######## mul_seq_flat ########
==> mul_seq_flat/metal_stack.png <==
(2 px per micron) Two of the layers only.
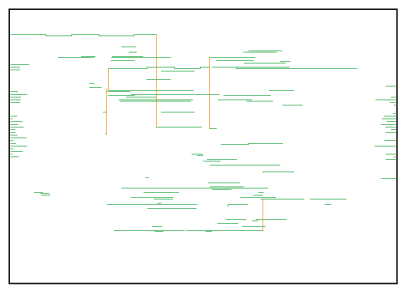

===== src/rtl/mul_seq_pkg.sv =====
// Shared types and constants for the shift-add multiplier sequencer and its ALU.
package mul_seq_pkg;

  localparam int unsigned Width = 16;

  typedef enum logic [1:0] {
    MulIdle = 2'd0,
    MulRun  = 2'd1,
    MulFix  = 2'd2,
    MulDone = 2'd3
  } mul_state_e;

  typedef enum logic [2:0] {
    OpId  = 3'd0,
    OpAdd = 3'd1,
    OpSub = 3'd2,
    OpAnd = 3'd3,
    OpOr  = 3'd4,
    OpXor = 3'd5
  } alu_op_e;

  // 16-bit two's complement; 0x8000 maps to itself and is read as magnitude 32768.
  function automatic logic [Width-1:0] neg16(logic [Width-1:0] x);
    return ~x + 1'b1;
  endfunction

endpackage


===== src/rtl/mul_seq_if.sv =====
// Operand/product handshake bundle between the execute stage and the multiplier.
interface mul_seq_if;

  logic                                  in_valid;
  logic                                  in_ready;
  logic [mul_seq_pkg::Width-1:0]         A;
  logic [mul_seq_pkg::Width-1:0]         B;
  logic                                  SIGNED;
  logic                                  out_valid;
  logic                                  out_ready;
  logic [2*mul_seq_pkg::Width-1:0]       P;
  logic                                  busy;

  modport master (
    output in_valid, A, B, SIGNED, out_ready,
    input  in_ready, out_valid, P, busy
  );

  modport slave (
    input  in_valid, A, B, SIGNED, out_ready,
    output in_ready, out_valid, P, busy
  );

endinterface


===== src/rtl/mul_seq_alu.sv =====
// 16-bit combinational ALU; the multiplier only uses OpAdd and OpId.
module mul_seq_alu
  import mul_seq_pkg::*;
(
  input  alu_op_e          op,
  input  logic [Width-1:0] a,
  input  logic [Width-1:0] b,
  input  logic             cin,
  output logic [Width-1:0] c,
  output logic             cout
);

  always_comb begin
    c    = a;
    cout = 1'b0;
    unique case (op)
      OpAdd:   {cout, c} = {1'b0, a} + {1'b0, b} + {{Width{1'b0}}, cin};
      OpSub:   {cout, c} = {1'b0, a} + {1'b0, ~b} + {{Width{1'b0}}, cin};
      OpAnd:   c = a & b;
      OpOr:    c = a | b;
      OpXor:   c = a ^ b;
      default: c = a;
    endcase
  end

endmodule


===== src/rtl/mul_seq.sv =====
// Fixed-latency 16x16 multiplier: sign-magnitude pre-fix, 16 shift-add steps, post-fix.
module mul_seq
  import mul_seq_pkg::*;
#(
  parameter int unsigned WIDTH = 16
) (
  input logic         clk,
  input logic         reset_n,
  mul_seq_if.slave    bus
);

  mul_state_e         state_q, state_d;
  logic [3:0]         cnt_q, cnt_d;
  logic [WIDTH-1:0]   acc_q, acc_d;
  logic [WIDTH-1:0]   mq_q, mq_d;
  logic [WIDTH-1:0]   mcand_q, mcand_d;
  logic               sgn_q, sgn_d;
  logic [2*WIDTH-1:0] p_q, p_d;

  alu_op_e            alu_op;
  logic [WIDTH-1:0]   alu_b;
  logic [WIDTH-1:0]   alu_c;
  logic               alu_cout;
  logic [2*WIDTH-1:0] prod;

  assign prod = {acc_q, mq_q};

  mul_seq_alu u_alu (
    .op   (alu_op),
    .a    (acc_q),
    .b    (alu_b),
    .cin  (1'b0),
    .c    (alu_c),
    .cout (alu_cout)
  );

  always_comb begin
    state_d = state_q;
    cnt_d   = cnt_q;
    acc_d   = acc_q;
    mq_d    = mq_q;
    mcand_d = mcand_q;
    sgn_d   = sgn_q;
    p_d     = p_q;
    alu_op  = OpId;
    alu_b   = '0;
    case (state_q)
      MulIdle: begin
        if (bus.in_valid) begin
          sgn_d   = bus.SIGNED & (bus.A[WIDTH-1] ^ bus.B[WIDTH-1]);
          mcand_d = (bus.SIGNED & bus.A[WIDTH-1]) ? neg16(bus.A) : bus.A;
          mq_d    = (bus.SIGNED & bus.B[WIDTH-1]) ? neg16(bus.B) : bus.B;
          acc_d   = '0;
          cnt_d   = '0;
          state_d = MulRun;
        end
      end
      MulRun: begin
        alu_op = OpAdd;
        alu_b  = mq_q[0] ? mcand_q : '0;
        // Carry re-enters at the top as the 33-bit {cout, sum, mq} shifts right.
        {acc_d, mq_d} = {alu_cout, alu_c, mq_q[WIDTH-1:1]};
        cnt_d = cnt_q + 4'd1;
        if (cnt_q == 4'd15) state_d = MulFix;
      end
      MulFix: begin
        p_d     = sgn_q ? (~prod + 1'b1) : prod;
        state_d = MulDone;
      end
      MulDone: begin
        if (bus.out_ready) state_d = MulIdle;
      end
      default: state_d = MulIdle;
    endcase
  end

  always_ff @(posedge clk or negedge reset_n) begin
    if (!reset_n) begin
      state_q <= MulIdle;
      cnt_q   <= '0;
      acc_q   <= '0;
      mq_q    <= '0;
      mcand_q <= '0;
      sgn_q   <= 1'b0;
      p_q     <= '0;
    end else begin
      state_q <= state_d;
      cnt_q   <= cnt_d;
      acc_q   <= acc_d;
      mq_q    <= mq_d;
      mcand_q <= mcand_d;
      sgn_q   <= sgn_d;
      p_q     <= p_d;
    end
  end

  assign bus.in_ready  = (state_q == MulIdle);
  assign bus.out_valid = (state_q == MulDone);
  assign bus.busy      = (state_q != MulIdle);
  assign bus.P         = p_q;

endmodule


===== src/flat_wrapper.sv =====
// flat-port wrapper written by rule: the top's interface ports become plain ports
module mul_seq_flat import mul_seq_pkg::*;
#(
  parameter int unsigned WIDTH = 16
)
  (clk, reset_n, bus_in_valid, bus_A, bus_B, bus_SIGNED, bus_out_ready, bus_in_ready, bus_out_valid, bus_P, bus_busy);
  mul_seq_if bus_i ();
  input logic clk;
  input logic reset_n;
  input wire logic [$bits(bus_i.in_valid)-1:0] bus_in_valid;
  input wire logic [$bits(bus_i.A)-1:0] bus_A;
  input wire logic [$bits(bus_i.B)-1:0] bus_B;
  input wire logic [$bits(bus_i.SIGNED)-1:0] bus_SIGNED;
  input wire logic [$bits(bus_i.out_ready)-1:0] bus_out_ready;
  output wire logic [$bits(bus_i.in_ready)-1:0] bus_in_ready;
  output wire logic [$bits(bus_i.out_valid)-1:0] bus_out_valid;
  output wire logic [$bits(bus_i.P)-1:0] bus_P;
  output wire logic [$bits(bus_i.busy)-1:0] bus_busy;
  assign bus_i.in_valid = bus_in_valid;
  assign bus_i.A = bus_A;
  assign bus_i.B = bus_B;
  assign bus_i.SIGNED = bus_SIGNED;
  assign bus_i.out_ready = bus_out_ready;
  assign bus_in_ready = bus_i.in_ready;
  assign bus_out_valid = bus_i.out_valid;
  assign bus_P = bus_i.P;
  assign bus_busy = bus_i.busy;
  mul_seq #(.WIDTH(WIDTH)) u_core (.clk(clk), .reset_n(reset_n), .bus(bus_i));
endmodule

===== config.mk =====
export PLATFORM = sky130hd
export DESIGN_NAME = mul_seq_flat
export DESIGN_NICKNAME = d
export VERILOG_FILES = /design/src/rtl/mul_seq_pkg.sv /design/src/rtl/mul_seq_if.sv /design/src/rtl/mul_seq_alu.sv /design/src/rtl/mul_seq.sv /design/src/flat_wrapper.sv
export SDC_FILE = /design/constraint.sdc
export NUM_CORES = 1
export LEC_CHECK = 0
export CAP_MARGIN = 20
export CORE_ASPECT_RATIO = 0.7
export CORE_MARGIN = 2
export CORE_UTILIZATION = 30
export CTS_BUF_LIST = sky130_fd_sc_hd__clkbuf_16
export CTS_CLUSTER_DIAMETER = 150
export DETAILED_ROUTE_END_ITERATION = 16
export GPL_TIMING_DRIVEN = 0
export PLACE_DENSITY = 0.45
export SLEW_MARGIN = 0
export SYNTH_ARGS = -nofsm -noshare
export SYNTH_HDL_FRONTEND = slang
export SYNTH_HIERARCHICAL = 1
export SYNTH_SLANG_ARGS = --single-unit
export TNS_END_PERCENT = 10

===== constraint.sdc =====
create_clock -name clk -period 4.3 [get_ports clk]
set_clock_uncertainty 0.05 [all_clocks]
set_input_delay 0.86 -clock clk [delete_from_list [all_inputs] [get_ports clk]]
set_output_delay 0.86 -clock clk [all_outputs]
set_load 0.05 [all_outputs]

######## cmp_serial_nbit_flat ########
`src/rtl/cmp_serial_nbit_if.sv`:
```
// Request/result bundle for the bit-serial magnitude comparator.
interface cmp_serial_nbit_if #(
  parameter int unsigned WIDTH = 8
);
  logic             start;
  logic             signed_mode;
  logic [WIDTH-1:0] a;
  logic [WIDTH-1:0] b;
  logic             busy;
  logic             done;
  logic             gt;
  logic             eq;
  logic             lt;

  modport master (
    output start, signed_mode, a, b,
    input  busy, done, gt, eq, lt
  );

  modport slave (
    input  start, signed_mode, a, b,
    output busy, done, gt, eq, lt
  );
endinterface

```
`src/rtl/cmp_serial_nbit.sv`:
```
// Bit-serial MSB-first magnitude comparator with signed/unsigned modes and
// optional termination at the first differing bit.
module cmp_serial_nbit #(
  parameter int unsigned WIDTH      = 8,
  parameter bit          EARLY_EXIT = 1'b1
) (
  input  logic              clk,
  input  logic              rst,
  cmp_serial_nbit_if.slave  bus
);

  localparam int unsigned CNT_W = $clog2(WIDTH) + 1;

  typedef enum logic [0:0] {IDLE, SHIFT} state_t;

  state_t             state_q, state_d;
  logic [WIDTH-1:0]   a_sh_q, a_sh_d;
  logic [WIDTH-1:0]   b_sh_q, b_sh_d;
  logic [CNT_W-1:0]   cnt_q, cnt_d;
  logic               signed_q, signed_d;
  logic               decided_q, decided_d;
  logic               gt_acc_q, gt_acc_d;
  logic               lt_acc_q, lt_acc_d;
  logic               busy_q, busy_d;
  logic               done_q, done_d;
  logic               gt_q, gt_d;
  logic               eq_q, eq_d;
  logic               lt_q, lt_d;

  logic a_bit, b_bit, sign_bit, a_wins, b_wins, first_diff;

  // State and datapath registers; rst clears everything and aborts a compare.
  always_ff @(posedge clk) begin
    if (rst) begin
      state_q   <= IDLE;
      a_sh_q    <= '0;
      b_sh_q    <= '0;
      cnt_q     <= '0;
      signed_q  <= 1'b0;
      decided_q <= 1'b0;
      gt_acc_q  <= 1'b0;
      lt_acc_q  <= 1'b0;
      busy_q    <= 1'b0;
      done_q    <= 1'b0;
      gt_q      <= 1'b0;
      eq_q      <= 1'b0;
      lt_q      <= 1'b0;
    end else begin
      state_q   <= state_d;
      a_sh_q    <= a_sh_d;
      b_sh_q    <= b_sh_d;
      cnt_q     <= cnt_d;
      signed_q  <= signed_d;
      decided_q <= decided_d;
      gt_acc_q  <= gt_acc_d;
      lt_acc_q  <= lt_acc_d;
      busy_q    <= busy_d;
      done_q    <= done_d;
      gt_q      <= gt_d;
      eq_q      <= eq_d;
      lt_q      <= lt_d;
    end
  end

  // Next-state: latch on start, then examine one MSB per clock until decided
  // (early exit) or the last bit has been examined.
  always_comb begin
    state_d   = state_q;
    a_sh_d    = a_sh_q;
    b_sh_d    = b_sh_q;
    cnt_d     = cnt_q;
    signed_d  = signed_q;
    decided_d = decided_q;
    gt_acc_d  = gt_acc_q;
    lt_acc_d  = lt_acc_q;
    busy_d    = busy_q;
    done_d    = 1'b0;
    gt_d      = gt_q;
    eq_d      = eq_q;
    lt_d      = lt_q;

    a_bit      = a_sh_q[WIDTH-1];
    b_bit      = b_sh_q[WIDTH-1];
    // The first bit examined is the sign bit; in signed mode a set sign means smaller.
    sign_bit   = signed_q && (cnt_q == CNT_W'(WIDTH - 1));
    a_wins     = sign_bit ? (~a_bit & b_bit) : (a_bit & ~b_bit);
    b_wins     = sign_bit ? (a_bit & ~b_bit) : (~a_bit & b_bit);
    first_diff = ~decided_q & (a_bit ^ b_bit);

    case (state_q)
      IDLE: begin
        if (bus.start) begin
          a_sh_d    = bus.a;
          b_sh_d    = bus.b;
          signed_d  = bus.signed_mode;
          cnt_d     = CNT_W'(WIDTH - 1);
          decided_d = 1'b0;
          gt_acc_d  = 1'b0;
          lt_acc_d  = 1'b0;
          busy_d    = 1'b1;
          state_d   = SHIFT;
        end
      end
      SHIFT: begin
        a_sh_d = a_sh_q << 1;
        b_sh_d = b_sh_q << 1;
        cnt_d  = cnt_q - CNT_W'(1);
        if (first_diff) begin
          decided_d = 1'b1;
          gt_acc_d  = a_wins;
          lt_acc_d  = b_wins;
        end
        if ((cnt_q == '0) || (EARLY_EXIT && first_diff)) begin
          state_d = IDLE;
          busy_d  = 1'b0;
          done_d  = 1'b1;
          gt_d    = gt_acc_d;
          lt_d    = lt_acc_d;
          eq_d    = ~decided_d;
        end
      end
      default: state_d = IDLE;
    endcase
  end

  assign bus.busy = busy_q;
  assign bus.done = done_q;
  assign bus.gt   = gt_q;
  assign bus.eq   = eq_q;
  assign bus.lt   = lt_q;

endmodule
```
`src/flat_wrapper.sv`:
```
// flat-port wrapper written by rule: the top's interface ports become plain ports
module cmp_serial_nbit_flat 
#(
  parameter int unsigned WIDTH      = 8,
  parameter bit          EARLY_EXIT = 1'b1
)
  (clk, rst, bus_start, bus_signed_mode, bus_a, bus_b, bus_busy, bus_done, bus_gt, bus_eq, bus_lt);
  cmp_serial_nbit_if #(.WIDTH(WIDTH)) bus_i ();
  input  logic clk;
  input  logic rst;
  input wire logic [$bits(bus_i.start)-1:0] bus_start;
  input wire logic [$bits(bus_i.signed_mode)-1:0] bus_signed_mode;
  input wire logic [$bits(bus_i.a)-1:0] bus_a;
  input wire logic [$bits(bus_i.b)-1:0] bus_b;
  output wire logic [$bits(bus_i.busy)-1:0] bus_busy;
  output wire logic [$bits(bus_i.done)-1:0] bus_done;
  output wire logic [$bits(bus_i.gt)-1:0] bus_gt;
  output wire logic [$bits(bus_i.eq)-1:0] bus_eq;
  output wire logic [$bits(bus_i.lt)-1:0] bus_lt;
  assign bus_i.start = bus_start;
  assign bus_i.signed_mode = bus_signed_mode;
  assign bus_i.a = bus_a;
  assign bus_i.b = bus_b;
  assign bus_busy = bus_i.busy;
  assign bus_done = bus_i.done;
  assign bus_gt = bus_i.gt;
  assign bus_eq = bus_i.eq;
  assign bus_lt = bus_i.lt;
  cmp_serial_nbit #(.WIDTH(WIDTH), .EARLY_EXIT(EARLY_EXIT)) u_core (.clk(clk), .rst(rst), .bus(bus_i));
endmodule
```
`config.mk`:
```
export PLATFORM = sky130hd
export DESIGN_NAME = cmp_serial_nbit_flat
export DESIGN_NICKNAME = d
export VERILOG_FILES = /design/src/rtl/cmp_serial_nbit_if.sv /design/src/rtl/cmp_serial_nbit.sv /design/src/flat_wrapper.sv
export SDC_FILE = /design/constraint.sdc
export NUM_CORES = 1
export LEC_CHECK = 0
export ABC_CLOCK_PERIOD_IN_PS = 3800
export CAP_MARGIN = 20
export CORE_MARGIN = 1
export CORE_UTILIZATION = 43
export DETAILED_ROUTE_END_ITERATION = 10
export PLACE_DENSITY = 0.78
export SETUP_SLACK_MARGIN = 0.5
export SYNTH_ARGS = -nofsm -noshare
export SYNTH_HDL_FRONTEND = slang
export SYNTH_SLANG_ARGS = --single-unit
```
`constraint.sdc`:
```
create_clock -name clk -period 3.8 [get_ports clk]
set_input_delay 0.95 -clock clk [delete_from_list [all_inputs] [get_ports clk]]
set_output_delay 0.95 -clock clk [all_outputs]
set_load 0.05 [all_outputs]
```
######## ft_restore_ctrl_flat ########
$ cat src/rtl/ft_pkg.sv
// Shared definitions for the fault-tolerant checkpoint memory and its restore sequencer.
// The register/PC word layout lives here so both sides agree on one definition.
package ft_pkg;

  // Checkpoint layout: register words at 0..FT_NUM_REGS-1, saved PC at FT_PC_WORD.
  localparam int unsigned FT_NUM_REGS = 32;
  localparam int unsigned FT_PC_WORD  = 32;

  typedef enum logic [2:0] {
    IDLE,
    REQ,
    WAIT,
    DONE,
    ERROR
  } restore_state_e;

  // Word index to byte address on the 32-bit memory data interface.
  function automatic logic [31:0] word_to_byte_addr(input logic [5:0] word_idx);
    return {24'b0, word_idx, 2'b00};
  endfunction

endpackage

$ cat src/rtl/ft_restore_ctrl_if.sv
// Read-only data interface between the restore sequencer (master) and the checkpoint
// memory (slave). The memory samples addr in the grant cycle; rdata/err follow with rvalid.
interface ft_restore_ctrl_if;

  logic        req;
  logic        gnt;
  logic        rvalid;
  logic [31:0] addr;
  logic [31:0] rdata;
  logic        err;

  modport master (
    output req,
    output addr,
    input  gnt,
    input  rvalid,
    input  rdata,
    input  err
  );

  modport slave (
    input  req,
    input  addr,
    output gnt,
    output rvalid,
    output rdata,
    output err
  );

endinterface

$ cat src/rtl/ft_restore_ctrl.sv
// Restore sequencer: reads the saved register file and PC back from the checkpoint
// memory, replays the registers into the core register-file write port, then loads the PC.
module ft_restore_ctrl
  import ft_pkg::*;
#(
  parameter int unsigned NUM_REGS = FT_NUM_REGS,
  parameter int unsigned PC_WORD  = FT_PC_WORD,
  parameter bit          SKIP_X0  = 1'b1,
  parameter int unsigned TIMEOUT  = 16
) (
  input  logic               clk_i,
  input  logic               rst_ni,
  input  logic               start_i,
  output logic               busy_o,
  output logic               done_o,
  output logic               err_o,
  ft_restore_ctrl_if.master  mem,
  output logic               rf_we_o,
  output logic [4:0]         rf_addr_o,
  output logic [31:0]        rf_wdata_o,
  output logic               pc_load_o,
  output logic [31:0]        pc_o
);

  // idx == LastIdx selects the PC word, which is always the final read.
  localparam logic [5:0] LastIdx     = 6'(NUM_REGS);
  localparam logic [5:0] PcIdx       = 6'(PC_WORD);
  localparam logic [5:0] StartIdx    = SKIP_X0 ? 6'd1 : 6'd0;
  localparam logic [7:0] TimeoutLast = 8'(TIMEOUT - 1);

  restore_state_e state_q;
  logic [5:0]     idx_q;
  logic [7:0]     cnt_q;
  logic           busy_q;
  logic           done_q;
  logic           err_q;
  logic           req_q;
  logic [31:0]    addr_q;
  logic           rf_we_q;
  logic [4:0]     rf_addr_q;
  logic [31:0]    rf_wdata_q;
  logic           pc_load_q;
  logic [31:0]    pc_q;

  // Memory address for a sequence index; the terminal index maps onto the PC slot.
  function automatic logic [31:0] seq_addr(input logic [5:0] i);
    return word_to_byte_addr((i == LastIdx) ? PcIdx : i);
  endfunction

  // Sequencer FSM with all outputs registered; strobes default low every cycle.
  always_ff @(posedge clk_i or negedge rst_ni) begin
    if (!rst_ni) begin
      state_q    <= IDLE;
      idx_q      <= '0;
      cnt_q      <= '0;
      busy_q     <= 1'b0;
      done_q     <= 1'b0;
      err_q      <= 1'b0;
      req_q      <= 1'b0;
      addr_q     <= '0;
      rf_we_q    <= 1'b0;
      rf_addr_q  <= '0;
      rf_wdata_q <= '0;
      pc_load_q  <= 1'b0;
      pc_q       <= '0;
    end else begin
      done_q    <= 1'b0;
      rf_we_q   <= 1'b0;
      pc_load_q <= 1'b0;
      unique case (state_q)
        IDLE: begin
          if (start_i) begin
            idx_q   <= StartIdx;
            err_q   <= 1'b0;
            busy_q  <= 1'b1;
            req_q   <= 1'b1;
            addr_q  <= seq_addr(StartIdx);
            state_q <= REQ;
          end
        end
        REQ: begin
          // req/addr stay stable until granted.
          if (mem.gnt) begin
            req_q   <= 1'b0;
            cnt_q   <= '0;
            state_q <= WAIT;
          end
        end
        WAIT: begin
          // rvalid takes priority over an expiring timeout in the same cycle.
          if (mem.rvalid) begin
            if (mem.err) begin
              err_q   <= 1'b1;
              state_q <= ERROR;
            end else if (idx_q < LastIdx) begin
              rf_we_q    <= 1'b1;
              rf_addr_q  <= idx_q[4:0];
              rf_wdata_q <= mem.rdata;
              idx_q      <= idx_q + 6'd1;
              req_q      <= 1'b1;
              addr_q     <= seq_addr(idx_q + 6'd1);
              state_q    <= REQ;
            end else begin
              pc_q      <= mem.rdata;
              pc_load_q <= 1'b1;
              state_q   <= DONE;
            end
          end else if (cnt_q == TimeoutLast) begin
            err_q   <= 1'b1;
            state_q <= ERROR;
          end else begin
            cnt_q <= cnt_q + 8'd1;
          end
        end
        DONE: begin
          done_q  <= 1'b1;
          busy_q  <= 1'b0;
          state_q <= IDLE;
        end
        ERROR: begin
          busy_q  <= 1'b0;
          state_q <= IDLE;
        end
        default: state_q <= IDLE;
      endcase
    end
  end

  assign busy_o     = busy_q;
  assign done_o     = done_q;
  assign err_o      = err_q;
  assign mem.req    = req_q;
  assign mem.addr   = addr_q;
  assign rf_we_o    = rf_we_q;
  assign rf_addr_o  = rf_addr_q;
  assign rf_wdata_o = rf_wdata_q;
  assign pc_load_o  = pc_load_q;
  assign pc_o       = pc_q;

endmodule
$ cat src/flat_wrapper.sv
// flat-port wrapper written by rule: the top's interface ports become plain ports
module ft_restore_ctrl_flat import ft_pkg::*;
#(
  parameter int unsigned NUM_REGS = FT_NUM_REGS,
  parameter int unsigned PC_WORD  = FT_PC_WORD,
  parameter bit          SKIP_X0  = 1'b1,
  parameter int unsigned TIMEOUT  = 16
)
  (clk_i, rst_ni, start_i, busy_o, done_o, err_o, rf_we_o, rf_addr_o, rf_wdata_o, pc_load_o, pc_o, mem_req, mem_addr, mem_gnt, mem_rvalid, mem_rdata, mem_err);
  ft_restore_ctrl_if mem_i ();
  input  logic clk_i;
  input  logic rst_ni;
  input  logic start_i;
  output logic busy_o;
  output logic done_o;
  output logic err_o;
  output logic rf_we_o;
  output logic [4:0] rf_addr_o;
  output logic [31:0] rf_wdata_o;
  output logic pc_load_o;
  output logic [31:0] pc_o;
  output wire logic [$bits(mem_i.req)-1:0] mem_req;
  output wire logic [$bits(mem_i.addr)-1:0] mem_addr;
  input wire logic [$bits(mem_i.gnt)-1:0] mem_gnt;
  input wire logic [$bits(mem_i.rvalid)-1:0] mem_rvalid;
  input wire logic [$bits(mem_i.rdata)-1:0] mem_rdata;
  input wire logic [$bits(mem_i.err)-1:0] mem_err;
  assign mem_req = mem_i.req;
  assign mem_addr = mem_i.addr;
  assign mem_i.gnt = mem_gnt;
  assign mem_i.rvalid = mem_rvalid;
  assign mem_i.rdata = mem_rdata;
  assign mem_i.err = mem_err;
  ft_restore_ctrl #(.NUM_REGS(NUM_REGS), .PC_WORD(PC_WORD), .SKIP_X0(SKIP_X0), .TIMEOUT(TIMEOUT)) u_core (.clk_i(clk_i), .rst_ni(rst_ni), .start_i(start_i), .busy_o(busy_o), .done_o(done_o), .err_o(err_o), .mem(mem_i), .rf_we_o(rf_we_o), .rf_addr_o(rf_addr_o), .rf_wdata_o(rf_wdata_o), .pc_load_o(pc_load_o), .pc_o(pc_o));
endmodule
$ cat config.mk
export PLATFORM = sky130hd
export DESIGN_NAME = ft_restore_ctrl_flat
export DESIGN_NICKNAME = d
export VERILOG_FILES = /design/src/rtl/ft_pkg.sv /design/src/rtl/ft_restore_ctrl_if.sv /design/src/rtl/ft_restore_ctrl.sv /design/src/flat_wrapper.sv
export SDC_FILE = /design/constraint.sdc
export NUM_CORES = 1
export LEC_CHECK = 0
export CAP_MARGIN = 20
export CELL_PAD_IN_SITES_DETAIL_PLACEMENT = 1
export CELL_PAD_IN_SITES_GLOBAL_PLACEMENT = 1
export CORE_MARGIN = 4
export CORE_UTILIZATION = 36
export CTS_BUF_LIST = sky130_fd_sc_hd__clkbuf_8 sky130_fd_sc_hd__clkbuf_16
export DETAILED_ROUTE_END_ITERATION = 10
export PLACE_DENSITY = 0.87
export SETUP_SLACK_MARGIN = 0.02
export SLEW_MARGIN = 15
export SYNTH_ARGS = -nofsm -noshare
export SYNTH_HDL_FRONTEND = slang
export SYNTH_SLANG_ARGS = --single-unit
$ cat constraint.sdc
create_clock -name clk_i -period 4.1 [get_ports clk_i]
set_input_delay 0.82 -clock clk_i [delete_from_list [all_inputs] [get_ports clk_i]]
set_output_delay 0.82 -clock clk_i [all_outputs]
set_load 0.1 [all_outputs]
==> ft_restore_ctrl_flat/final_congestion.png <==
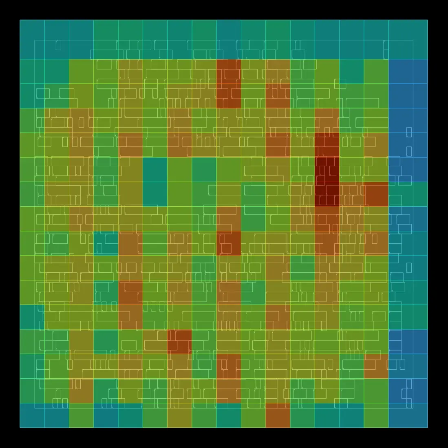
routing usage on met2: 0.279
met3 track demand over resource: 0.0449
layer carrying the most global-route usage: met2
global router's overall resource usage: 0.164
global routing usage on met1: 0.202

==> reports/results.ini, ft_restore_ctrl_flat <==
[power_and_ir_drop]
power_mw = 4.83
pwr-share-seq = 0.277
worst_ir_drop_vdd_uv = 362
power_report.internal_total_mw = 2.31
p_sw_mw = 2.52
power_switching_share = 0.521

[clock_network]
cts-root-to-sink-buffers = 2
clk_pin_slew_ps = 70
postCtsResizedCells = 0
clock_sink_count = 96
cts_tree = built

[finish]
seq-cell-share = 0.428
area_growth_syn_to_layout_pct = 37.7
inv_count = 5
fin_nets = 535
dominant_cells = sequential cells
sequential_cell_count = 96
finished_layout_cells = 640
num-clock-buffers = 10
stdcell_area_sq_um = 5620
clock_area_frac = 0.0630

[floorplan]
num_tap_cells = 140
fp.dieH_microns = 114
chip_area_sq_um = 13100

[drt]
drt_iter0_markers = 119
via_count = 3029
via_per_inst = 4.73

[final_timing]
report.final.slew_viol_count = 0
timing.final.setup_violations = 0
fin_ws_ps = 1280
timing.final.hold_violations = 0

[critical_path]
crit_start = u_core.mem.addr[6]
path_max_fanout = 6
worstReg2RegStart = u_core.state_q[1]
endpoint_of_the_worst_setup_timing_path = mem_addr[6]
critical_path_class = register to primary output
cp_cell_sequence = clkdlybuf4s50_1
path_buffers = 1
cp.required_ps = 3280
worst_setup_path_end_kind = primary output

[grt]
first_global_vias = 3307
global_route_wire_length_before_repair_microns = 17000

[synthesis]
syn-mean-instance-area_sq_um = 10.7
mappedNetlistArea_sq_um = 4080
synth_top_area_share = 0.589
synth_stat.cells = 382
synth.lib_cells_used.distinct = 39
synthesis.instances = 382
top_cells_by_instance_count_after_synthesis = nand2_1 (121), dfrtp_1 (96), mux2_2 (32), buf_4 (28), nor2_1 (13)
synth_top_cell_by_area = dfrtp_1
synth_dominant_cell_count = nand2_1

[run_status]
outcome = finished clean

[job]
drv_cap = 0

[place]
dp_hpwl_microns = 7620

[ft_restore_ctrl_flat: metal layers]
layer	up-vias	part of all wire
met2	87	0.52
met3	13	0.065
li1	1415	-
met4	0	0.013
met1	1514	0.40
met5	-	0
[ft_restore_ctrl_flat: cells by family (layout without fill, tap and decap cells)]
group,count (synthesis),after routing,synth area share
compound gates,25,25,0.0408
xor+xnor,7,7,0.0150
fa+ha+maj,2,2,0.00613
buf+inv,50,143,0.0769
flops,96,96,0.589
mux,34,34,0.0932
other cells,1,26,0.000919
simple gates,167,167,0.178
[ft_restore_ctrl_flat: layout by cell type, fill, tap and decap left out, types with 2 or more instances in the layout]
cell,count
a21oi_1,4
xnor2_1,5
mux2_2,32
nand2b_1,5
dfrtp_1,96
nor3_1,5
conb_1,26
a31o_2,2
or3_1,2
a21o_1,6
o21ai_0,7
bufinv_16,3
mux2i_1,2
nor4_2,2
clkdlybuf4s50_1,117
buf_4,5
inv_1,5
ha_1,2
xor2_1,2
nand2_1,121
nand3_1,8
nor2_1,13
or3_4,2
clkbuf_16,9
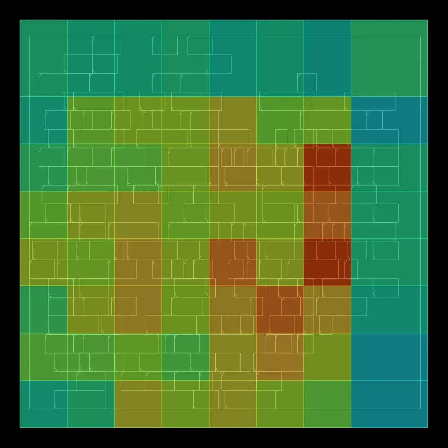
(cmp_serial_nbit_flat/final_congestion.png)
met3 track demand over resource: 0.0655
routing usage on met2: 0.321
global routing usage on met1: 0.196
Final Core Density: 0.566

==> reports/results.ini, cmp_serial_nbit_flat <==
[run_status]
outcome = finished clean

[final_timing]
period_minus_slack_ps = 2450
timing.final.setup_violations = 0
slew_at_the_pin_closest_to_its_max_slew_limit_ps = 919
fin_ws_ps = 1350

[floorplan]
fp.dieH_microns = 59.5
initCoreUtil = 0.458
io-pin-count = 25

[grt]
global_route_wire_length_before_repair_microns = 4670
globalRouteOverflowTotal = 0

[place]
dp_hpwl_microns = 1820
post-place-cells = 202
place_ws_ps = 978

[power_and_ir_drop]
p_clk_mw = 0.200
cellPowerDensity_nw_per_um2 = 399
worst_ir_drop_vdd_uv = 229

[synthesis]
synth_dominant_cell_count = dfxtp_1
syn-mean-instance-area_sq_um = 10.1
numSynthFlops = 30
synth_top_area_share = 0.423

[drt]
drt_iter0_markers = 27
drt-total-wl_microns = 2610
routed_wire_length_per_instance_microns = 12.4

[finish]
finished_layout_cells = 210
area_growth_syn_to_layout_pct = 23.6
insertedDiodeCount = 0

[critical_path]
timing.critical_path.depth = 4
cp.required_ps = 4000
reg2regPathDepth = 5
timing.critical_path.arrival_ps = 2650

[min_path]
hold-path-cell-count = 2
worstHoldEndpoint = u_core.bus.eq

[clock_network]
post_cts_hold_buffer_count = 0

==> cmp_serial_nbit_flat: registers in the layout, summed over array words and instances, names as in the netlist <==
register          flops
u_core.bus.done       1
u_core.a_sh_q         8
u_core.state_q        1
u_core.gt_acc_q       1
u_core.bus.eq         1
u_core.cnt_q          4
u_core.lt_acc_q       1
u_core.signed_q       1
u_core.bus.gt         1
u_core.decided_q      1
u_core.bus.lt         1
u_core.bus.busy       1
u_core.b_sh_q         8
==> cmp_serial_nbit_flat: cell families after synthesis <==
kind of cell	count (synthesis)	share of synthesized area
AND-OR/OR-AND	14	0.0687
adder cells (fa/ha/maj)	5	0.0441
buffers and inverters	13	0.0405
flip-flops	30	0.423
multiplexers	34	0.253
AND/OR/NAND/NOR	44	0.171
==> cmp_serial_nbit_flat: layout make-up <==
| type | instances | area [sq um] | area share |
|---|---|---|---|
| Clock buffer | 6 | 51.3 | 0.0292 |
| Clock inverter | 2 | 12.5 | 0.00713 |
| Inverter | 5 | 18.8 | 0.0107 |
| Multi-Input combinational cell | 97 | 762 | 0.434 |
| Sequential cell | 30 | 601 | 0.342 |
| Tap cell | 44 | 55.1 | 0.0314 |
| Timing Repair Buffer | 26 | 255 | 0.145 |
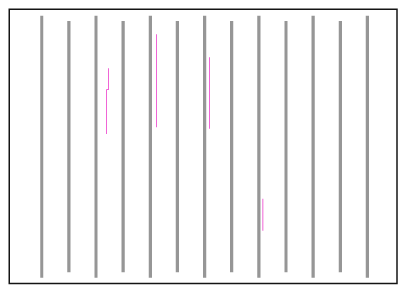
(mul_seq_flat/met4.png)
(2 px per micron) Supply wires on this layer in grey.
The layer holds 0.50% of the routed length. 3 nets have wire on it. The layer carries 131 microns of wire. The longest straight run is 46.2 microns.
overall via count from detail_route: 7090
Routed Wire Length: 26200 microns

About mul_seq_flat/metal_stack.png:
met4: shown in orange, wire length 131 microns. met3: shown in green, wire length 1540 microns.
global router's overall resource usage: 0.204
average routed wire per standard cell: 19.4 microns

==> reports/results.ini, mul_seq_flat <==
[critical_path]
reg2reg_slack_ps = 280
path_buffers = 4
timing.critical_path.slowest_stage_cell = fa_1
endpoint_of_the_worst_setup_timing_path = u_core/acc_q[15]
worst_setup_path_end_kind = register
startpoint_type = register
critPathTopFamily = AND-OR/OR-AND gates
timing.critical_path.arrival_ps = 4250
critical_path_class = register to register

[finish]
finished_layout_cells = 1352
postLayoutCoreUtil = 0.368
final_layout_size_suffix_gt1_frac = 0.0565
area_growth_syn_to_layout_pct = 20.8
largest_register_ff_count = 32

[synthesis]
numSynthFlops = 87
edf_count = 0
ffs_w_async_s_r_synth = 1.00
synth_stat.cells = 932
yosys.area_share.aoi = 0.268
synth_dominant_cell_count = nor2_1
synth-adder-area-share = 0.109
synth-simple-area-share = 0.173
synth_top_area_share = 0.290

[final_timing]
report.final.slew_viol_count = 0
fin_setup_tns_ps = 0
timing.final.setup_violations = 0
worst_hold_slack_ps = 376
worst_slew_margin_rel = 0.405

[drt]
met3RoutedLength_microns = 1540
drt_drc_violations_left = 0
route.top_layer_used = met4

[power_and_ir_drop]
power.largest_group = combinational logic
clk_pwr_share = 0.131
power.combinational.fraction = 0.628
power_report.internal_total_mw = 3.33

[clock_network]
cts_made_buffers = 9
cts_post_setup_buffers_inserted = 0

[place]
post_placement_cell_area_sq_um = 8670

[grt]
global_route_wire_length_before_repair_microns = 40600
grt_most_used_layer = met1
first_global_vias = 6588

[floorplan]
die-width_microns = 193
initCoreUtil = 0.305
fp.dieH_microns = 136

[run_status]
outcome = finished clean

mul_seq_flat: cell usage in the layout, fill, tap and decap left out, drive strengths merged, types with 5 or more instances in the layout:
master / count
a21o: 9
a21oi: 91
a221oi: 5
a22o: 18
a31oi: 9
and3: 17
buf: 14
clkbuf: 57
clkdlybuf4s50: 70
conb: 7
dfrtp: 87
ha: 59
inv: 63
mux2i: 8
nand2: 69
nand2b: 13
nand3: 10
nor2: 96
nor2b: 10
nor3: 15
nor4: 9
o21a: 9
o21ai: 75
o22ai: 12
o31ai: 17
o41ai: 19
or3: 7
or4: 5
xnor2: 20
xor2: 49
mul_seq_flat: area by class of cell:
| cell class | count | area (sq um) | share of cell area |
|---|---|---|---|
| Buffer | 58 | 239 | 0.0263 |
| Clock buffer | 9 | 225 | 0.0248 |
| Clock inverter | 7 | 120 | 0.0132 |
| Inverter | 63 | 236 | 0.0261 |
| Multi-Input combinational cell | 729 | 4920 | 0.542 |
| Sequential cell | 87 | 2180 | 0.240 |
| Tap cell | 325 | 407 | 0.0448 |
| Timing Repair Buffer | 74 | 751 | 0.0828 |

==> screenshots <==
The metal 1 layer.
panel A
(3 px per micron) Supply wires on this layer in grey. Cells faint in the background.
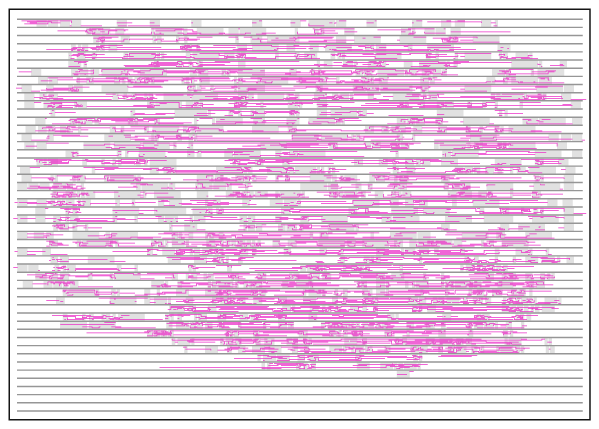
panel B
(4 px per micron) Supply wires on this layer in grey. Cells faint in the background.
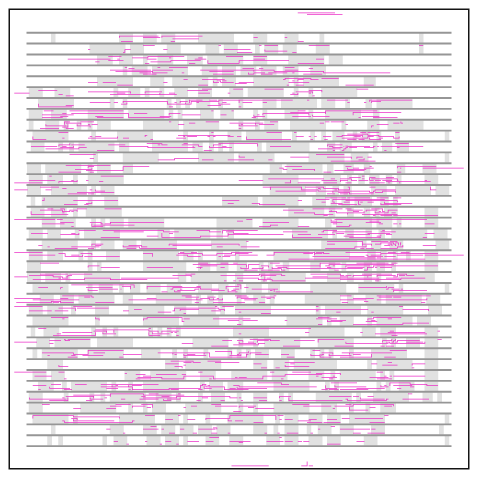
panel C
(10 px per micron) Supply wires on this layer in grey. Cells faint in the background.
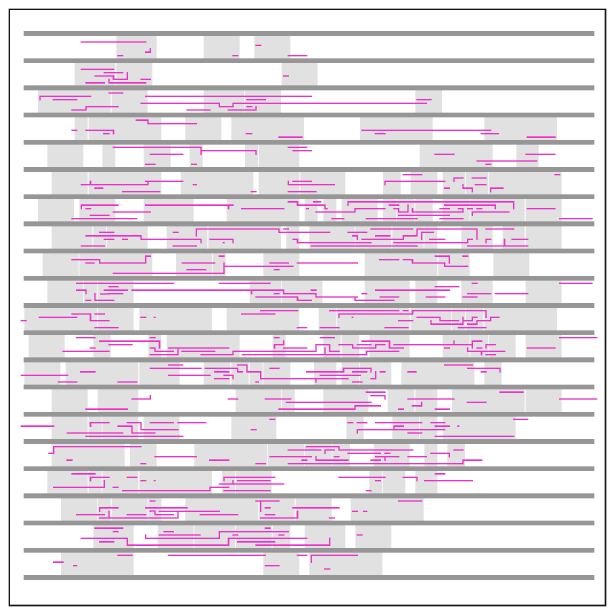
ft_restore_ctrl_flat: panel B
mul_seq_flat: panel A
cmp_serial_nbit_flat: panel C
- smallest die: panel C


######## pwm_bank_fade ########
## config.mk

```make
export PLATFORM = sky130hd
export DESIGN_NAME = pwm_bank_fade
export DESIGN_NICKNAME = d
export VERILOG_FILES = /design/src/rtl/pwm_bank_fade.sv
export SDC_FILE = /design/constraint.sdc
export NUM_CORES = 1
export LEC_CHECK = 0
export ABC_CLOCK_PERIOD_IN_PS = 4300
export CAP_MARGIN = 20
export CORE_AREA = 8 8 172 174
export DETAILED_ROUTE_END_ITERATION = 16
export DIE_AREA = 0 0 180 182
export GPL_TIMING_DRIVEN = 0
export SYNTH_ARGS = -nofsm -noshare
export SYNTH_HDL_FRONTEND = slang
export SYNTH_SLANG_ARGS = --single-unit
```

## constraint.sdc

```tcl
create_clock -name CLK -period 4.3 [get_ports CLK]
set_clock_uncertainty 0.05 [all_clocks]
set_input_delay 0.43 -clock CLK [delete_from_list [all_inputs] [get_ports CLK]]
set_output_delay 0.43 -clock CLK [all_outputs]
set_load 0.05 [all_outputs]
```

## src/rtl/pwm_bank_fade.sv

```systemverilog
// Multi-channel PWM bank for the LED pins: a shared prescaled counter with per-channel
// target/current duty. Duty changes land only at period wraps, optionally ramped by one LSB per period.
module pwm_bank_fade #(
    parameter int CH  = 6,
    parameter int CW  = 8,
    parameter int DIV = 1,
    localparam int WCW = (CH > 1) ? $clog2(CH) : 1
) (
    input  logic           CLK,
    input  logic           RST,
    input  logic           en,
    input  logic           wr,
    input  logic [WCW-1:0] wr_ch,
    input  logic [CW-1:0]  wr_duty,
    input  logic           wr_fade,
    input  logic [CH-1:0]  LED_in,
    output logic [CH-1:0]  LED_o,
    output logic           period_start,
    output logic           busy
);

    localparam int PW = (DIV > 1) ? $clog2(DIV) : 1;
    localparam logic [PW-1:0] PRE_LAST = PW'(DIV - 1);
    localparam logic [CW-1:0] CNT_LAST = {CW{1'b1}};

    logic [PW-1:0] pre;
    logic [CW-1:0] cnt;
    logic [CW-1:0] tgt [CH];
    logic [CW-1:0] cur [CH];
    logic [CW-1:0] tgt_next [CH];
    logic [CW-1:0] cur_next [CH];
    logic [CH-1:0] fade;
    logic [CH-1:0] fade_next;
    logic          wrap_d;
    logic          tick;
    logic          wrap;
    logic          wr_ok;
    logic          busy_next;

    assign tick  = en && (pre == PRE_LAST);
    assign wrap  = tick && (cnt == CNT_LAST);
    assign wr_ok = wr && (int'(wr_ch) < CH);

    // The wrap step reads the old target, so a write in the wrap cycle only counts at the next wrap.
    always_comb begin
        busy_next = 1'b0;
        fade_next = fade;
        for (int i = 0; i < CH; i++) begin
            tgt_next[i] = tgt[i];
            cur_next[i] = cur[i];
            if (wrap) begin
                if (!fade[i]) begin
                    cur_next[i] = tgt[i];
                end else if (cur[i] < tgt[i]) begin
                    cur_next[i] = cur[i] + 1'b1;
                end else if (cur[i] > tgt[i]) begin
                    cur_next[i] = cur[i] - 1'b1;
                end
            end
            if (wr_ok && (int'(wr_ch) == i)) begin
                tgt_next[i]  = wr_duty;
                fade_next[i] = wr_fade;
            end
            busy_next = busy_next | (cur_next[i] != tgt_next[i]);
        end
    end

    always_ff @(posedge CLK) begin
        if (RST) begin
            pre          <= '0;
            cnt          <= '0;
            LED_o        <= '0;
            period_start <= 1'b0;
            wrap_d       <= 1'b0;
            busy         <= 1'b0;
            fade         <= '0;
            for (int i = 0; i < CH; i++) begin
                tgt[i] <= '0;
                cur[i] <= '0;
            end
        end else begin
            for (int i = 0; i < CH; i++) begin
                tgt[i] <= tgt_next[i];
                cur[i] <= cur_next[i];
            end
            fade <= fade_next;
            busy <= busy_next;
            if (!en) begin
                pre          <= '0;
                cnt          <= '0;
                LED_o        <= '0;
                period_start <= 1'b0;
                wrap_d       <= 1'b0;
            end else begin
                pre <= tick ? '0 : pre + 1'b1;
                if (tick) begin
                    cnt <= cnt + 1'b1;
                end
                // Delayed one extra cycle so the pulse lines up with the first pin sample of the new period.
                wrap_d       <= wrap;
                period_start <= wrap_d;
                for (int i = 0; i < CH; i++) begin
                    LED_o[i] <= LED_in[i] & (cnt < cur[i]);
                end
            end
        end
    end

endmodule

```

######## dual_bus_ack_responder ########
<file path="src/rtl/dual_bus_ack_responder.sv">
// Two independent request/acknowledge channels with latency, stall-timeout forcing,
// overrun reporting and a saturating acknowledge counter.

// state | meaning
// IDLE  | no transaction pending
// WAIT  | request accepted, counting toward the ack latency
// ACK   | ack (and forced, if timed out) asserted for this one cycle
module dual_bus_ack_channel #(
  parameter int LAT = 2
) (
  input  logic clk,
  input  logic reset,
  input  logic req,
  input  logic stall,
  output logic ack,
  output logic forced,
  output logic overrun,
  output logic ack_nxt
);
  typedef enum logic [1:0] {IDLE, WAIT, ACK} state_t;

  localparam logic [2:0] LAT_C = 3'(LAT);
  localparam logic [2:0] CNT_MAX = 3'd4;

  state_t     state_q, state_d;
  logic [2:0] cnt_q, cnt_d;
  logic       req_q;
  logic       rise;
  logic       forced_d, overrun_d;

  assign rise = req & ~req_q;

  always_comb begin
    state_d   = state_q;
    cnt_d     = cnt_q;
    ack_nxt   = 1'b0;
    forced_d  = 1'b0;
    overrun_d = 1'b0;
    case (state_q)
      IDLE: begin
        if (rise) begin
          state_d = WAIT;
          cnt_d   = 3'd0;
        end
      end
      WAIT: begin
        overrun_d = rise;
        if (((cnt_q >= LAT_C) && !stall) || (cnt_q == CNT_MAX)) begin
          state_d  = ACK;
          ack_nxt  = 1'b1;
          // Stalled at exit can only happen on the cnt==4 timeout path.
          forced_d = stall;
        end else begin
          cnt_d = cnt_q + 3'd1;
        end
      end
      ACK: begin
        if (rise) begin
          state_d = WAIT;
          cnt_d   = 3'd0;
        end else begin
          state_d = IDLE;
        end
      end
      default: state_d = IDLE;
    endcase
  end

  always_ff @(posedge clk) begin
    req_q <= req;
    if (reset) begin
      state_q <= IDLE;
      cnt_q   <= 3'd0;
      ack     <= 1'b0;
      forced  <= 1'b0;
      overrun <= 1'b0;
    end else begin
      state_q <= state_d;
      cnt_q   <= cnt_d;
      ack     <= ack_nxt;
      forced  <= forced_d;
      overrun <= overrun_d;
    end
  end
endmodule

module dual_bus_ack_responder #(
  parameter int LAT1  = 2,
  parameter int LAT2  = 3,
  parameter int CNT_W = 16
) (
  input  logic             clk,
  input  logic             reset,
  input  logic             bus_select,
  input  logic             req1,
  input  logic             req2,
  input  logic             busy,
  output logic             ack1,
  output logic             ack2,
  output logic             forced1,
  output logic             forced2,
  output logic [1:0]       overrun,
  output logic [CNT_W-1:0] ack_cnt
);
  logic stall1, stall2;
  logic ack1_nxt, ack2_nxt;
  logic ovr1, ovr2;
  logic [1:0] inc;
  logic [CNT_W:0] sum;

  assign stall1 = busy & ~bus_select;
  assign stall2 = busy & bus_select;

  dual_bus_ack_channel #(.LAT(LAT1)) u_ch1 (
    .clk(clk), .reset(reset), .req(req1), .stall(stall1),
    .ack(ack1), .forced(forced1), .overrun(ovr1), .ack_nxt(ack1_nxt)
  );

  dual_bus_ack_channel #(.LAT(LAT2)) u_ch2 (
    .clk(clk), .reset(reset), .req(req2), .stall(stall2),
    .ack(ack2), .forced(forced2), .overrun(ovr2), .ack_nxt(ack2_nxt)
  );

  assign overrun = {ovr2, ovr1};

  // Count from the next-state acks so ack_cnt moves in the same cycle as the pulses.
  assign inc = {1'b0, ack1_nxt} + {1'b0, ack2_nxt};
  assign sum = {1'b0, ack_cnt} + {{(CNT_W-1){1'b0}}, inc};

  always_ff @(posedge clk) begin
    if (reset) ack_cnt <= '0;
    else       ack_cnt <= sum[CNT_W] ? {CNT_W{1'b1}} : sum[CNT_W-1:0];
  end
endmodule

</file>
<file path="config.mk">
export PLATFORM = sky130hd
export DESIGN_NAME = dual_bus_ack_responder
export DESIGN_NICKNAME = d
export VERILOG_FILES = /design/src/rtl/dual_bus_ack_responder.sv
export SDC_FILE = /design/constraint.sdc
export NUM_CORES = 1
export LEC_CHECK = 0
export CORE_MARGIN = 4
export CORE_UTILIZATION = 55
export CTS_CLUSTER_SIZE = 20
export DETAILED_ROUTE_END_ITERATION = 12
export PLACE_DENSITY = 0.82
export SLEW_MARGIN = 20
export SYNTH_ARGS = -nofsm -noshare
export SYNTH_HDL_FRONTEND = slang
export SYNTH_HIERARCHICAL = 1
export SYNTH_SLANG_ARGS = --single-unit
export TNS_END_PERCENT = 10
</file>
<file path="constraint.sdc">
create_clock -name clk -period 6.75 [get_ports clk]
set_input_delay 1.0125 -clock clk [delete_from_list [all_inputs] [get_ports clk]]
set_output_delay 1.0125 -clock clk [all_outputs]
set_load 0.005 [all_outputs]
</file>
######## fpa_seq_ctrl ########
### config.mk
export PLATFORM = sky130hd
export DESIGN_NAME = fpa_seq_ctrl
export DESIGN_NICKNAME = d
export VERILOG_FILES = /design/src/rtl/fpa_pkg.sv /design/src/rtl/fpa_norm_step.sv /design/src/rtl/fpa_seq_ctrl.sv
export SDC_FILE = /design/constraint.sdc
export NUM_CORES = 1
export LEC_CHECK = 0
export CORE_MARGIN = 2
export CORE_UTILIZATION = 35
export DETAILED_ROUTE_END_ITERATION = 8
export RECOVER_POWER = 50
export SLEW_MARGIN = 10
export SYNTH_ARGS = -nofsm -noshare
export SYNTH_HDL_FRONTEND = slang
export SYNTH_SLANG_ARGS = --single-unit
### constraint.sdc
create_clock -name clk -period 9.4 [get_ports clk]
set_input_delay 1.88 -clock clk [delete_from_list [all_inputs] [get_ports clk]]
set_output_delay 1.88 -clock clk [all_outputs]
set_load 0.01 [all_outputs]
### src/rtl/fpa_pkg.sv
// Shared types and constants for the multi-cycle single-precision add/subtract sequencer.
// Also holds the operand swap/split/shift helpers used at accept and during alignment.
package fpa_pkg;

    localparam int EXP_W = 8;
    localparam int MAN_W = 23;
    localparam int BIAS  = 127;
    localparam int SIG_W = MAN_W + 1;

    typedef enum logic [2:0] {
        IDLE  = 3'd0,
        ALIGN = 3'd1,
        ADD   = 3'd2,
        NORM  = 3'd3,
        DONE  = 3'd4
    } state_t;

    localparam logic [31:0]      QNAN    = 32'h7FC0_0000;
    localparam logic [EXP_W-1:0] EXP_MAX = 8'd255;

    localparam int FLAG_INVALID   = 3;
    localparam int FLAG_OVERFLOW  = 2;
    localparam int FLAG_UNDERFLOW = 1;
    localparam int FLAG_ZERO      = 0;

    typedef struct packed {
        logic             sign;
        logic [EXP_W-1:0] exp;
        logic [SIG_W-1:0] sig;
        logic             is_nan;
        logic             is_inf;
    } operand_t;

    // Denormals get a zero hidden bit; specials are tagged so ALIGN can short-circuit.
    function automatic operand_t split(input logic [31:0] x);
        operand_t o;
        o.sign   = x[31];
        o.exp    = x[30:23];
        o.sig    = {|x[30:23], x[22:0]};
        o.is_nan = (x[30:23] == EXP_MAX) && (x[22:0] != '0);
        o.is_inf = (x[30:23] == EXP_MAX) && (x[22:0] == '0);
        return o;
    endfunction

    function automatic logic swap_needed(input logic [31:0] a, input logic [31:0] b);
        return b[30:0] > a[30:0];
    endfunction

    // Truncating right shift; any amount of SIG_W or more yields zero.
    function automatic logic [SIG_W-1:0] shift_right(input logic [SIG_W-1:0] sig,
                                                     input logic [EXP_W-1:0] amt);
        return (amt >= EXP_W'(SIG_W)) ? '0 : (sig >> amt);
    endfunction

endpackage

### src/rtl/fpa_norm_step.sv
// One normalisation decision: either finish the result or shift the sum left one place.
// Purely combinational; the sequencer registers everything it produces.
module fpa_norm_step
    import fpa_pkg::*;
(
    input  logic             sign,
    input  logic [EXP_W-1:0] exp,
    input  logic [SIG_W:0]   sum,
    output logic             done,
    output logic [SIG_W:0]   next_sum,
    output logic [EXP_W-1:0] next_exp,
    output logic [31:0]      result,
    output logic [3:0]       flags
);

    logic [EXP_W-1:0] exp_inc;
    logic [EXP_W-1:0] exp_dec;

    assign exp_inc = exp + EXP_W'(1);
    assign exp_dec = exp - EXP_W'(1);

    always_comb begin
        done     = 1'b0;
        next_sum = sum;
        next_exp = exp;
        result   = {sign, exp, sum[MAN_W-1:0]};
        flags    = '0;
        if (sum == '0) begin
            done             = 1'b1;
            result           = '0;
            flags[FLAG_ZERO] = 1'b1;
        end else if (sum[SIG_W]) begin
            // Carry out of the add: one right shift always suffices.
            done     = 1'b1;
            next_sum = sum >> 1;
            next_exp = exp_inc;
            if (exp_inc == EXP_MAX) begin
                result               = {sign, EXP_MAX, {MAN_W{1'b0}}};
                flags[FLAG_OVERFLOW] = 1'b1;
            end else begin
                result = {sign, exp_inc, sum[MAN_W:1]};
            end
        end else if (sum[SIG_W-1]) begin
            done = 1'b1;
        end else if (exp == EXP_W'(1)) begin
            done                  = 1'b1;
            result                = {sign, {EXP_W{1'b0}}, sum[MAN_W-1:0]};
            flags[FLAG_UNDERFLOW] = 1'b1;
        end else begin
            next_sum = sum << 1;
            next_exp = exp_dec;
        end
    end

endmodule

### src/rtl/fpa_seq_ctrl.sv
// Multi-cycle IEEE-754 single-precision add/subtract sequencer: accept, align, add,
// iterative normalise, then hold the result until the consumer takes it.
module fpa_seq_ctrl
    import fpa_pkg::*;
(
    input  logic        clk,
    input  logic        rst,
    input  logic        in_valid,
    output logic        in_ready,
    input  logic [31:0] in_a,
    input  logic [31:0] in_b,
    input  logic        in_sub,
    output logic        out_valid,
    input  logic        out_ready,
    output logic [31:0] out_result,
    output logic [3:0]  out_flags,
    output logic        busy
);

    // Handshakes: a transfer happens on a rising edge where valid and ready are both high.
    // in_ready is high only in IDLE; out_valid rises on entry to DONE and, with result
    // and flags, stays unchanged until out_ready is seen.

    state_t           state;
    operand_t         op_a;
    operand_t         op_b;
    logic [SIG_W:0]   sum;
    logic [EXP_W-1:0] exp_r;
    logic             sign_r;

    logic [31:0]      b_signed;
    logic             do_swap;
    logic [EXP_W-1:0] ediff;

    logic             norm_done;
    logic [SIG_W:0]   norm_sum;
    logic [EXP_W-1:0] norm_exp;
    logic [31:0]      norm_result;
    logic [3:0]       norm_flags;

    assign b_signed = {in_b[31] ^ in_sub, in_b[30:0]};
    assign do_swap  = swap_needed(in_a, b_signed);
    assign ediff    = op_a.exp - op_b.exp;
    assign in_ready = (state == IDLE);
    assign busy     = (state != IDLE);

    fpa_norm_step u_norm (
        .sign     (sign_r),
        .exp      (exp_r),
        .sum      (sum),
        .done     (norm_done),
        .next_sum (norm_sum),
        .next_exp (norm_exp),
        .result   (norm_result),
        .flags    (norm_flags)
    );

    always_ff @(posedge clk or posedge rst) begin
        if (rst) begin
            state      <= IDLE;
            op_a       <= '0;
            op_b       <= '0;
            sum        <= '0;
            exp_r      <= '0;
            sign_r     <= 1'b0;
            out_valid  <= 1'b0;
            out_result <= '0;
            out_flags  <= '0;
        end else begin
            case (state)
                IDLE: begin
                    if (in_valid) begin
                        op_a  <= do_swap ? split(b_signed) : split(in_a);
                        op_b  <= do_swap ? split(in_a) : split(b_signed);
                        state <= ALIGN;
                    end
                end
                ALIGN: begin
                    if (op_a.is_nan || op_b.is_nan ||
                        (op_a.is_inf && op_b.is_inf && (op_a.sign != op_b.sign))) begin
                        out_result <= QNAN;
                        out_flags  <= 4'(1 << FLAG_INVALID);
                        out_valid  <= 1'b1;
                        state      <= DONE;
                    end else if (op_a.is_inf || op_b.is_inf) begin
                        // After the swap a finite A can never sit beside an infinite B.
                        out_result <= {op_a.sign, EXP_MAX, {MAN_W{1'b0}}};
                        out_flags  <= '0;
                        out_valid  <= 1'b1;
                        state      <= DONE;
                    end else begin
                        op_b.sig <= shift_right(op_b.sig, ediff);
                        state    <= ADD;
                    end
                end
                ADD: begin
                    sum    <= (op_a.sign == op_b.sign) ? ({1'b0, op_a.sig} + {1'b0, op_b.sig})
                                                       : ({1'b0, op_a.sig} - {1'b0, op_b.sig});
                    sign_r <= op_a.sign;
                    exp_r  <= (op_a.exp == '0) ? EXP_W'(1) : op_a.exp;
                    state  <= NORM;
                end
                NORM: begin
                    sum   <= norm_sum;
                    exp_r <= norm_exp;
                    if (norm_done) begin
                        out_result <= norm_result;
                        out_flags  <= norm_flags;
                        out_valid  <= 1'b1;
                        state      <= DONE;
                    end
                end
                DONE: begin
                    if (out_ready) begin
                        out_valid <= 1'b0;
                        state     <= IDLE;
                    end
                end
                default: state <= IDLE;
            endcase
        end
    end

endmodule

==> pwm_bank_fade/registers.png <==
(2 px per micron)
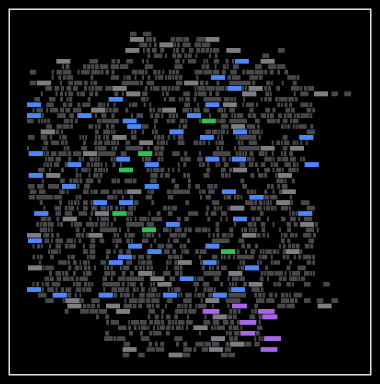
cnt: shown in purple, flops 8. fade: shown in green, flops 6. tgt: shown in blue, flops 48.
Final Core Density: 0.436
Seq/total area: 0.209
Flop area: 2420 sq um

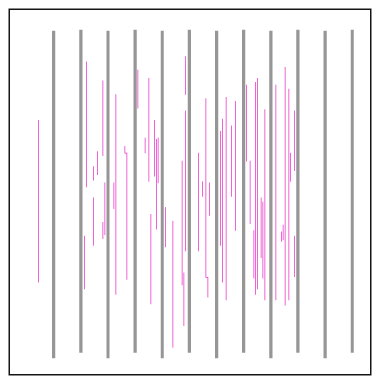
(pwm_bank_fade/met4.png)
(2 px per micron) Supply wires on this layer in grey.
41 nets have wire on it. The longest straight run is 119 microns. The layer holds 5.6% of the routed length. The layer carries 2330 microns of wire.
overall via count from detail_route: 10700
Routed Wire Length: 41800 microns

==> reports/results.ini, pwm_bank_fade <==
[critical_path]
path_common_cell = buf_6
cp_cell_sequence = ha_1 -> nand4b_1 -> buf_4 -> or3_4 -> buf_6 -> buf_6 -> clkbuf_2 -> buf_2 -> o22ai_2 -> nand3_1 -> nor4_2 -> nand4_1 -> nor4_1 -> and4_1 -> a41oi_1
path_buffers = 5

[final_timing]
fin_setup_tns_ps = 0
slew_at_the_pin_closest_to_its_max_slew_limit_ps = 1120
grt_setup_unrepaired = no
worst_hold_slack_ps = 378
timing.final.setup_violations = 0

[place]
dp_hpwl_microns = 31200
place_ws_ps = -1320
port_buffers = 27

[finish]
stdcell_area_sq_um = 11600
area.combinational_sq_um = 7240
comb-cell-share = 0.623
area_growth_syn_to_layout_pct = 13.3

[grt]
global_route_wire_length_before_repair_microns = 63100
pin_count_of_the_biggest_net_entering_global_routing = 17

[drt]
via_per_inst = 6.12
drt_drc_violations_left = 0
route.top_layer_used = met5

[run_status]
outcome = finished clean

[clock_network]
cts_tree = built
cts_post_setup_buffers_inserted = 2

==> pwm_bank_fade: worst max path at each step <==
stage	to	slack, ps	cells after the start
floorplan	busy	1090	12
global placement	busy	-1330	13
detailed placement	busy	-1320	13
CTS	busy	50	15
global route	busy	10	15
finish	busy	50	15
==> pwm_bank_fade: registers in the layout, indices dropped and copies added, names as in the netlist <==
name,cells
LED_o,6
busy,1
cnt,8
cur,48
fade,6
period_start,1
pre,1
tgt,48
wrap_d,1
==> pwm_bank_fade: cells in the final DEF, fill, tap and decap left out, types with 19 or more instances in the layout <==
| master | Yosys | routed |
|---|---|---|
| a21oi_1 | 112 | 112 |
| a22oi_1 | 22 | 22 |
| clkbuf_1 | 44 | 41 |
| clkdlybuf4s50_1 | 0 | 27 |
| dfxtp_1 | 120 | 112 |
| ha_1 | 103 | 103 |
| inv_1 | 98 | 98 |
| mux2_2 | 19 | 19 |
| mux2i_1 | 52 | 52 |
| nand2_1 | 81 | 81 |
| nand3_1 | 48 | 48 |
| nand4_1 | 27 | 27 |
| nor2_1 | 171 | 171 |
| nor2b_1 | 39 | 39 |
| nor3_1 | 34 | 34 |
| o21ai_0 | 62 | 62 |
| o22ai_1 | 21 | 20 |
| xnor2_1 | 32 | 32 |
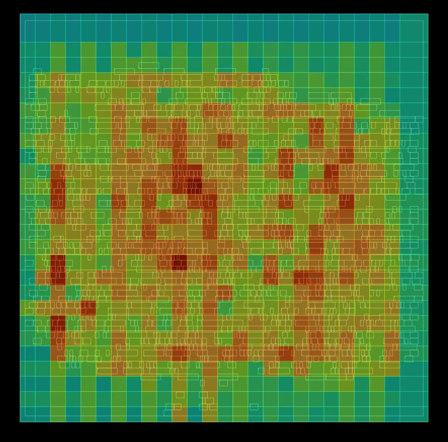
(fpa_seq_ctrl/final_congestion.png)
global routing usage on met1: 0.302
routing usage on met2: 0.307
layer carrying the most global-route usage: met2
global router's overall resource usage: 0.202
Final Core Density: 0.414

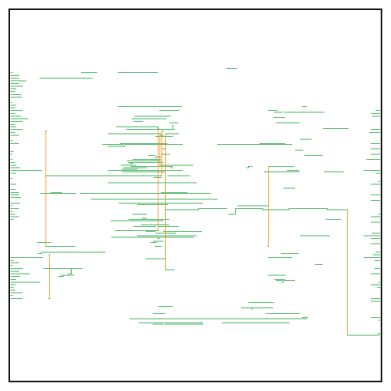
(fpa_seq_ctrl/metal_stack.png)
(2 px per micron) Two of the layers only.
met4: shown in orange, wire length 339 microns. met3: shown in green, wire length 2150 microns.
average routed wire per standard cell: 17.8 microns
overall via count from detail_route: 10500

==> reports/results.ini, fpa_seq_ctrl <==
[run_status]
outcome = finished, violations left
violations = max-capacitance violations, max-slew violations

[min_path]
hold_path_start = out_result[15]

[drt]
drt_drc_violations_left = 0
drt-total-wl_microns = 33700
count_of_nets_left_with_antenna_violations_after_detail_routing = 0
route.top_layer_used = met4

[finish]
signal_buffer_area_fraction = 0.0884
clock_area_frac = 0.0456
comb-cell-share = 0.538
area_growth_syn_to_layout_pct = 16.7
biggestRegsByFlops = op_a: 35 flops, op_b: 35 flops, out_result: 32 flops
n_fill_cell = 3311
fin_nets = 1578
finished_layout_cells = 1894
dominant_cells = multi-input combinational cells
dominant_logic_cell_type_in_the_layout = nand2_1
insertedDiodeCount = 0

[final_timing]
report.final.slew_viol_count = 147
timing.final.setup_violations = 0

[clock_network]
clk_pin_slew_ps = 70
post_cts_hold_buffer_count = 0

[critical_path]
cp_cell_sequence = clkdlybuf4s50_1 -> inv_1 -> ha_1 -> a21oi_1 -> o21ai_0 -> a2111oi_0 -> o21ai_0 -> o21ai_4 -> buf_4 -> mux2_2 -> a221oi_1 -> nor2_1
timing.critical_path.slowest_stage_cell = buf_4
cp.required_ps = 9700
worst_setup_path_end_kind = register

[synthesis]
synth-simple-area-share = 0.179
yosys.area_share.xor_xnor = 0.0495
syn-mean-instance-area_sq_um = 8.27
synth_stat.cells = 1392
ffs_w_async_s_r_synth = 1.00
mappedNetlistArea_sq_um = 11500

[floorplan]
fp.dieH_microns = 185
placement_rows = 66
num_tap_cells = 442
die-width_microns = 185

[place]
post_placement_cell_area_sq_um = 12900
port_buffers = 107

[grt]
pin_count_of_the_biggest_net_entering_global_routing = 75

[job]
drv_cap = 3

## fpa_seq_ctrl: cells in the mapped netlist, types with 17 or more instances
cell type    n  area share
a21oi_1     90       0.039
a22oi_1     33       0.022
clkbuf_1    66       0.022
dfrtp_1    144        0.31
ha_1        68       0.074
inv_1       64       0.021
mux2i_1     63       0.055
nand2_1    175       0.057
nand3_1     35       0.015
nand4_1     17      0.0092
nor2_1      93       0.030
nor3_1      27       0.012
nor4_1      28       0.015
o21ai_0    141       0.061
xnor2_1     42       0.032
xor2_1      23       0.018
## fpa_seq_ctrl: worst paths after layout
| kind | end | slack (ps) | depth (start not counted) |
|---|---|---|---|
| max in group asynchronous | sum[4] | 4550 | 3 |
| min in group asynchronous | op_b[30] | 2830 | 2 |
| worst max register to register | exp_r[0] | 4440 | 8 |
| worst min-delay path | out_result[15] | 470 | 2 |
| worst max-delay path | op_b[18] | 3670 | 12 |
| worst min register to register | out_result[15] | 470 | 2 |
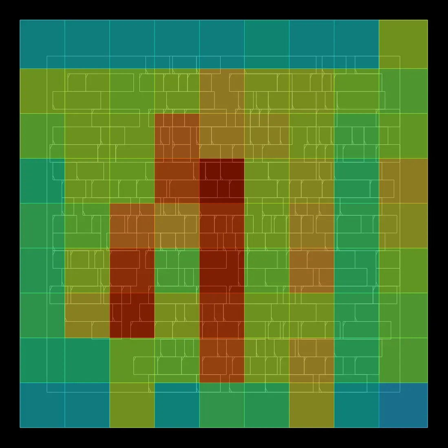
(dual_bus_ack_responder/final_congestion.png)
layer carrying the most global-route usage: met2
routing usage on met2: 0.316
global routing usage on met1: 0.206
global router's overall resource usage: 0.184

==> reports/results.ini, dual_bus_ack_responder <==
[synthesis]
synth_dominant_cell_count = dfxtp_1
synth_top_cell_by_area = dfxtp_1
edf_count = 0
fp_nets = 177
post_synth_main_area_contributors = dfxtp_1 (41%), ha_1 (5.3%), a21oi_1 (4.9%)

[job]
openroad.warnings = 29

[drt]
drtPass1Iterations = 4
met2WireLength_microns = 1640
drt_iter0_markers = 80
count_of_nets_left_with_antenna_violations_after_detail_routing = 0
route.top_layer_used = met4

[final_timing]
timing.final.hold_violations = 0
report.final.slew_viol_count = 0
clock.fmax_ghz = 0.274
fin_ws_ps = 3110

[floorplan]
fp.dieH_microns = 62.7
placement_rows = 19

[place]
port_buffers = 27
gp_congestion = 0.800

[finish]
n_fill_cell = 233
dominant_logic_cell_type_in_the_layout = dfxtp_1
final.signal_buffer_count = 28
postLayoutCoreUtil = 0.725
stdcell_area_sq_um = 2030

[min_path]
worstHoldPathType = register to register

[critical_path]
timing.critical_path.slowest_stage_cell = clkdlybuf4s50_1
critical_path_class = input port to register
cp_cell_sequence = clkdlybuf4s50_1 -> nor2b_1 -> nor2b_2 -> o21a_1 -> nor2b_1 -> inv_1 -> fa_1 -> inv_1 -> ha_1 -> nand3_1 -> nor3_4 -> nand3_4 -> a21oi_1
reg2reg_slack_ps = 3800
timing.critical_path.arrival_ps = 3910

[clock_network]
cts-root-to-sink-buffers = 2
clock_sink_count = 34

[run_status]
outcome = finished clean

[grt]
globalRouteOverflowTotal = 0

-- dual_bus_ack_responder: registers in the layout, summed over array words and instances (netlist names), 2 cells and up --
name           count
u_ch2/cnt_q        3
u_ch1/cnt_q        3
u_ch1/state_q      2
ack_cnt           16
u_ch2/state_q      2
-- dual_bus_ack_responder: worst paths after layout --
kind / start / endpoint / cells past startpoint
max: busy / ack_cnt[0] / 13
min reg2reg: u_ch2/req_q / u_ch2/overrun / 1
max reg2reg: u_ch2/cnt_q[1] / ack_cnt[0] / 12
min: u_ch2/req_q / u_ch2/overrun / 1
-- dual_bus_ack_responder: kinds of logic (layout without fill, tap and decap cells) --
logic type | count (synthesis) | in the layout | share of synthesized area
AOI/OAI and AO/OA | 29 | 29 | 0.133
DFF | 34 | 34 | 0.414
buffers and inverters | 19 | 50 | 0.0525
muxes | 5 | 5 | 0.0396
xor gates and xnor gates | 10 | 10 | 0.0533
and+or+nand+nor | 58 | 58 | 0.242
adders and majority gates | 8 | 8 | 0.0654

######## float_round_arbiter ########
<file path="config.mk">
export PLATFORM = sky130hd
export DESIGN_NAME = float_round_arbiter
export DESIGN_NICKNAME = d
export VERILOG_FILES = /design/src/rtl/float_round_arbiter_pkg.sv /design/src/rtl/float_rounder.sv /design/src/rtl/float_round_arbiter.sv
export SDC_FILE = /design/constraint.sdc
export NUM_CORES = 1
export LEC_CHECK = 0
export CORE_MARGIN = 5
export CORE_UTILIZATION = 43
export CTS_BUF_LIST = sky130_fd_sc_hd__clkbuf_8 sky130_fd_sc_hd__clkbuf_16
export CTS_CLUSTER_DIAMETER = 50
export DETAILED_ROUTE_END_ITERATION = 10
export PLACE_DENSITY = 0.85
export RECOVER_POWER = 25
export SETUP_SLACK_MARGIN = 0.1
export SLEW_MARGIN = 40
export SYNTH_ARGS = -nofsm -noshare
export SYNTH_HDL_FRONTEND = slang
export SYNTH_SLANG_ARGS = --single-unit
</file>
<file path="constraint.sdc">
create_clock -name clock -period 6.7 [get_ports clock]
set_clock_uncertainty 0.1 [all_clocks]
set_input_delay 1.34 -clock clock [delete_from_list [all_inputs] [get_ports clock]]
set_output_delay 1.34 -clock clock [all_outputs]
set_load 0.02 [all_outputs]
</file>
<file path="src/rtl/float_round_arbiter_pkg.sv">
// Shared FPU definitions: rounding-mode enum, RISC-V rm encodings and
// helpers for legality checks and encoding-to-enum conversion.
package float_round_arbiter_pkg;

  typedef enum logic [2:0] {
    RNE = 3'b000,
    RTZ = 3'b001,
    RDN = 3'b010,
    RUP = 3'b011,
    RMM = 3'b100
  } round_mode_t;

  localparam logic [2:0] RM_RNE = 3'b000;
  localparam logic [2:0] RM_RTZ = 3'b001;
  localparam logic [2:0] RM_RDN = 3'b010;
  localparam logic [2:0] RM_RUP = 3'b011;
  localparam logic [2:0] RM_RMM = 3'b100;
  localparam logic [2:0] RM_DYN = 3'b111;

  function automatic logic is_legal_rm(input logic [2:0] rm);
    return (rm <= RM_RMM);
  endfunction

  // Illegal encodings map to RNE; callers must mask the result separately.
  function automatic round_mode_t to_round_mode(input logic [2:0] rm);
    round_mode_t m;
    case (rm)
      RM_RNE:  m = RNE;
      RM_RTZ:  m = RTZ;
      RM_RDN:  m = RDN;
      RM_RUP:  m = RUP;
      RM_RMM:  m = RMM;
      default: m = RNE;
    endcase
    return m;
  endfunction

endpackage

</file>
<file path="src/rtl/float_rounder.sv">
// Combinational mantissa rounder: adds one ulp to A according to the
// rounding mode, sign and guard/sticky bits; Y carries the carry-out.
module float_rounder
  import float_round_arbiter_pkg::*;
#(
  parameter int N = 4
) (
  input  logic        sign,
  input  logic [N-1:0] a,
  input  logic [1:0]  sticky,
  input  round_mode_t mode,
  output logic [N:0]  y
);

  // sticky[1] is the guard (half-ulp) bit, sticky[0] ORs everything below it.
  function automatic logic round_inc(input round_mode_t m, input logic s,
                                     input logic lsb, input logic g,
                                     input logic st);
    logic inc;
    case (m)
      RNE:     inc = g & (st | lsb);
      RTZ:     inc = 1'b0;
      RDN:     inc = s & (g | st);
      RUP:     inc = ~s & (g | st);
      RMM:     inc = g;
      default: inc = 1'b0;
    endcase
    return inc;
  endfunction

  logic inc;

  always_comb begin
    inc = round_inc(mode, sign, a[0], sticky[1], sticky[0]);
    y   = {1'b0, a} + {{N{1'b0}}, inc};
  end

endmodule

</file>
<file path="src/rtl/float_round_arbiter.sv">
// Round-robin arbiter sharing one float_rounder between two requesters,
// with dynamic rounding-mode resolution and a registered tagged response.
module float_round_arbiter
  import float_round_arbiter_pkg::*;
#(
  parameter int N = 4
) (
  input  logic                clock,
  input  logic                reset_n,
  input  logic [1:0]          req_valid,
  output logic [1:0]          req_ready,
  input  logic [1:0]          req_sign,
  input  logic [1:0][N-1:0]   req_a,
  input  logic [1:0][1:0]     req_sticky,
  input  logic [1:0][2:0]     req_rm,
  input  logic [2:0]          frm,
  output logic                rsp_valid,
  input  logic                rsp_ready,
  output logic                rsp_id,
  output logic [N:0]          rsp_y,
  output logic                rsp_inexact,
  output logic                rsp_illegal
);

  logic        ptr_q, ptr_d;
  logic        vld_p1_q, vld_p1_d;
  logic        id_p1_q, id_p1_d;
  logic [N:0]  y_p1_q, y_p1_d;
  logic        inexact_p1_q, inexact_p1_d;
  logic        illegal_p1_q, illegal_p1_d;

  logic        free;
  logic [1:0]  grant;
  logic        xfer;
  logic        sel;
  logic [2:0]  rm_sel;
  logic [2:0]  rm_eff;
  logic        illegal;
  round_mode_t mode;
  logic        sel_sign;
  logic [N-1:0] sel_a;
  logic [1:0]  sel_sticky;
  logic [N:0]  rnd_y;

  // Stage 0: arbitration, mode resolution and operand select
  always_comb begin
    free     = ~vld_p1_q | rsp_ready;
    grant[0] = req_valid[0] & (~ptr_q | ~req_valid[1]);
    grant[1] = req_valid[1] & ( ptr_q | ~req_valid[0]);
    // Handshakes are suppressed while reset is held so no transfer is seen.
    req_ready = (reset_n && free) ? grant : 2'b00;
    xfer      = |req_ready;
    sel       = grant[1];

    rm_sel     = req_rm[sel];
    rm_eff     = (rm_sel == RM_DYN) ? frm : rm_sel;
    illegal    = ~is_legal_rm(rm_eff);
    mode       = to_round_mode(rm_eff);
    sel_sign   = req_sign[sel];
    sel_a      = req_a[sel];
    sel_sticky = req_sticky[sel];
  end

  float_rounder #(.N(N)) u_rounder (
    .sign   (sel_sign),
    .a      (sel_a),
    .sticky (sel_sticky),
    .mode   (mode),
    .y      (rnd_y)
  );

  always_comb begin
    ptr_d        = ptr_q;
    vld_p1_d     = vld_p1_q;
    id_p1_d      = id_p1_q;
    y_p1_d       = y_p1_q;
    inexact_p1_d = inexact_p1_q;
    illegal_p1_d = illegal_p1_q;
    if (xfer) begin
      ptr_d        = ~sel;
      vld_p1_d     = 1'b1;
      id_p1_d      = sel;
      y_p1_d       = illegal ? '0 : rnd_y;
      inexact_p1_d = (|sel_sticky) & ~illegal;
      illegal_p1_d = illegal;
    end else if (rsp_ready) begin
      vld_p1_d = 1'b0;
    end
  end

  // Stage 1: response register
  always_ff @(posedge clock or negedge reset_n) begin
    if (!reset_n) begin
      ptr_q        <= 1'b0;
      vld_p1_q     <= 1'b0;
      id_p1_q      <= 1'b0;
      y_p1_q       <= '0;
      inexact_p1_q <= 1'b0;
      illegal_p1_q <= 1'b0;
    end else begin
      ptr_q        <= ptr_d;
      vld_p1_q     <= vld_p1_d;
      id_p1_q      <= id_p1_d;
      y_p1_q       <= y_p1_d;
      inexact_p1_q <= inexact_p1_d;
      illegal_p1_q <= illegal_p1_d;
    end
  end

  assign rsp_valid   = vld_p1_q;
  assign rsp_id      = id_p1_q;
  assign rsp_y       = y_p1_q;
  assign rsp_inexact = inexact_p1_q;
  assign rsp_illegal = illegal_p1_q;

endmodule
</file>
######## trigger_tx_flat ########
$ cat src/rtl/config_pkg.sv
// rtl/config_pkg.sv - shared trigger frame constants and state type
package config_pkg;

    localparam logic [31:0] TRIGGER_ETHERTYPE_WORD = 32'h7274_005c;
    localparam logic [31:0] TRIGGER_MAGIC_WORD     = 32'h6e69_6769;
    localparam int          BEAT_IDX_WIDTH         = 5;

    typedef enum logic [1:0] {
        IDLE = 2'd0,
        SEND = 2'd1,
        GAP  = 2'd2
    } triggerState_e;

    function automatic logic [7:0] satInc8(input logic [7:0] value);
        return (value == 8'hFF) ? value : value + 8'd1;
    endfunction

endpackage

$ cat src/rtl/trigger_tx_if.sv
// rtl/trigger_tx_if.sv - trigger frame transmit stream
interface trigger_tx_if;
  logic [31:0] TxTdata;
  logic [3:0]  TxTstrb;
  logic        TxTvalid;
  logic        TxTlast;
  logic        TxTready;

  modport master (output TxTdata, TxTstrb, TxTvalid, TxTlast, input TxTready);
  modport slave  (input TxTdata, TxTstrb, TxTvalid, TxTlast, output TxTready);
endinterface

$ cat src/rtl/trigger_tx_counter.sv
// rtl/trigger_tx_counter.sv - clearable enabled up-counter
module trigger_tx_counter #(
  parameter int WIDTH = 5
) (
  input  logic             clk,
  input  logic             reset,
  input  logic             clear,
  input  logic             enable,
  output logic [WIDTH-1:0] count
);

  always_ff @(posedge clk) begin
    if (reset || clear)
      count <= '0;
    else if (enable)
      count <= count + 1'b1;
  end

endmodule

$ cat src/rtl/trigger_tx.sv
// rtl/trigger_tx.sv - trigger frame generator with request merging and gap
module trigger_tx
  import config_pkg::*;
#(
  parameter logic [47:0] DST_MAC     = 48'h4502_1111_6843,
  parameter logic [47:0] SRC_MAC     = 48'h8f54_0000_1654,
  parameter int          FRAME_WORDS = 15,
  parameter int          GAP_CYCLES  = 16
) (
  input  logic                clk,
  input  logic                reset,
  input  logic                TriggerReq,
  trigger_tx_if.master        tx,
  output logic                Busy,
  output logic                FrameSent,
  output logic [7:0]          DropCount
);

  localparam logic [BEAT_IDX_WIDTH-1:0] LAST_IDX = BEAT_IDX_WIDTH'(FRAME_WORDS - 1);
  localparam logic [7:0]                GAP_LAST = 8'(GAP_CYCLES - 1);

  triggerState_e             state, nextState;
  logic [BEAT_IDX_WIDTH-1:0] beatIdx;
  logic [7:0]                gapCnt;
  logic                      pending;
  logic [31:0]               seqNum;
  logic [7:0]                dropCnt;
  logic [31:0]               beatWord;
  logic                      handshake, lastBeat, frameDone, startFrame;

  assign handshake  = (state == SEND) && tx.TxTready;
  assign lastBeat   = (beatIdx == LAST_IDX);
  assign frameDone  = handshake && lastBeat;
  assign startFrame = (state == IDLE) && (TriggerReq || pending);

  trigger_tx_counter #(.WIDTH(BEAT_IDX_WIDTH)) beatCounter (
    .clk    (clk),
    .reset  (reset),
    .clear  (frameDone),
    .enable (handshake),
    .count  (beatIdx)
  );

  always_ff @(posedge clk) begin
    if (reset)
      state <= IDLE;
    else
      state <= nextState;
  end

  always_comb begin
    nextState = state;
    case (state)
      IDLE:    if (startFrame) nextState = SEND;
      SEND:    if (frameDone) nextState = GAP;
      GAP:     if (gapCnt == GAP_LAST) nextState = IDLE;
      default: nextState = IDLE;
    endcase
  end

  always_ff @(posedge clk) begin
    if (reset || state != GAP || gapCnt == GAP_LAST)
      gapCnt <= 8'd0;
    else
      gapCnt <= gapCnt + 8'd1;
  end

  // A request arriving while busy is remembered once; further ones are counted as dropped.
  always_ff @(posedge clk) begin
    if (reset) begin
      pending <= 1'b0;
      dropCnt <= 8'd0;
    end else begin
      if (startFrame)
        pending <= 1'b0;
      else if (TriggerReq && state != IDLE)
        pending <= 1'b1;
      if (TriggerReq && pending && state != IDLE)
        dropCnt <= satInc8(dropCnt);
    end
  end

  always_ff @(posedge clk) begin
    if (reset)
      seqNum <= 32'd0;
    else if (frameDone)
      seqNum <= seqNum + 32'd1;
  end

  always_comb begin
    beatWord = 32'd0;
    case (beatIdx)
      5'd0:    beatWord = DST_MAC[31:0];
      5'd1:    beatWord = {SRC_MAC[15:0], DST_MAC[47:32]};
      5'd2:    beatWord = SRC_MAC[47:16];
      5'd3:    beatWord = TRIGGER_ETHERTYPE_WORD;
      5'd4:    beatWord = TRIGGER_MAGIC_WORD;
      5'd5:    beatWord = seqNum;
      default: beatWord = 32'd0;
    endcase
  end

  assign tx.TxTvalid = (state == SEND);
  assign tx.TxTdata  = (state == SEND) ? beatWord : 32'd0;
  assign tx.TxTstrb  = (state == SEND) ? 4'hF : 4'h0;
  assign tx.TxTlast  = (state == SEND) && lastBeat;
  assign Busy        = (state != IDLE);
  assign FrameSent   = frameDone;
  assign DropCount   = dropCnt;

endmodule

$ cat src/flat_wrapper.sv
// flat-port wrapper written by rule: the top's interface ports become plain ports
module trigger_tx_flat import config_pkg::*;
#(
  parameter logic [47:0] DST_MAC     = 48'h4502_1111_6843,
  parameter logic [47:0] SRC_MAC     = 48'h8f54_0000_1654,
  parameter int          FRAME_WORDS = 15,
  parameter int          GAP_CYCLES  = 16
)
  (clk, reset, TriggerReq, Busy, FrameSent, DropCount, tx_TxTdata, tx_TxTstrb, tx_TxTvalid, tx_TxTlast, tx_TxTready);
  trigger_tx_if tx_i ();
  input  logic clk;
  input  logic reset;
  input  logic TriggerReq;
  output logic Busy;
  output logic FrameSent;
  output logic [7:0] DropCount;
  output wire logic [$bits(tx_i.TxTdata)-1:0] tx_TxTdata;
  output wire logic [$bits(tx_i.TxTstrb)-1:0] tx_TxTstrb;
  output wire logic [$bits(tx_i.TxTvalid)-1:0] tx_TxTvalid;
  output wire logic [$bits(tx_i.TxTlast)-1:0] tx_TxTlast;
  input wire logic [$bits(tx_i.TxTready)-1:0] tx_TxTready;
  assign tx_TxTdata = tx_i.TxTdata;
  assign tx_TxTstrb = tx_i.TxTstrb;
  assign tx_TxTvalid = tx_i.TxTvalid;
  assign tx_TxTlast = tx_i.TxTlast;
  assign tx_i.TxTready = tx_TxTready;
  trigger_tx #(.DST_MAC(DST_MAC), .SRC_MAC(SRC_MAC), .FRAME_WORDS(FRAME_WORDS), .GAP_CYCLES(GAP_CYCLES)) u_core (.clk(clk), .reset(reset), .TriggerReq(TriggerReq), .tx(tx_i), .Busy(Busy), .FrameSent(FrameSent), .DropCount(DropCount));
endmodule
$ cat config.mk
export PLATFORM = sky130hd
export DESIGN_NAME = trigger_tx_flat
export DESIGN_NICKNAME = d
export VERILOG_FILES = /design/src/rtl/config_pkg.sv /design/src/rtl/trigger_tx_if.sv /design/src/rtl/trigger_tx_counter.sv /design/src/rtl/trigger_tx.sv /design/src/flat_wrapper.sv
export SDC_FILE = /design/constraint.sdc
export NUM_CORES = 1
export LEC_CHECK = 0
export CORE_UTILIZATION = 40
export CTS_CLUSTER_DIAMETER = 60
export DETAILED_ROUTE_END_ITERATION = 10
export PLACE_DENSITY_LB_ADDON = 0.2
export SETUP_SLACK_MARGIN = 0.15
export SYNTH_ARGS = -nofsm -noshare
export SYNTH_HDL_FRONTEND = slang
export SYNTH_SLANG_ARGS = --single-unit
$ cat constraint.sdc
create_clock -name clk -period 3.5 [get_ports clk]
set_clock_uncertainty 0.1 [all_clocks]
set_input_delay 1.05 -clock clk [delete_from_list [all_inputs] [get_ports clk]]
set_output_delay 1.05 -clock clk [all_outputs]
set_load 0.02 [all_outputs]

## Gallery

The metal 1 layer.
picture 1
(12 px per micron) Supply wires on this layer in grey. Cells faint in the background.
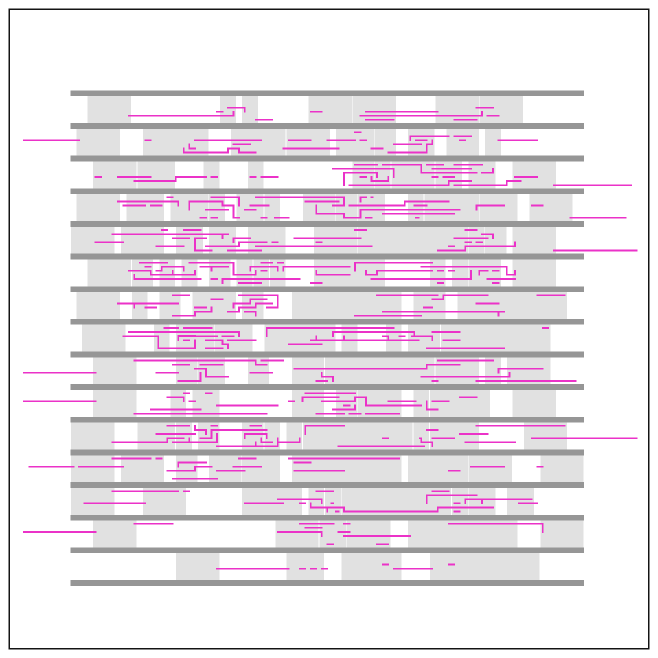
picture 2
(6 px per micron) Supply wires on this layer in grey. Cells faint in the background.
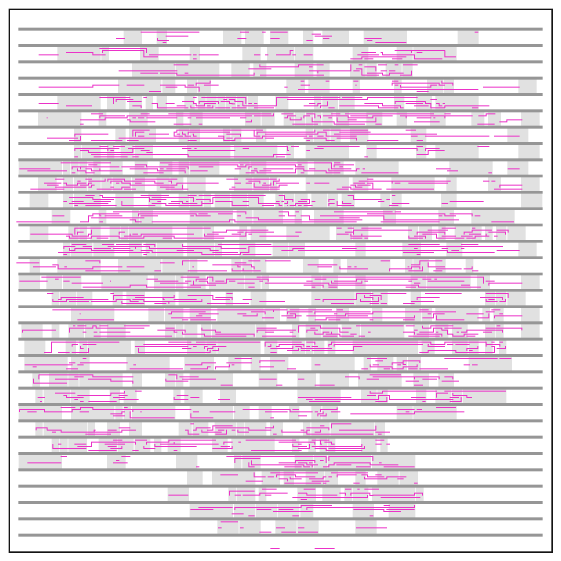
The one with the largest die is picture 2.
trigger_tx_flat: picture 2
float_round_arbiter: picture 1

==> trigger_tx_flat/met3.png <==
(4 px per micron) Cells faint in the background.
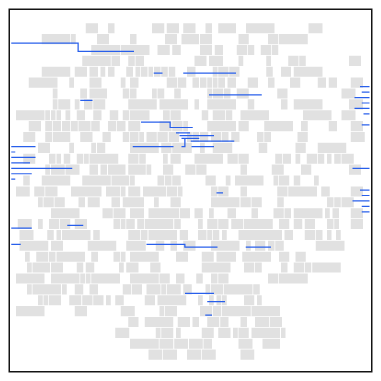
The layer carries 236 microns of wire. 38 nets have wire on it. The layer holds 2.9% of the routed length. The wires run mostly horizontal.
overall via count from detail_route: 3112
met3 track demand over resource: 0.0296
Routed Wire Length: 8100 microns

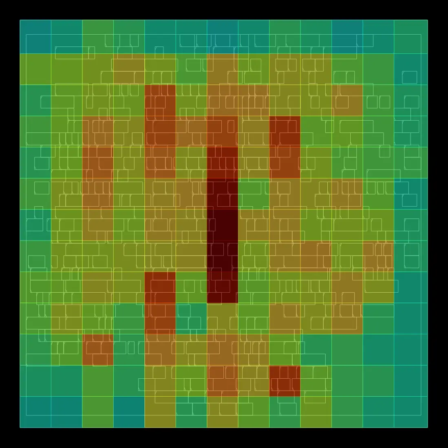
(trigger_tx_flat/final_congestion.png)
routing usage on met2: 0.324
average routed wire per standard cell: 14.9 microns
global router's overall resource usage: 0.198
layer carrying the most global-route usage: met2

==> reports/results.ini, trigger_tx_flat <==
[run_status]
outcome = finished clean

[place]
gp_congestion = 0.833
post-place-cells = 534

[critical_path]
critical_path_class = register to primary output
reg2regPathDepth = 6
crit_start = u_core.beatCounter.count[0]
worst_setup_path_end_kind = primary output
critPathTopFamily = buffers and inverters
path_buffers = 3
path_max_fanout = 10

[floorplan]
placement_rows = 31
fp.dieH_microns = 90.2
chip_area_sq_um = 8140
num_tap_cells = 99

[grt]
globalRouteOverflowTotal = 0
first_global_vias = 2760

[finish]
area_growth_syn_to_layout_pct = 24.3
comb-cell-share = 0.480
sequential_cell_count = 56
postLayoutCoreUtil = 0.525
dominant_cells = multi-input combinational cells
insertedDiodeCount = 0
regArea_sq_um = 1120
n_fill_cell = 744
signal_buffer_area_fraction = 0.161
seq-cell-share = 0.290

[min_path]
hold-path-cell-count = 1
hold_path_start = u_core.gapCnt[0]

[final_timing]
finalClockPeriodUsage = 0.942
fin_setup_tns_ps = 0
worst_slew_margin_rel = 0.478
timing.final.hold_violations = 0
timing.final.setup_violations = 0
slew_at_the_pin_closest_to_its_max_slew_limit_ps = 782

[synthesis]
ffs_w_async_s_r_synth = 0
yosys.area_share.xor_xnor = 0.0562
post_synth_main_logic_family = simple AND/OR/NAND/NOR gates
mux_area_frac = 0.0129
synth_seq_share = 0.360
synth_top_area_share = 0.360

[job]
openroad.warnings = 30
drv_cap = 0

[power_and_ir_drop]
worst_ir_drop_vdd_uv = 181
power_leakage_nw = 1.41

[drt]
drt-met1-wl_microns = 4070
met3RoutedLength_microns = 236

trigger_tx_flat: layout by cell type, fill, tap and decap left out, drive strengths merged, types with 3 or more instances in the layout:
cell type / netlist / routed
a21oi: 49 / 49
nor2: 28 / 28
dlygate4sd2: 0 / 25
clkdlybuf4s50: 0 / 18
nand3: 18 / 18
and4: 7 / 7
inv: 7 / 8
or4: 22 / 22
dfxtp: 56 / 56
nor3: 6 / 6
clkbuf: 20 / 8
a31oi: 7 / 7
and2: 5 / 5
o31ai: 22 / 22
ha: 7 / 7
nand2: 42 / 42
xnor2: 7 / 7
and3: 8 / 8
clkdlybuf4s15: 0 / 3
o21ai: 9 / 9
buf: 9 / 19
nand4: 18 / 18
xor2: 13 / 13
mux2i: 4 / 4
or3: 8 / 8
trigger_tx_flat: power by group:
| part | switching [mW] | leakage, nW | internal, mW |
|---|---|---|---|
| Sequential | 0.00393 | 0.452 | 0.641 |
| Combinational | 0.130 | 0.903 | 0.0847 |
| Clock | 0.217 | 0.0548 | 0.216 |
| Total | 0.351 | 1.41 | 0.942 |
trigger_tx_flat: repair_timing:
item,CTS,global route
setup buffers,0,0
pin swaps,0,0
gates cloned,0,0
hold endpoints to repair,0,0
resized,36,16
setup endpoints to repair,33,25
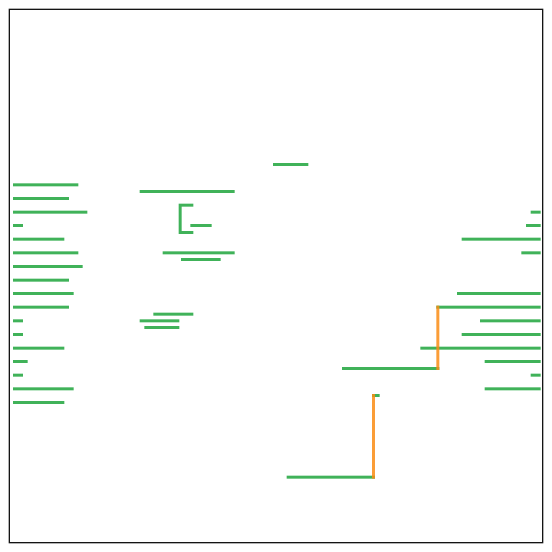
(float_round_arbiter/metal_stack.png)
(10 px per micron) Two of the layers only.
met4: shown in orange, wire length 14.3 microns. met3: shown in green, wire length 196 microns.
overall via count from detail_route: 914
Routed Wire Length: 2230 microns
global router's overall resource usage: 0.180
average routed wire per standard cell: 13.9 microns

==> reports/results.ini, float_round_arbiter <==
[grt]
first_global_vias = 946

[floorplan]
chip_area_sq_um = 2830
fp.dieH_microns = 53.2

[critical_path]
cp_cell_sequence = dlygate4sd3_1 -> and2_1 -> and3_1 -> clkdlybuf4s50_1
endpoint_of_the_worst_setup_timing_path = req_ready[0]
timing.critical_path.depth = 4

[power_and_ir_drop]
cellPowerDensity_nw_per_um2 = 207
power_switching_share = 0.331
seq-power_mw = 0.0811

[finish]
insertedDiodeCount = 0

[synthesis]
synth_warnings = 0
synth_top_area_share = 0.312

[clock_network]
worst_skew_pair.late_latency_ps = 220
cts-root-to-sink-buffers = 2

[job]
drv_cap = 0

[run_status]
outcome = finished clean

[min_path]
hold_path_start = rsp_y[0]

==> float_round_arbiter: cell usage in the layout (no fill, tap or decap), types with 2 or more instances in the layout <==
master / n
xor2_1: 2
and3_1: 3
nor4b_1: 2
o31ai_1: 4
inv_1: 5
clkdlybuf4s50_1: 37
nor2_1: 5
nor3_1: 3
a31oi_1: 4
o21ai_0: 5
nand2_1: 21
a21o_1: 3
dfrtp_1: 10
ha_1: 2
a21oi_1: 3
nand4_1: 2
o21ai_1: 2
clkbuf_8: 3
o41ai_2: 2
==> float_round_arbiter: area by class of cell <==
type                       instances  area [sq um]
tap                               25          31.3
inverter                           5          18.8
fill                             153           507
multi-input combinational         80           517
timing repair buffer              38           380
clock buffer                       3          41.3
sequential                        10           250
==> float_round_arbiter: registers in the layout (all words and copies together) (netlist names) <==
| signal | flops |
|---|---|
| rsp_id | 1 |
| rsp_illegal | 1 |
| rsp_valid | 1 |
| rsp_inexact | 1 |
| rsp_y | 5 |
| ptr_q | 1 |
==> float_round_arbiter: routing by layer <==
metal  vias up  global-route usage  share of wire
li1        442                   -              -
met1       417               0.199           0.39
met2        51               0.333           0.51
met3         4              0.0394          0.088
met4         0              0.0596         0.0063
met5         -                   0              0

######## hazard_stall_controller_flat ########
==> hazard_stall_controller_flat/met3.png <==
(4 px per micron) Cells faint in the background.
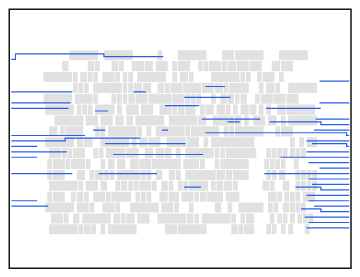

## src/rtl/hazard_stall_controller_pkg.sv

```systemverilog
// Shared definitions for the ID-stage hazard logic.
// Holds the stall FSM state encoding and the default widths, so the
// forwarding and control units decode the same values.
package hazard_stall_controller_pkg;

  localparam int unsigned REG_ADDR_W_DEF = 5;
  localparam int unsigned CNT_W_DEF      = 16;

  typedef enum logic {
    RUN  = 1'b0,
    HOLD = 1'b1
  } hsc_state_t;

endpackage

```

## src/rtl/hazard_stall_controller_if.sv

```systemverilog
// Bundle between the ID-stage decode/comparator and the hazard stall controller.
//   master : ID-stage side; drives the decoded operand/branch fields and
//            the EX-stage destination info, and receives the write enables,
//            bubble, flush and the performance counters.
//   slave  : the hazard stall controller.
interface hazard_stall_controller_if #(
  parameter int unsigned REG_ADDR_W = 5,
  parameter int unsigned CNT_W      = 16
);
  logic [REG_ADDR_W-1:0] IFIDrs;
  logic [REG_ADDR_W-1:0] IFIDrt;
  logic                  IFIDUsesRt;
  logic                  IFIDbeq;
  logic                  IFIDbne;
  logic                  IFIDjump;
  logic                  BranchTaken;
  logic [REG_ADDR_W-1:0] IDEXRegisterRd;
  logic                  IDEXRegWrite;
  logic                  IDEXMemRead;
  logic                  PCWrite;
  logic                  IFIDWrite;
  logic                  IDEXBubble;
  logic                  IFIDFlush;
  logic [CNT_W-1:0]      StallCycles;
  logic [CNT_W-1:0]      FlushCount;

  modport master (
    output IFIDrs, IFIDrt, IFIDUsesRt, IFIDbeq, IFIDbne, IFIDjump, BranchTaken,
           IDEXRegisterRd, IDEXRegWrite, IDEXMemRead,
    input  PCWrite, IFIDWrite, IDEXBubble, IFIDFlush, StallCycles, FlushCount
  );

  modport slave (
    input  IFIDrs, IFIDrt, IFIDUsesRt, IFIDbeq, IFIDbne, IFIDjump, BranchTaken,
           IDEXRegisterRd, IDEXRegWrite, IDEXMemRead,
    output PCWrite, IFIDWrite, IDEXBubble, IFIDFlush, StallCycles, FlushCount
  );
endinterface

```

## src/rtl/hazard_stall_controller_sat_counter.sv

```systemverilog
// Saturating up-counter for the performance report.
//   clk_i   : clock, rising edge
//   clear_i : synchronous clear (wins over inc_i)
//   inc_i   : count one event this cycle
//   count_o : current count, holds at all-ones
module hazard_stall_controller_sat_counter #(
  parameter int unsigned CNT_W = 16
) (
  input  logic             clk_i,
  input  logic             clear_i,
  input  logic             inc_i,
  output logic [CNT_W-1:0] count_o
);

  logic [CNT_W-1:0] count_q;

  always_ff @(posedge clk_i) begin
    if (clear_i) begin
      count_q <= '0;
    end else if (inc_i && (count_q != '1)) begin
      count_q <= count_q + CNT_W'(1);
    end
  end

  assign count_o = count_q;

endmodule

```

## src/rtl/hazard_stall_controller.sv

```systemverilog
// Hazard stall controller for the 5-stage MIPS pipeline.
// Detects the hazards forwarding cannot cover (load-use, branch-after-ALU,
// branch-after-load), stalls PC and IF/ID while bubbling ID/EX, and flushes
// IF/ID on a taken branch or jump once the branch is allowed to proceed.
//   clk   : pipeline clock, rising edge
//   reset : synchronous, active-high
//   hz    : slave side of hazard_stall_controller_if (decode fields in,
//           write enables / bubble / flush / performance counters out)
module hazard_stall_controller
  import hazard_stall_controller_pkg::*;
#(
  parameter int unsigned CNT_W      = CNT_W_DEF,
  parameter int unsigned REG_ADDR_W = REG_ADDR_W_DEF
) (
  input  logic                     clk,
  input  logic                     reset,
  hazard_stall_controller_if.slave hz
);

  hsc_state_t state_q, state_d;

  logic [REG_ADDR_W-1:0] rd, rs, rt;
  logic match_rs, match_rt, br;
  logic lu, ba, bl;
  logic stall, flush;

  assign rd = hz.IDEXRegisterRd;
  assign rs = hz.IFIDrs;
  assign rt = hz.IFIDrt;

  always_comb begin
    // $0 is never a real producer, so it never creates a dependency.
    match_rs = (rd != '0) && (rd == rs);
    match_rt = (rd != '0) && (rd == rt) && hz.IFIDUsesRt;
    br       = hz.IFIDbeq || hz.IFIDbne;
    lu       = hz.IDEXMemRead && (match_rs || match_rt) && !br;
    ba       = br && hz.IDEXRegWrite && !hz.IDEXMemRead && (match_rs || match_rt);
    bl       = br && hz.IDEXMemRead && (match_rs || match_rt);

    stall   = 1'b0;
    state_d = state_q;
    unique case (state_q)
      RUN: begin
        stall = lu || ba || bl;
        if (bl) state_d = HOLD;
      end
      // Second cycle of branch-after-load: the load is in MEM, inputs ignored.
      HOLD: begin
        stall   = 1'b1;
        state_d = RUN;
      end
      default: begin
        stall   = 1'b0;
        state_d = RUN;
      end
    endcase

    // Stall beats flush so a stalled taken branch flushes exactly once.
    flush = !stall && ((hz.BranchTaken && br) || hz.IFIDjump);
  end

  always_ff @(posedge clk) begin
    if (reset) state_q <= RUN;
    else       state_q <= state_d;
  end

  assign hz.PCWrite    = !stall;
  assign hz.IFIDWrite  = !stall;
  assign hz.IDEXBubble = stall;
  assign hz.IFIDFlush  = flush;

  hazard_stall_controller_sat_counter #(.CNT_W(CNT_W)) u_stall_cnt (
    .clk_i   (clk),
    .clear_i (reset),
    .inc_i   (stall),
    .count_o (hz.StallCycles)
  );

  hazard_stall_controller_sat_counter #(.CNT_W(CNT_W)) u_flush_cnt (
    .clk_i   (clk),
    .clear_i (reset),
    .inc_i   (flush),
    .count_o (hz.FlushCount)
  );

endmodule

```

## src/flat_wrapper.sv

```systemverilog
// flat-port wrapper written by rule: the top's interface ports become plain ports
module hazard_stall_controller_flat import hazard_stall_controller_pkg::*;
#(
  parameter int unsigned CNT_W      = CNT_W_DEF,
  parameter int unsigned REG_ADDR_W = REG_ADDR_W_DEF
)
  (clk, reset, hz_IFIDrs, hz_IFIDrt, hz_IFIDUsesRt, hz_IFIDbeq, hz_IFIDbne, hz_IFIDjump, hz_BranchTaken, hz_IDEXRegisterRd, hz_IDEXRegWrite, hz_IDEXMemRead, hz_PCWrite, hz_IFIDWrite, hz_IDEXBubble, hz_IFIDFlush, hz_StallCycles, hz_FlushCount);
  hazard_stall_controller_if #(.REG_ADDR_W(REG_ADDR_W), .CNT_W(CNT_W)) hz_i ();
  input  logic clk;
  input  logic reset;
  input wire logic [$bits(hz_i.IFIDrs)-1:0] hz_IFIDrs;
  input wire logic [$bits(hz_i.IFIDrt)-1:0] hz_IFIDrt;
  input wire logic [$bits(hz_i.IFIDUsesRt)-1:0] hz_IFIDUsesRt;
  input wire logic [$bits(hz_i.IFIDbeq)-1:0] hz_IFIDbeq;
  input wire logic [$bits(hz_i.IFIDbne)-1:0] hz_IFIDbne;
  input wire logic [$bits(hz_i.IFIDjump)-1:0] hz_IFIDjump;
  input wire logic [$bits(hz_i.BranchTaken)-1:0] hz_BranchTaken;
  input wire logic [$bits(hz_i.IDEXRegisterRd)-1:0] hz_IDEXRegisterRd;
  input wire logic [$bits(hz_i.IDEXRegWrite)-1:0] hz_IDEXRegWrite;
  input wire logic [$bits(hz_i.IDEXMemRead)-1:0] hz_IDEXMemRead;
  output wire logic [$bits(hz_i.PCWrite)-1:0] hz_PCWrite;
  output wire logic [$bits(hz_i.IFIDWrite)-1:0] hz_IFIDWrite;
  output wire logic [$bits(hz_i.IDEXBubble)-1:0] hz_IDEXBubble;
  output wire logic [$bits(hz_i.IFIDFlush)-1:0] hz_IFIDFlush;
  output wire logic [$bits(hz_i.StallCycles)-1:0] hz_StallCycles;
  output wire logic [$bits(hz_i.FlushCount)-1:0] hz_FlushCount;
  assign hz_i.IFIDrs = hz_IFIDrs;
  assign hz_i.IFIDrt = hz_IFIDrt;
  assign hz_i.IFIDUsesRt = hz_IFIDUsesRt;
  assign hz_i.IFIDbeq = hz_IFIDbeq;
  assign hz_i.IFIDbne = hz_IFIDbne;
  assign hz_i.IFIDjump = hz_IFIDjump;
  assign hz_i.BranchTaken = hz_BranchTaken;
  assign hz_i.IDEXRegisterRd = hz_IDEXRegisterRd;
  assign hz_i.IDEXRegWrite = hz_IDEXRegWrite;
  assign hz_i.IDEXMemRead = hz_IDEXMemRead;
  assign hz_PCWrite = hz_i.PCWrite;
  assign hz_IFIDWrite = hz_i.IFIDWrite;
  assign hz_IDEXBubble = hz_i.IDEXBubble;
  assign hz_IFIDFlush = hz_i.IFIDFlush;
  assign hz_StallCycles = hz_i.StallCycles;
  assign hz_FlushCount = hz_i.FlushCount;
  hazard_stall_controller #(.CNT_W(CNT_W), .REG_ADDR_W(REG_ADDR_W)) u_core (.clk(clk), .reset(reset), .hz(hz_i));
endmodule
```

## config.mk

```make
export PLATFORM = sky130hd
export DESIGN_NAME = hazard_stall_controller_flat
export DESIGN_NICKNAME = d
export VERILOG_FILES = /design/src/rtl/hazard_stall_controller_pkg.sv /design/src/rtl/hazard_stall_controller_if.sv /design/src/rtl/hazard_stall_controller_sat_counter.sv /design/src/rtl/hazard_stall_controller.sv /design/src/flat_wrapper.sv
export SDC_FILE = /design/constraint.sdc
export NUM_CORES = 1
export LEC_CHECK = 0
export ABC_AREA = 1
export CAP_MARGIN = 20
export CORE_ASPECT_RATIO = 0.7
export CORE_MARGIN = 8
export CORE_UTILIZATION = 68
export DETAILED_ROUTE_END_ITERATION = 10
export DONT_BUFFER_PORTS = 1
export GPL_TIMING_DRIVEN = 0
export PLACE_DENSITY = 0.84
export SLEW_MARGIN = 20
export SYNTH_ARGS = -nofsm -noshare
export SYNTH_HDL_FRONTEND = slang
export SYNTH_SLANG_ARGS = --single-unit
```

## constraint.sdc

```tcl
create_clock -name clk -period 3.8 [get_ports clk]
set_clock_uncertainty 0.05 [all_clocks]
set_input_delay 0.76 -clock clk [delete_from_list [all_inputs] [get_ports clk]]
set_output_delay 0.76 -clock clk [all_outputs]
set_load 0.03 [all_outputs]
```

######## sensor_channel_bank ########
**src/rtl/sensor_channel_bank.sv**
```systemverilog
// sensor_channel_bank: bank of independent saturating sensor channels.
// Each channel holds a clamped value updated by load/inc/dec requests, a
// 4-sample moving average, and a NORMAL/HIGH/LOW alarm FSM with hysteresis.
module sensor_channel_bank #(
    parameter int NUM_CH    = 2,
    parameter int WIDTH     = 8,
    parameter int RESET_VAL = 25,
    parameter int MIN_VAL   = 0,
    parameter int MAX_VAL   = 100,
    parameter int STEP_W    = 4,
    parameter int HYST      = 2
) (
    input  logic                    pclk,
    input  logic                    presetn,
    input  logic [NUM_CH-1:0]       inc_en,
    input  logic [NUM_CH-1:0]       dec_en,
    input  logic [STEP_W-1:0]       step,
    input  logic [NUM_CH-1:0]       load_en,
    input  logic [NUM_CH*WIDTH-1:0] load_val,
    input  logic [NUM_CH*WIDTH-1:0] thr_hi,
    input  logic [NUM_CH*WIDTH-1:0] thr_lo,
    output logic [NUM_CH*WIDTH-1:0] value,
    output logic [NUM_CH*WIDTH-1:0] avg_value,
    output logic [NUM_CH-1:0]       alarm_hi,
    output logic [NUM_CH-1:0]       alarm_lo,
    output logic [NUM_CH-1:0]       alarm_evt
);

    localparam int W1 = WIDTH + 1;
    localparam int W2 = WIDTH + 2;

    localparam logic [WIDTH:0]   MIN_E  = W1'(MIN_VAL);
    localparam logic [WIDTH:0]   MAX_E  = W1'(MAX_VAL);
    localparam logic [WIDTH:0]   HYST_E = W1'(HYST);
    localparam logic [WIDTH-1:0] RST_V  = WIDTH'(RESET_VAL);

    typedef enum logic [1:0] {
        ST_NORMAL = 2'd0,
        ST_HIGH   = 2'd1,
        ST_LOW    = 2'd2
    } state_e;

    logic [WIDTH-1:0] val_q [NUM_CH];
    logic [WIDTH-1:0] val_d [NUM_CH];
    logic [WIDTH-1:0] h1_q  [NUM_CH];
    logic [WIDTH-1:0] h2_q  [NUM_CH];
    logic [WIDTH-1:0] h3_q  [NUM_CH];
    logic [WIDTH-1:0] avg_q [NUM_CH];
    logic [WIDTH-1:0] avg_d [NUM_CH];
    state_e           st_q  [NUM_CH];
    state_e           st_d  [NUM_CH];

    // Next channel value; all arithmetic is one bit wider so it saturates instead of wrapping.
    function automatic logic [WIDTH-1:0] next_val(
        input logic [WIDTH-1:0]  cur,
        input logic              ld,
        input logic              inc,
        input logic              dec,
        input logic [WIDTH-1:0]  lv,
        input logic [STEP_W-1:0] stp
    );
        logic [WIDTH:0] cur_e;
        logic [WIDTH:0] lv_e;
        logic [WIDTH:0] stp_e;
        logic [WIDTH:0] sum_e;
        logic [WIDTH:0] res_e;
        cur_e = {1'b0, cur};
        lv_e  = {1'b0, lv};
        stp_e = W1'(stp);
        sum_e = cur_e + stp_e;
        res_e = cur_e;
        if (ld) begin
            if (lv_e < MIN_E)      res_e = MIN_E;
            else if (lv_e > MAX_E) res_e = MAX_E;
            else                   res_e = lv_e;
        end else if (inc && dec) begin
            res_e = cur_e;
        end else if (inc) begin
            res_e = (sum_e > MAX_E) ? MAX_E : sum_e;
        end else if (dec) begin
            res_e = (cur_e < MIN_E + stp_e) ? MIN_E : cur_e - stp_e;
        end
        return WIDTH'(res_e);
    endfunction

    // Alarm next state from the registered value; HIGH is tested before LOW.
    function automatic state_e fsm_next(
        input state_e           s,
        input logic [WIDTH-1:0] v,
        input logic [WIDTH-1:0] hi,
        input logic [WIDTH-1:0] lo
    );
        logic [WIDTH:0] v_e;
        logic [WIDTH:0] hi_e;
        logic [WIDTH:0] lo_e;
        state_e         n;
        v_e  = {1'b0, v};
        hi_e = {1'b0, hi};
        lo_e = {1'b0, lo};
        n    = s;
        case (s)
            ST_NORMAL: begin
                if (v_e > hi_e)      n = ST_HIGH;
                else if (v_e < lo_e) n = ST_LOW;
            end
            ST_HIGH:   if (v_e + HYST_E <= hi_e) n = ST_NORMAL;
            ST_LOW:    if (v_e >= lo_e + HYST_E) n = ST_NORMAL;
            default:   n = ST_NORMAL;
        endcase
        return n;
    endfunction

    // Per-channel next value, next average and next alarm state.
    always_comb begin
        for (int unsigned i = 0; i < NUM_CH; i++) begin
            val_d[i] = next_val(val_q[i], load_en[i], inc_en[i], dec_en[i],
                                load_val[i*WIDTH +: WIDTH], step);
            avg_d[i] = WIDTH'((W2'(val_q[i]) + W2'(h1_q[i]) + W2'(h2_q[i]) + W2'(h3_q[i])) >> 2);
            st_d[i]  = fsm_next(st_q[i], val_q[i], thr_hi[i*WIDTH +: WIDTH],
                                thr_lo[i*WIDTH +: WIDTH]);
        end
    end

    // Pack per-channel registers onto the flat output buses.
    always_comb begin
        value     = '0;
        avg_value = '0;
        for (int unsigned i = 0; i < NUM_CH; i++) begin
            value[i*WIDTH +: WIDTH]     = val_q[i];
            avg_value[i*WIDTH +: WIDTH] = avg_q[i];
        end
    end

    // Channel value, 3-deep history shift and registered average.
    always_ff @(posedge pclk or negedge presetn) begin
        if (!presetn) begin
            for (int unsigned i = 0; i < NUM_CH; i++) begin
                val_q[i] <= RST_V;
                h1_q[i]  <= RST_V;
                h2_q[i]  <= RST_V;
                h3_q[i]  <= RST_V;
                avg_q[i] <= RST_V;
            end
        end else begin
            for (int unsigned i = 0; i < NUM_CH; i++) begin
                val_q[i] <= val_d[i];
                h1_q[i]  <= val_q[i];
                h2_q[i]  <= h1_q[i];
                h3_q[i]  <= h2_q[i];
                avg_q[i] <= avg_d[i];
            end
        end
    end

    // Alarm FSM; flags are registered alongside the state so they show the new state directly.
    always_ff @(posedge pclk or negedge presetn) begin
        if (!presetn) begin
            for (int unsigned i = 0; i < NUM_CH; i++) begin
                st_q[i] <= ST_NORMAL;
            end
            alarm_hi  <= '0;
            alarm_lo  <= '0;
            alarm_evt <= '0;
        end else begin
            for (int unsigned i = 0; i < NUM_CH; i++) begin
                st_q[i]      <= st_d[i];
                alarm_hi[i]  <= (st_d[i] == ST_HIGH);
                alarm_lo[i]  <= (st_d[i] == ST_LOW);
                alarm_evt[i] <= (st_d[i] != st_q[i]) && (st_d[i] != ST_NORMAL);
            end
        end
    end

endmodule
```
**config.mk**
```make
export PLATFORM = sky130hd
export DESIGN_NAME = sensor_channel_bank
export DESIGN_NICKNAME = d
export VERILOG_FILES = /design/src/rtl/sensor_channel_bank.sv
export SDC_FILE = /design/constraint.sdc
export NUM_CORES = 1
export LEC_CHECK = 0
export ABC_CLOCK_PERIOD_IN_PS = 3550
export CAP_MARGIN = 20
export CORE_MARGIN = 1
export CORE_UTILIZATION = 57
export CTS_BUF_LIST = sky130_fd_sc_hd__clkbuf_16
export CTS_CLUSTER_SIZE = 24
export DETAILED_ROUTE_END_ITERATION = 8
export PLACE_DENSITY = 0.78
export REMOVE_ABC_BUFFERS = 1
export SKIP_CTS_REPAIR_TIMING = 1
export SLEW_MARGIN = 10
export SYNTH_ARGS = -nofsm -noshare
export SYNTH_HDL_FRONTEND = slang
export SYNTH_SLANG_ARGS = --single-unit
```
**constraint.sdc**
```tcl
create_clock -name pclk -period 3.55 [get_ports pclk]
set_clock_uncertainty 0.15 [all_clocks]
set_input_delay 0.71 -clock pclk [delete_from_list [all_inputs] [get_ports pclk]]
set_output_delay 0.71 -clock pclk [all_outputs]
set_load 0.05 [all_outputs]
```
==> hazard_stall_controller_flat/final_congestion.png <==
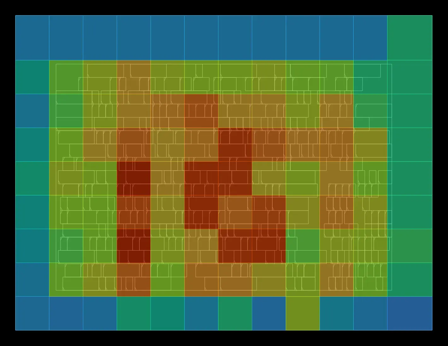
met3 track demand over resource: 0.0906
Final Core Density: 0.768

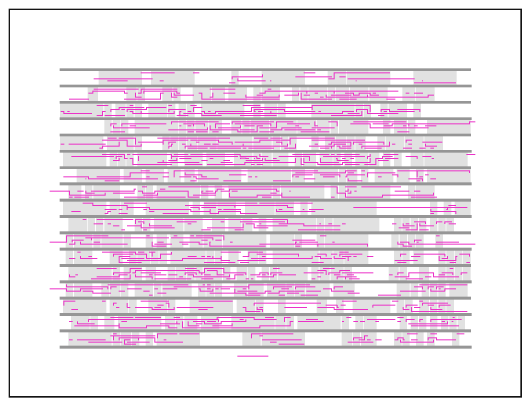
(hazard_stall_controller_flat/met1.png)
(6 px per micron) Supply wires on this layer in grey. Cells faint in the background.
The wires run mostly horizontal. 328 nets have wire on it.
Routed Wire Length: 5110 microns
global routing usage on met1: 0.235
overall via count from detail_route: 2014

## Picture notes: hazard_stall_controller_flat/met3.png
The wires run mostly horizontal. 43 nets have wire on it.

==> reports/results.ini, hazard_stall_controller_flat <==
[run_status]
outcome = finished clean

[clock_network]
post_cts_hold_buffer_count = 0
cts_tree = built
clk_pin_slew_ps = 60
cts_made_buffers = 5
worst_skew_pair.late_latency_ps = 290
postCtsResizedCells = 0

[min_path]
worstHoldPathType = register to register

[critical_path]
timing.critical_path.slowest_stage_cell = inv_1
reg2reg_slack_ps = 1580
path_buffers = 2
worst_setup_path_end_kind = primary output
worstReg2RegStart = u_core.u_flush_cnt.count_o[0]
timing.critical_path.depth = 6
cp_cell_sequence = nor3_1 -> nand3_1 -> nand3_4 -> nand2_4 -> inv_1 -> buf_4

[drt]
met2WireLength_microns = 2190
drt_iter0_markers = 76
via_per_inst = 5.49
met3RoutedLength_microns = 592
route.top_layer_used = met4

[finish]
comb-cell-share = 0.568
signal_buffer_area_fraction = 0.0303
area_growth_syn_to_layout_pct = 7.22
clock_area_frac = 0.0478
num-clock-buffers = 7
sequential_cell_count = 33

[final_timing]
timing.final.hold_violations = 0
report.final.slew_viol_count = 0

[grt]
pin_count_of_the_biggest_net_entering_global_routing = 11
globalRouteOverflowTotal = 0
global_route_wire_length_before_repair_microns = 8890

[floorplan]
die-width_microns = 85.1
chip_area_sq_um = 5470
initCoreUtil = 0.717
placement_rows = 17
core_area_sq_um = 3170

[synthesis]
synth_top_area_share = 0.291
synth-simple-area-share = 0.397
mux_area_frac = 0
synth_stat.cells = 321
fp_nets = 347
ff_type = dfxtp_1

[power_and_ir_drop]
power_leakage_nw = 0.957
p_clk_mw = 0.343
worst_ir_drop_vdd_uv = 285
pwr-share-seq = 0.459
seq-power_mw = 0.365

[place]
port_buffers = 0

[job]
openroad.warnings = 26

## hazard_stall_controller_flat: cell families (layout without fill, tap and decap cells)
| family | count (synthesis) | in the layout |
|---|---|---|
| compound gates | 32 | 32 |
| xor+xnor | 26 | 26 |
| fa+ha+maj | 2 | 2 |
| buf+inv | 48 | 56 |
| flops | 33 | 33 |
| simple gates | 180 | 180 |
## hazard_stall_controller_flat: worst max-delay path by stage
stage	end	from
after CTS	hz_PCWrite	hz_IDEXRegisterRd[2]
after global placement	hz_PCWrite	hz_IDEXRegisterRd[2]
after floorplan	hz_PCWrite	hz_IDEXRegisterRd[2]
after detailed placement	hz_PCWrite	hz_IDEXRegisterRd[2]
after global routing	hz_PCWrite	hz_IDEXRegisterRd[2]
final	hz_PCWrite	hz_IDEXRegisterRd[2]
## hazard_stall_controller_flat: through the flow
step                cells  setup WS (ps)  power [mW]   util  instance area, sq um
global route          367            984       0.821  0.768                  2430
finish                367           1090       0.794  0.768                  2430
CTS                   367           1080       0.798  0.768                  2430
floorplan             321           1210       0.444      -                  2270
global placement      359           1090       0.458  0.732                  2320
detailed placement    359           1080       0.459  0.732                  2320
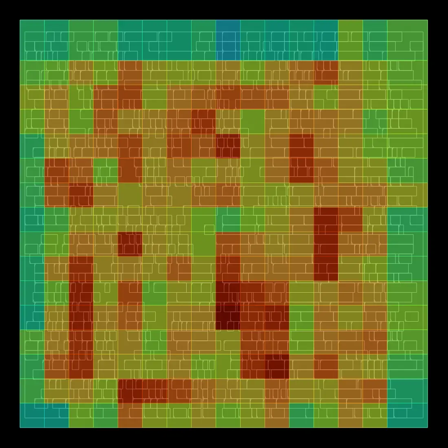
(sensor_channel_bank/final_congestion.png)
met3 track demand over resource: 0.0432
global router's overall resource usage: 0.289
layer carrying the most global-route usage: met2
Final Core Density: 0.735
global routing usage on met1: 0.383

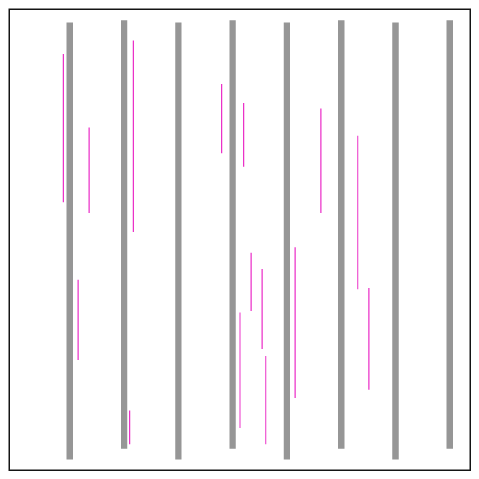
(sensor_channel_bank/met4.png)
(4 px per micron) Supply wires on this layer in grey.
The layer holds 2.1% of the routed length. The longest straight run is 47.6 microns.
Routed Wire Length: 18100 microns
overall via count from detail_route: 6075

==> reports/results.ini, sensor_channel_bank <==
[clock_network]
cts_made_buffers = 9
clock_tree.root_cell = clkbuf_16
clock_sink_count = 90
clk_pin_slew_ps = 70
cts-root-to-sink-buffers = 2

[place]
dp_hpwl_microns = 14100

[grt]
initial_antenna_violation_count = 0
global_route_wire_length_before_repair_microns = 29600

[critical_path]
cp.required_ps = 3600
timing.critical_path.arrival_ps = 3440
reg2reg_slack_ps = 240

[floorplan]
core_area_sq_um = 12200
placement_rows = 40
initCoreUtil = 0.595

[power_and_ir_drop]
power_combinational_mw = 4.63
worst_ir_drop_vdd_uv = 326
p_clk_mw = 0.955
power.largest_group = combinational logic
power_leakage_nw = 4.12

[synthesis]
synth_stat.cells = 728
ys_chip_area_sq_um = 7260
edf_count = 0

[drt]
drt_iter0_markers = 347
met3RoutedLength_microns = 826
route.top_layer_used = met4
drt-met1-wl_microns = 8080

[job]
drv_cap = 0

[run_status]
outcome = finished clean

[finish]
area_growth_syn_to_layout_pct = 23.6

==> sensor_channel_bank: stage by stage <==
| stage | power, mW | setup WS, ps | instance area [sq um] | cells | util |
|---|---|---|---|---|---|
| after floorplan | 4.92 | 172 | 7170 | 712 | - |
| after global placement | 6.04 | -80.9 | 8680 | 1022 | 0.711 |
| after detailed placement | 6.28 | -173 | 8680 | 1022 | 0.711 |
| after CTS | 7.30 | 186 | 8980 | 1038 | 0.735 |
| after global routing | 7.84 | 14.3 | 8980 | 1038 | 0.735 |
| final | 7.27 | 169 | 8980 | 1038 | 0.735 |
==> sensor_channel_bank: area by class of cell <==
cell class | count | area (sq um)
Clock buffer | 9 | 225
Clock inverter | 7 | 68.8
Fill cell | 928 | 3240
Inverter | 71 | 267
Multi-Input combinational cell | 551 | 4610
Sequential cell | 90 | 2290
Tap cell | 168 | 210
Timing Repair Buffer | 142 | 1310
==> sensor_channel_bank: critical path, cell delays in order <==
cell and delay [ps]:
clkdlybuf4s50_1 480, ha_1 170, inv_1 60, fa_1 390, o21ba_1 200, o21ai_1 190
xnor2_1 160, or4b_1 450, a211o_1 320, a21boi_0 190, o22ai_1 120

==> gallery <==
Metal layers overlaid.
image #1
(4 px per micron) Two of the layers only.
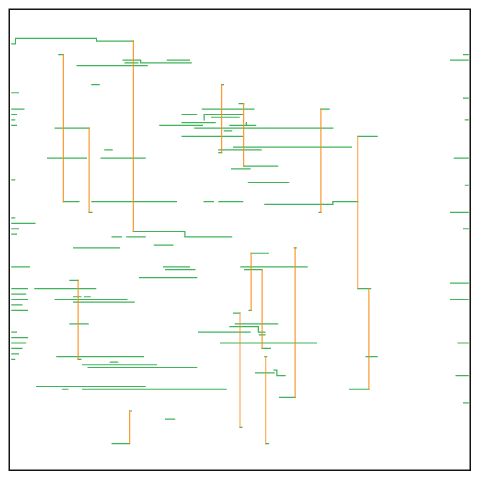
image #2
(6 px per micron) Two of the layers only.
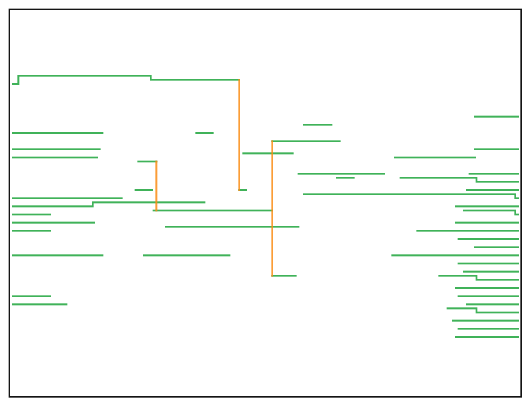
For hazard_stall_controller_flat, see image #2.
For sensor_channel_bank, see image #1.
Of these, most wire: image #1
Of these, largest die: image #1



==> screenshots <==
Congestion heat map.
(a)
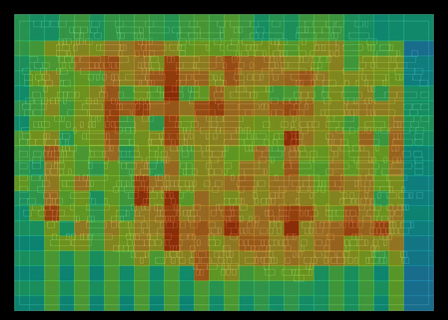
(b)
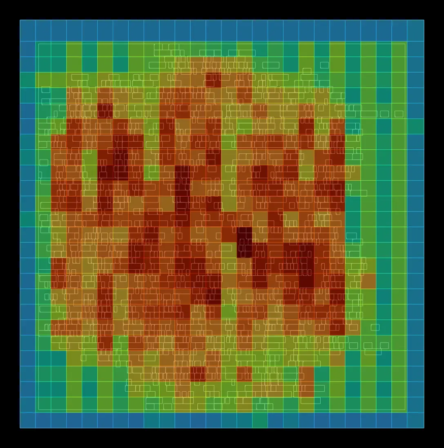
(c)
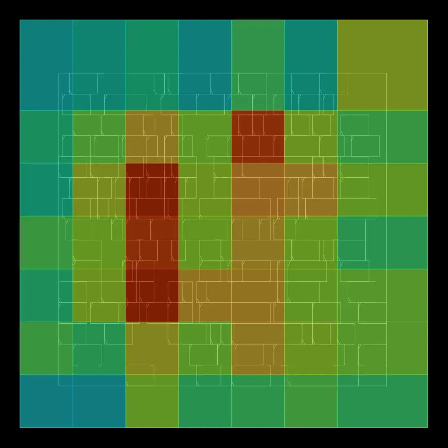
For pwm_bank_fade, see (b).
For float_round_arbiter, see (c).
For mul_seq_flat, see (a).
- highest utilization: (c)
- least wire per cell: (c)


==> gallery <==
The metal 3 layer.
shot_01.png
(3 px per micron) Cells faint in the background.
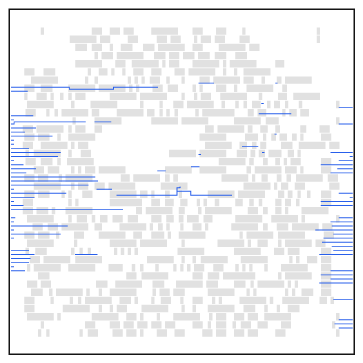
shot_02.png
(6 px per micron) Cells faint in the background.
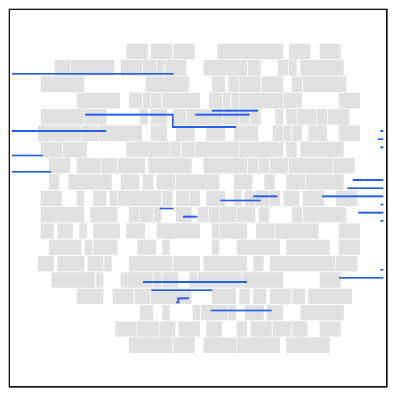
shot_03.png
(6 px per micron) Cells faint in the background.
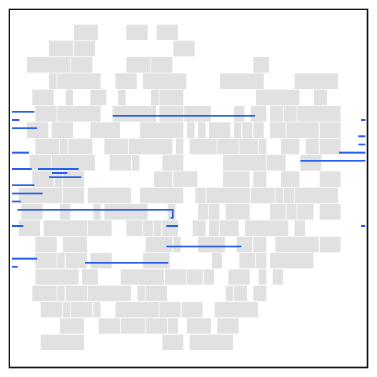
shot_04.png
(8 px per micron) Cells faint in the background.
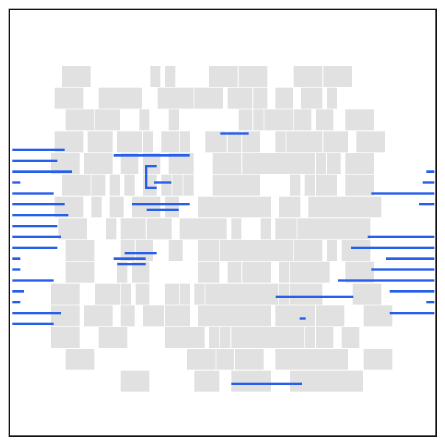
shot_05.png
(3 px per micron) Cells faint in the background.
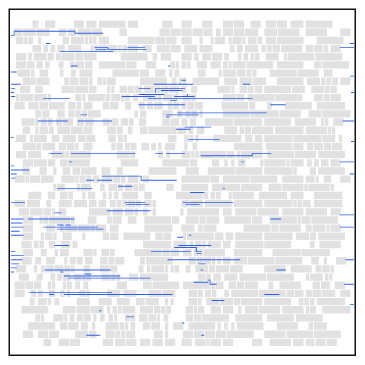
shot_02.png comes from dual_bus_ack_responder.
shot_01.png comes from ft_restore_ctrl_flat.
shot_03.png comes from cmp_serial_nbit_flat.
shot_05.png comes from sensor_channel_bank.
shot_04.png comes from float_round_arbiter.
The one with the smallest die is shot_04.png.

Key to shot_01.png:
73 nets have wire on it. The wires run mostly horizontal. The longest straight run is 37.0 microns.

Power and IR drop assume default switching activity.
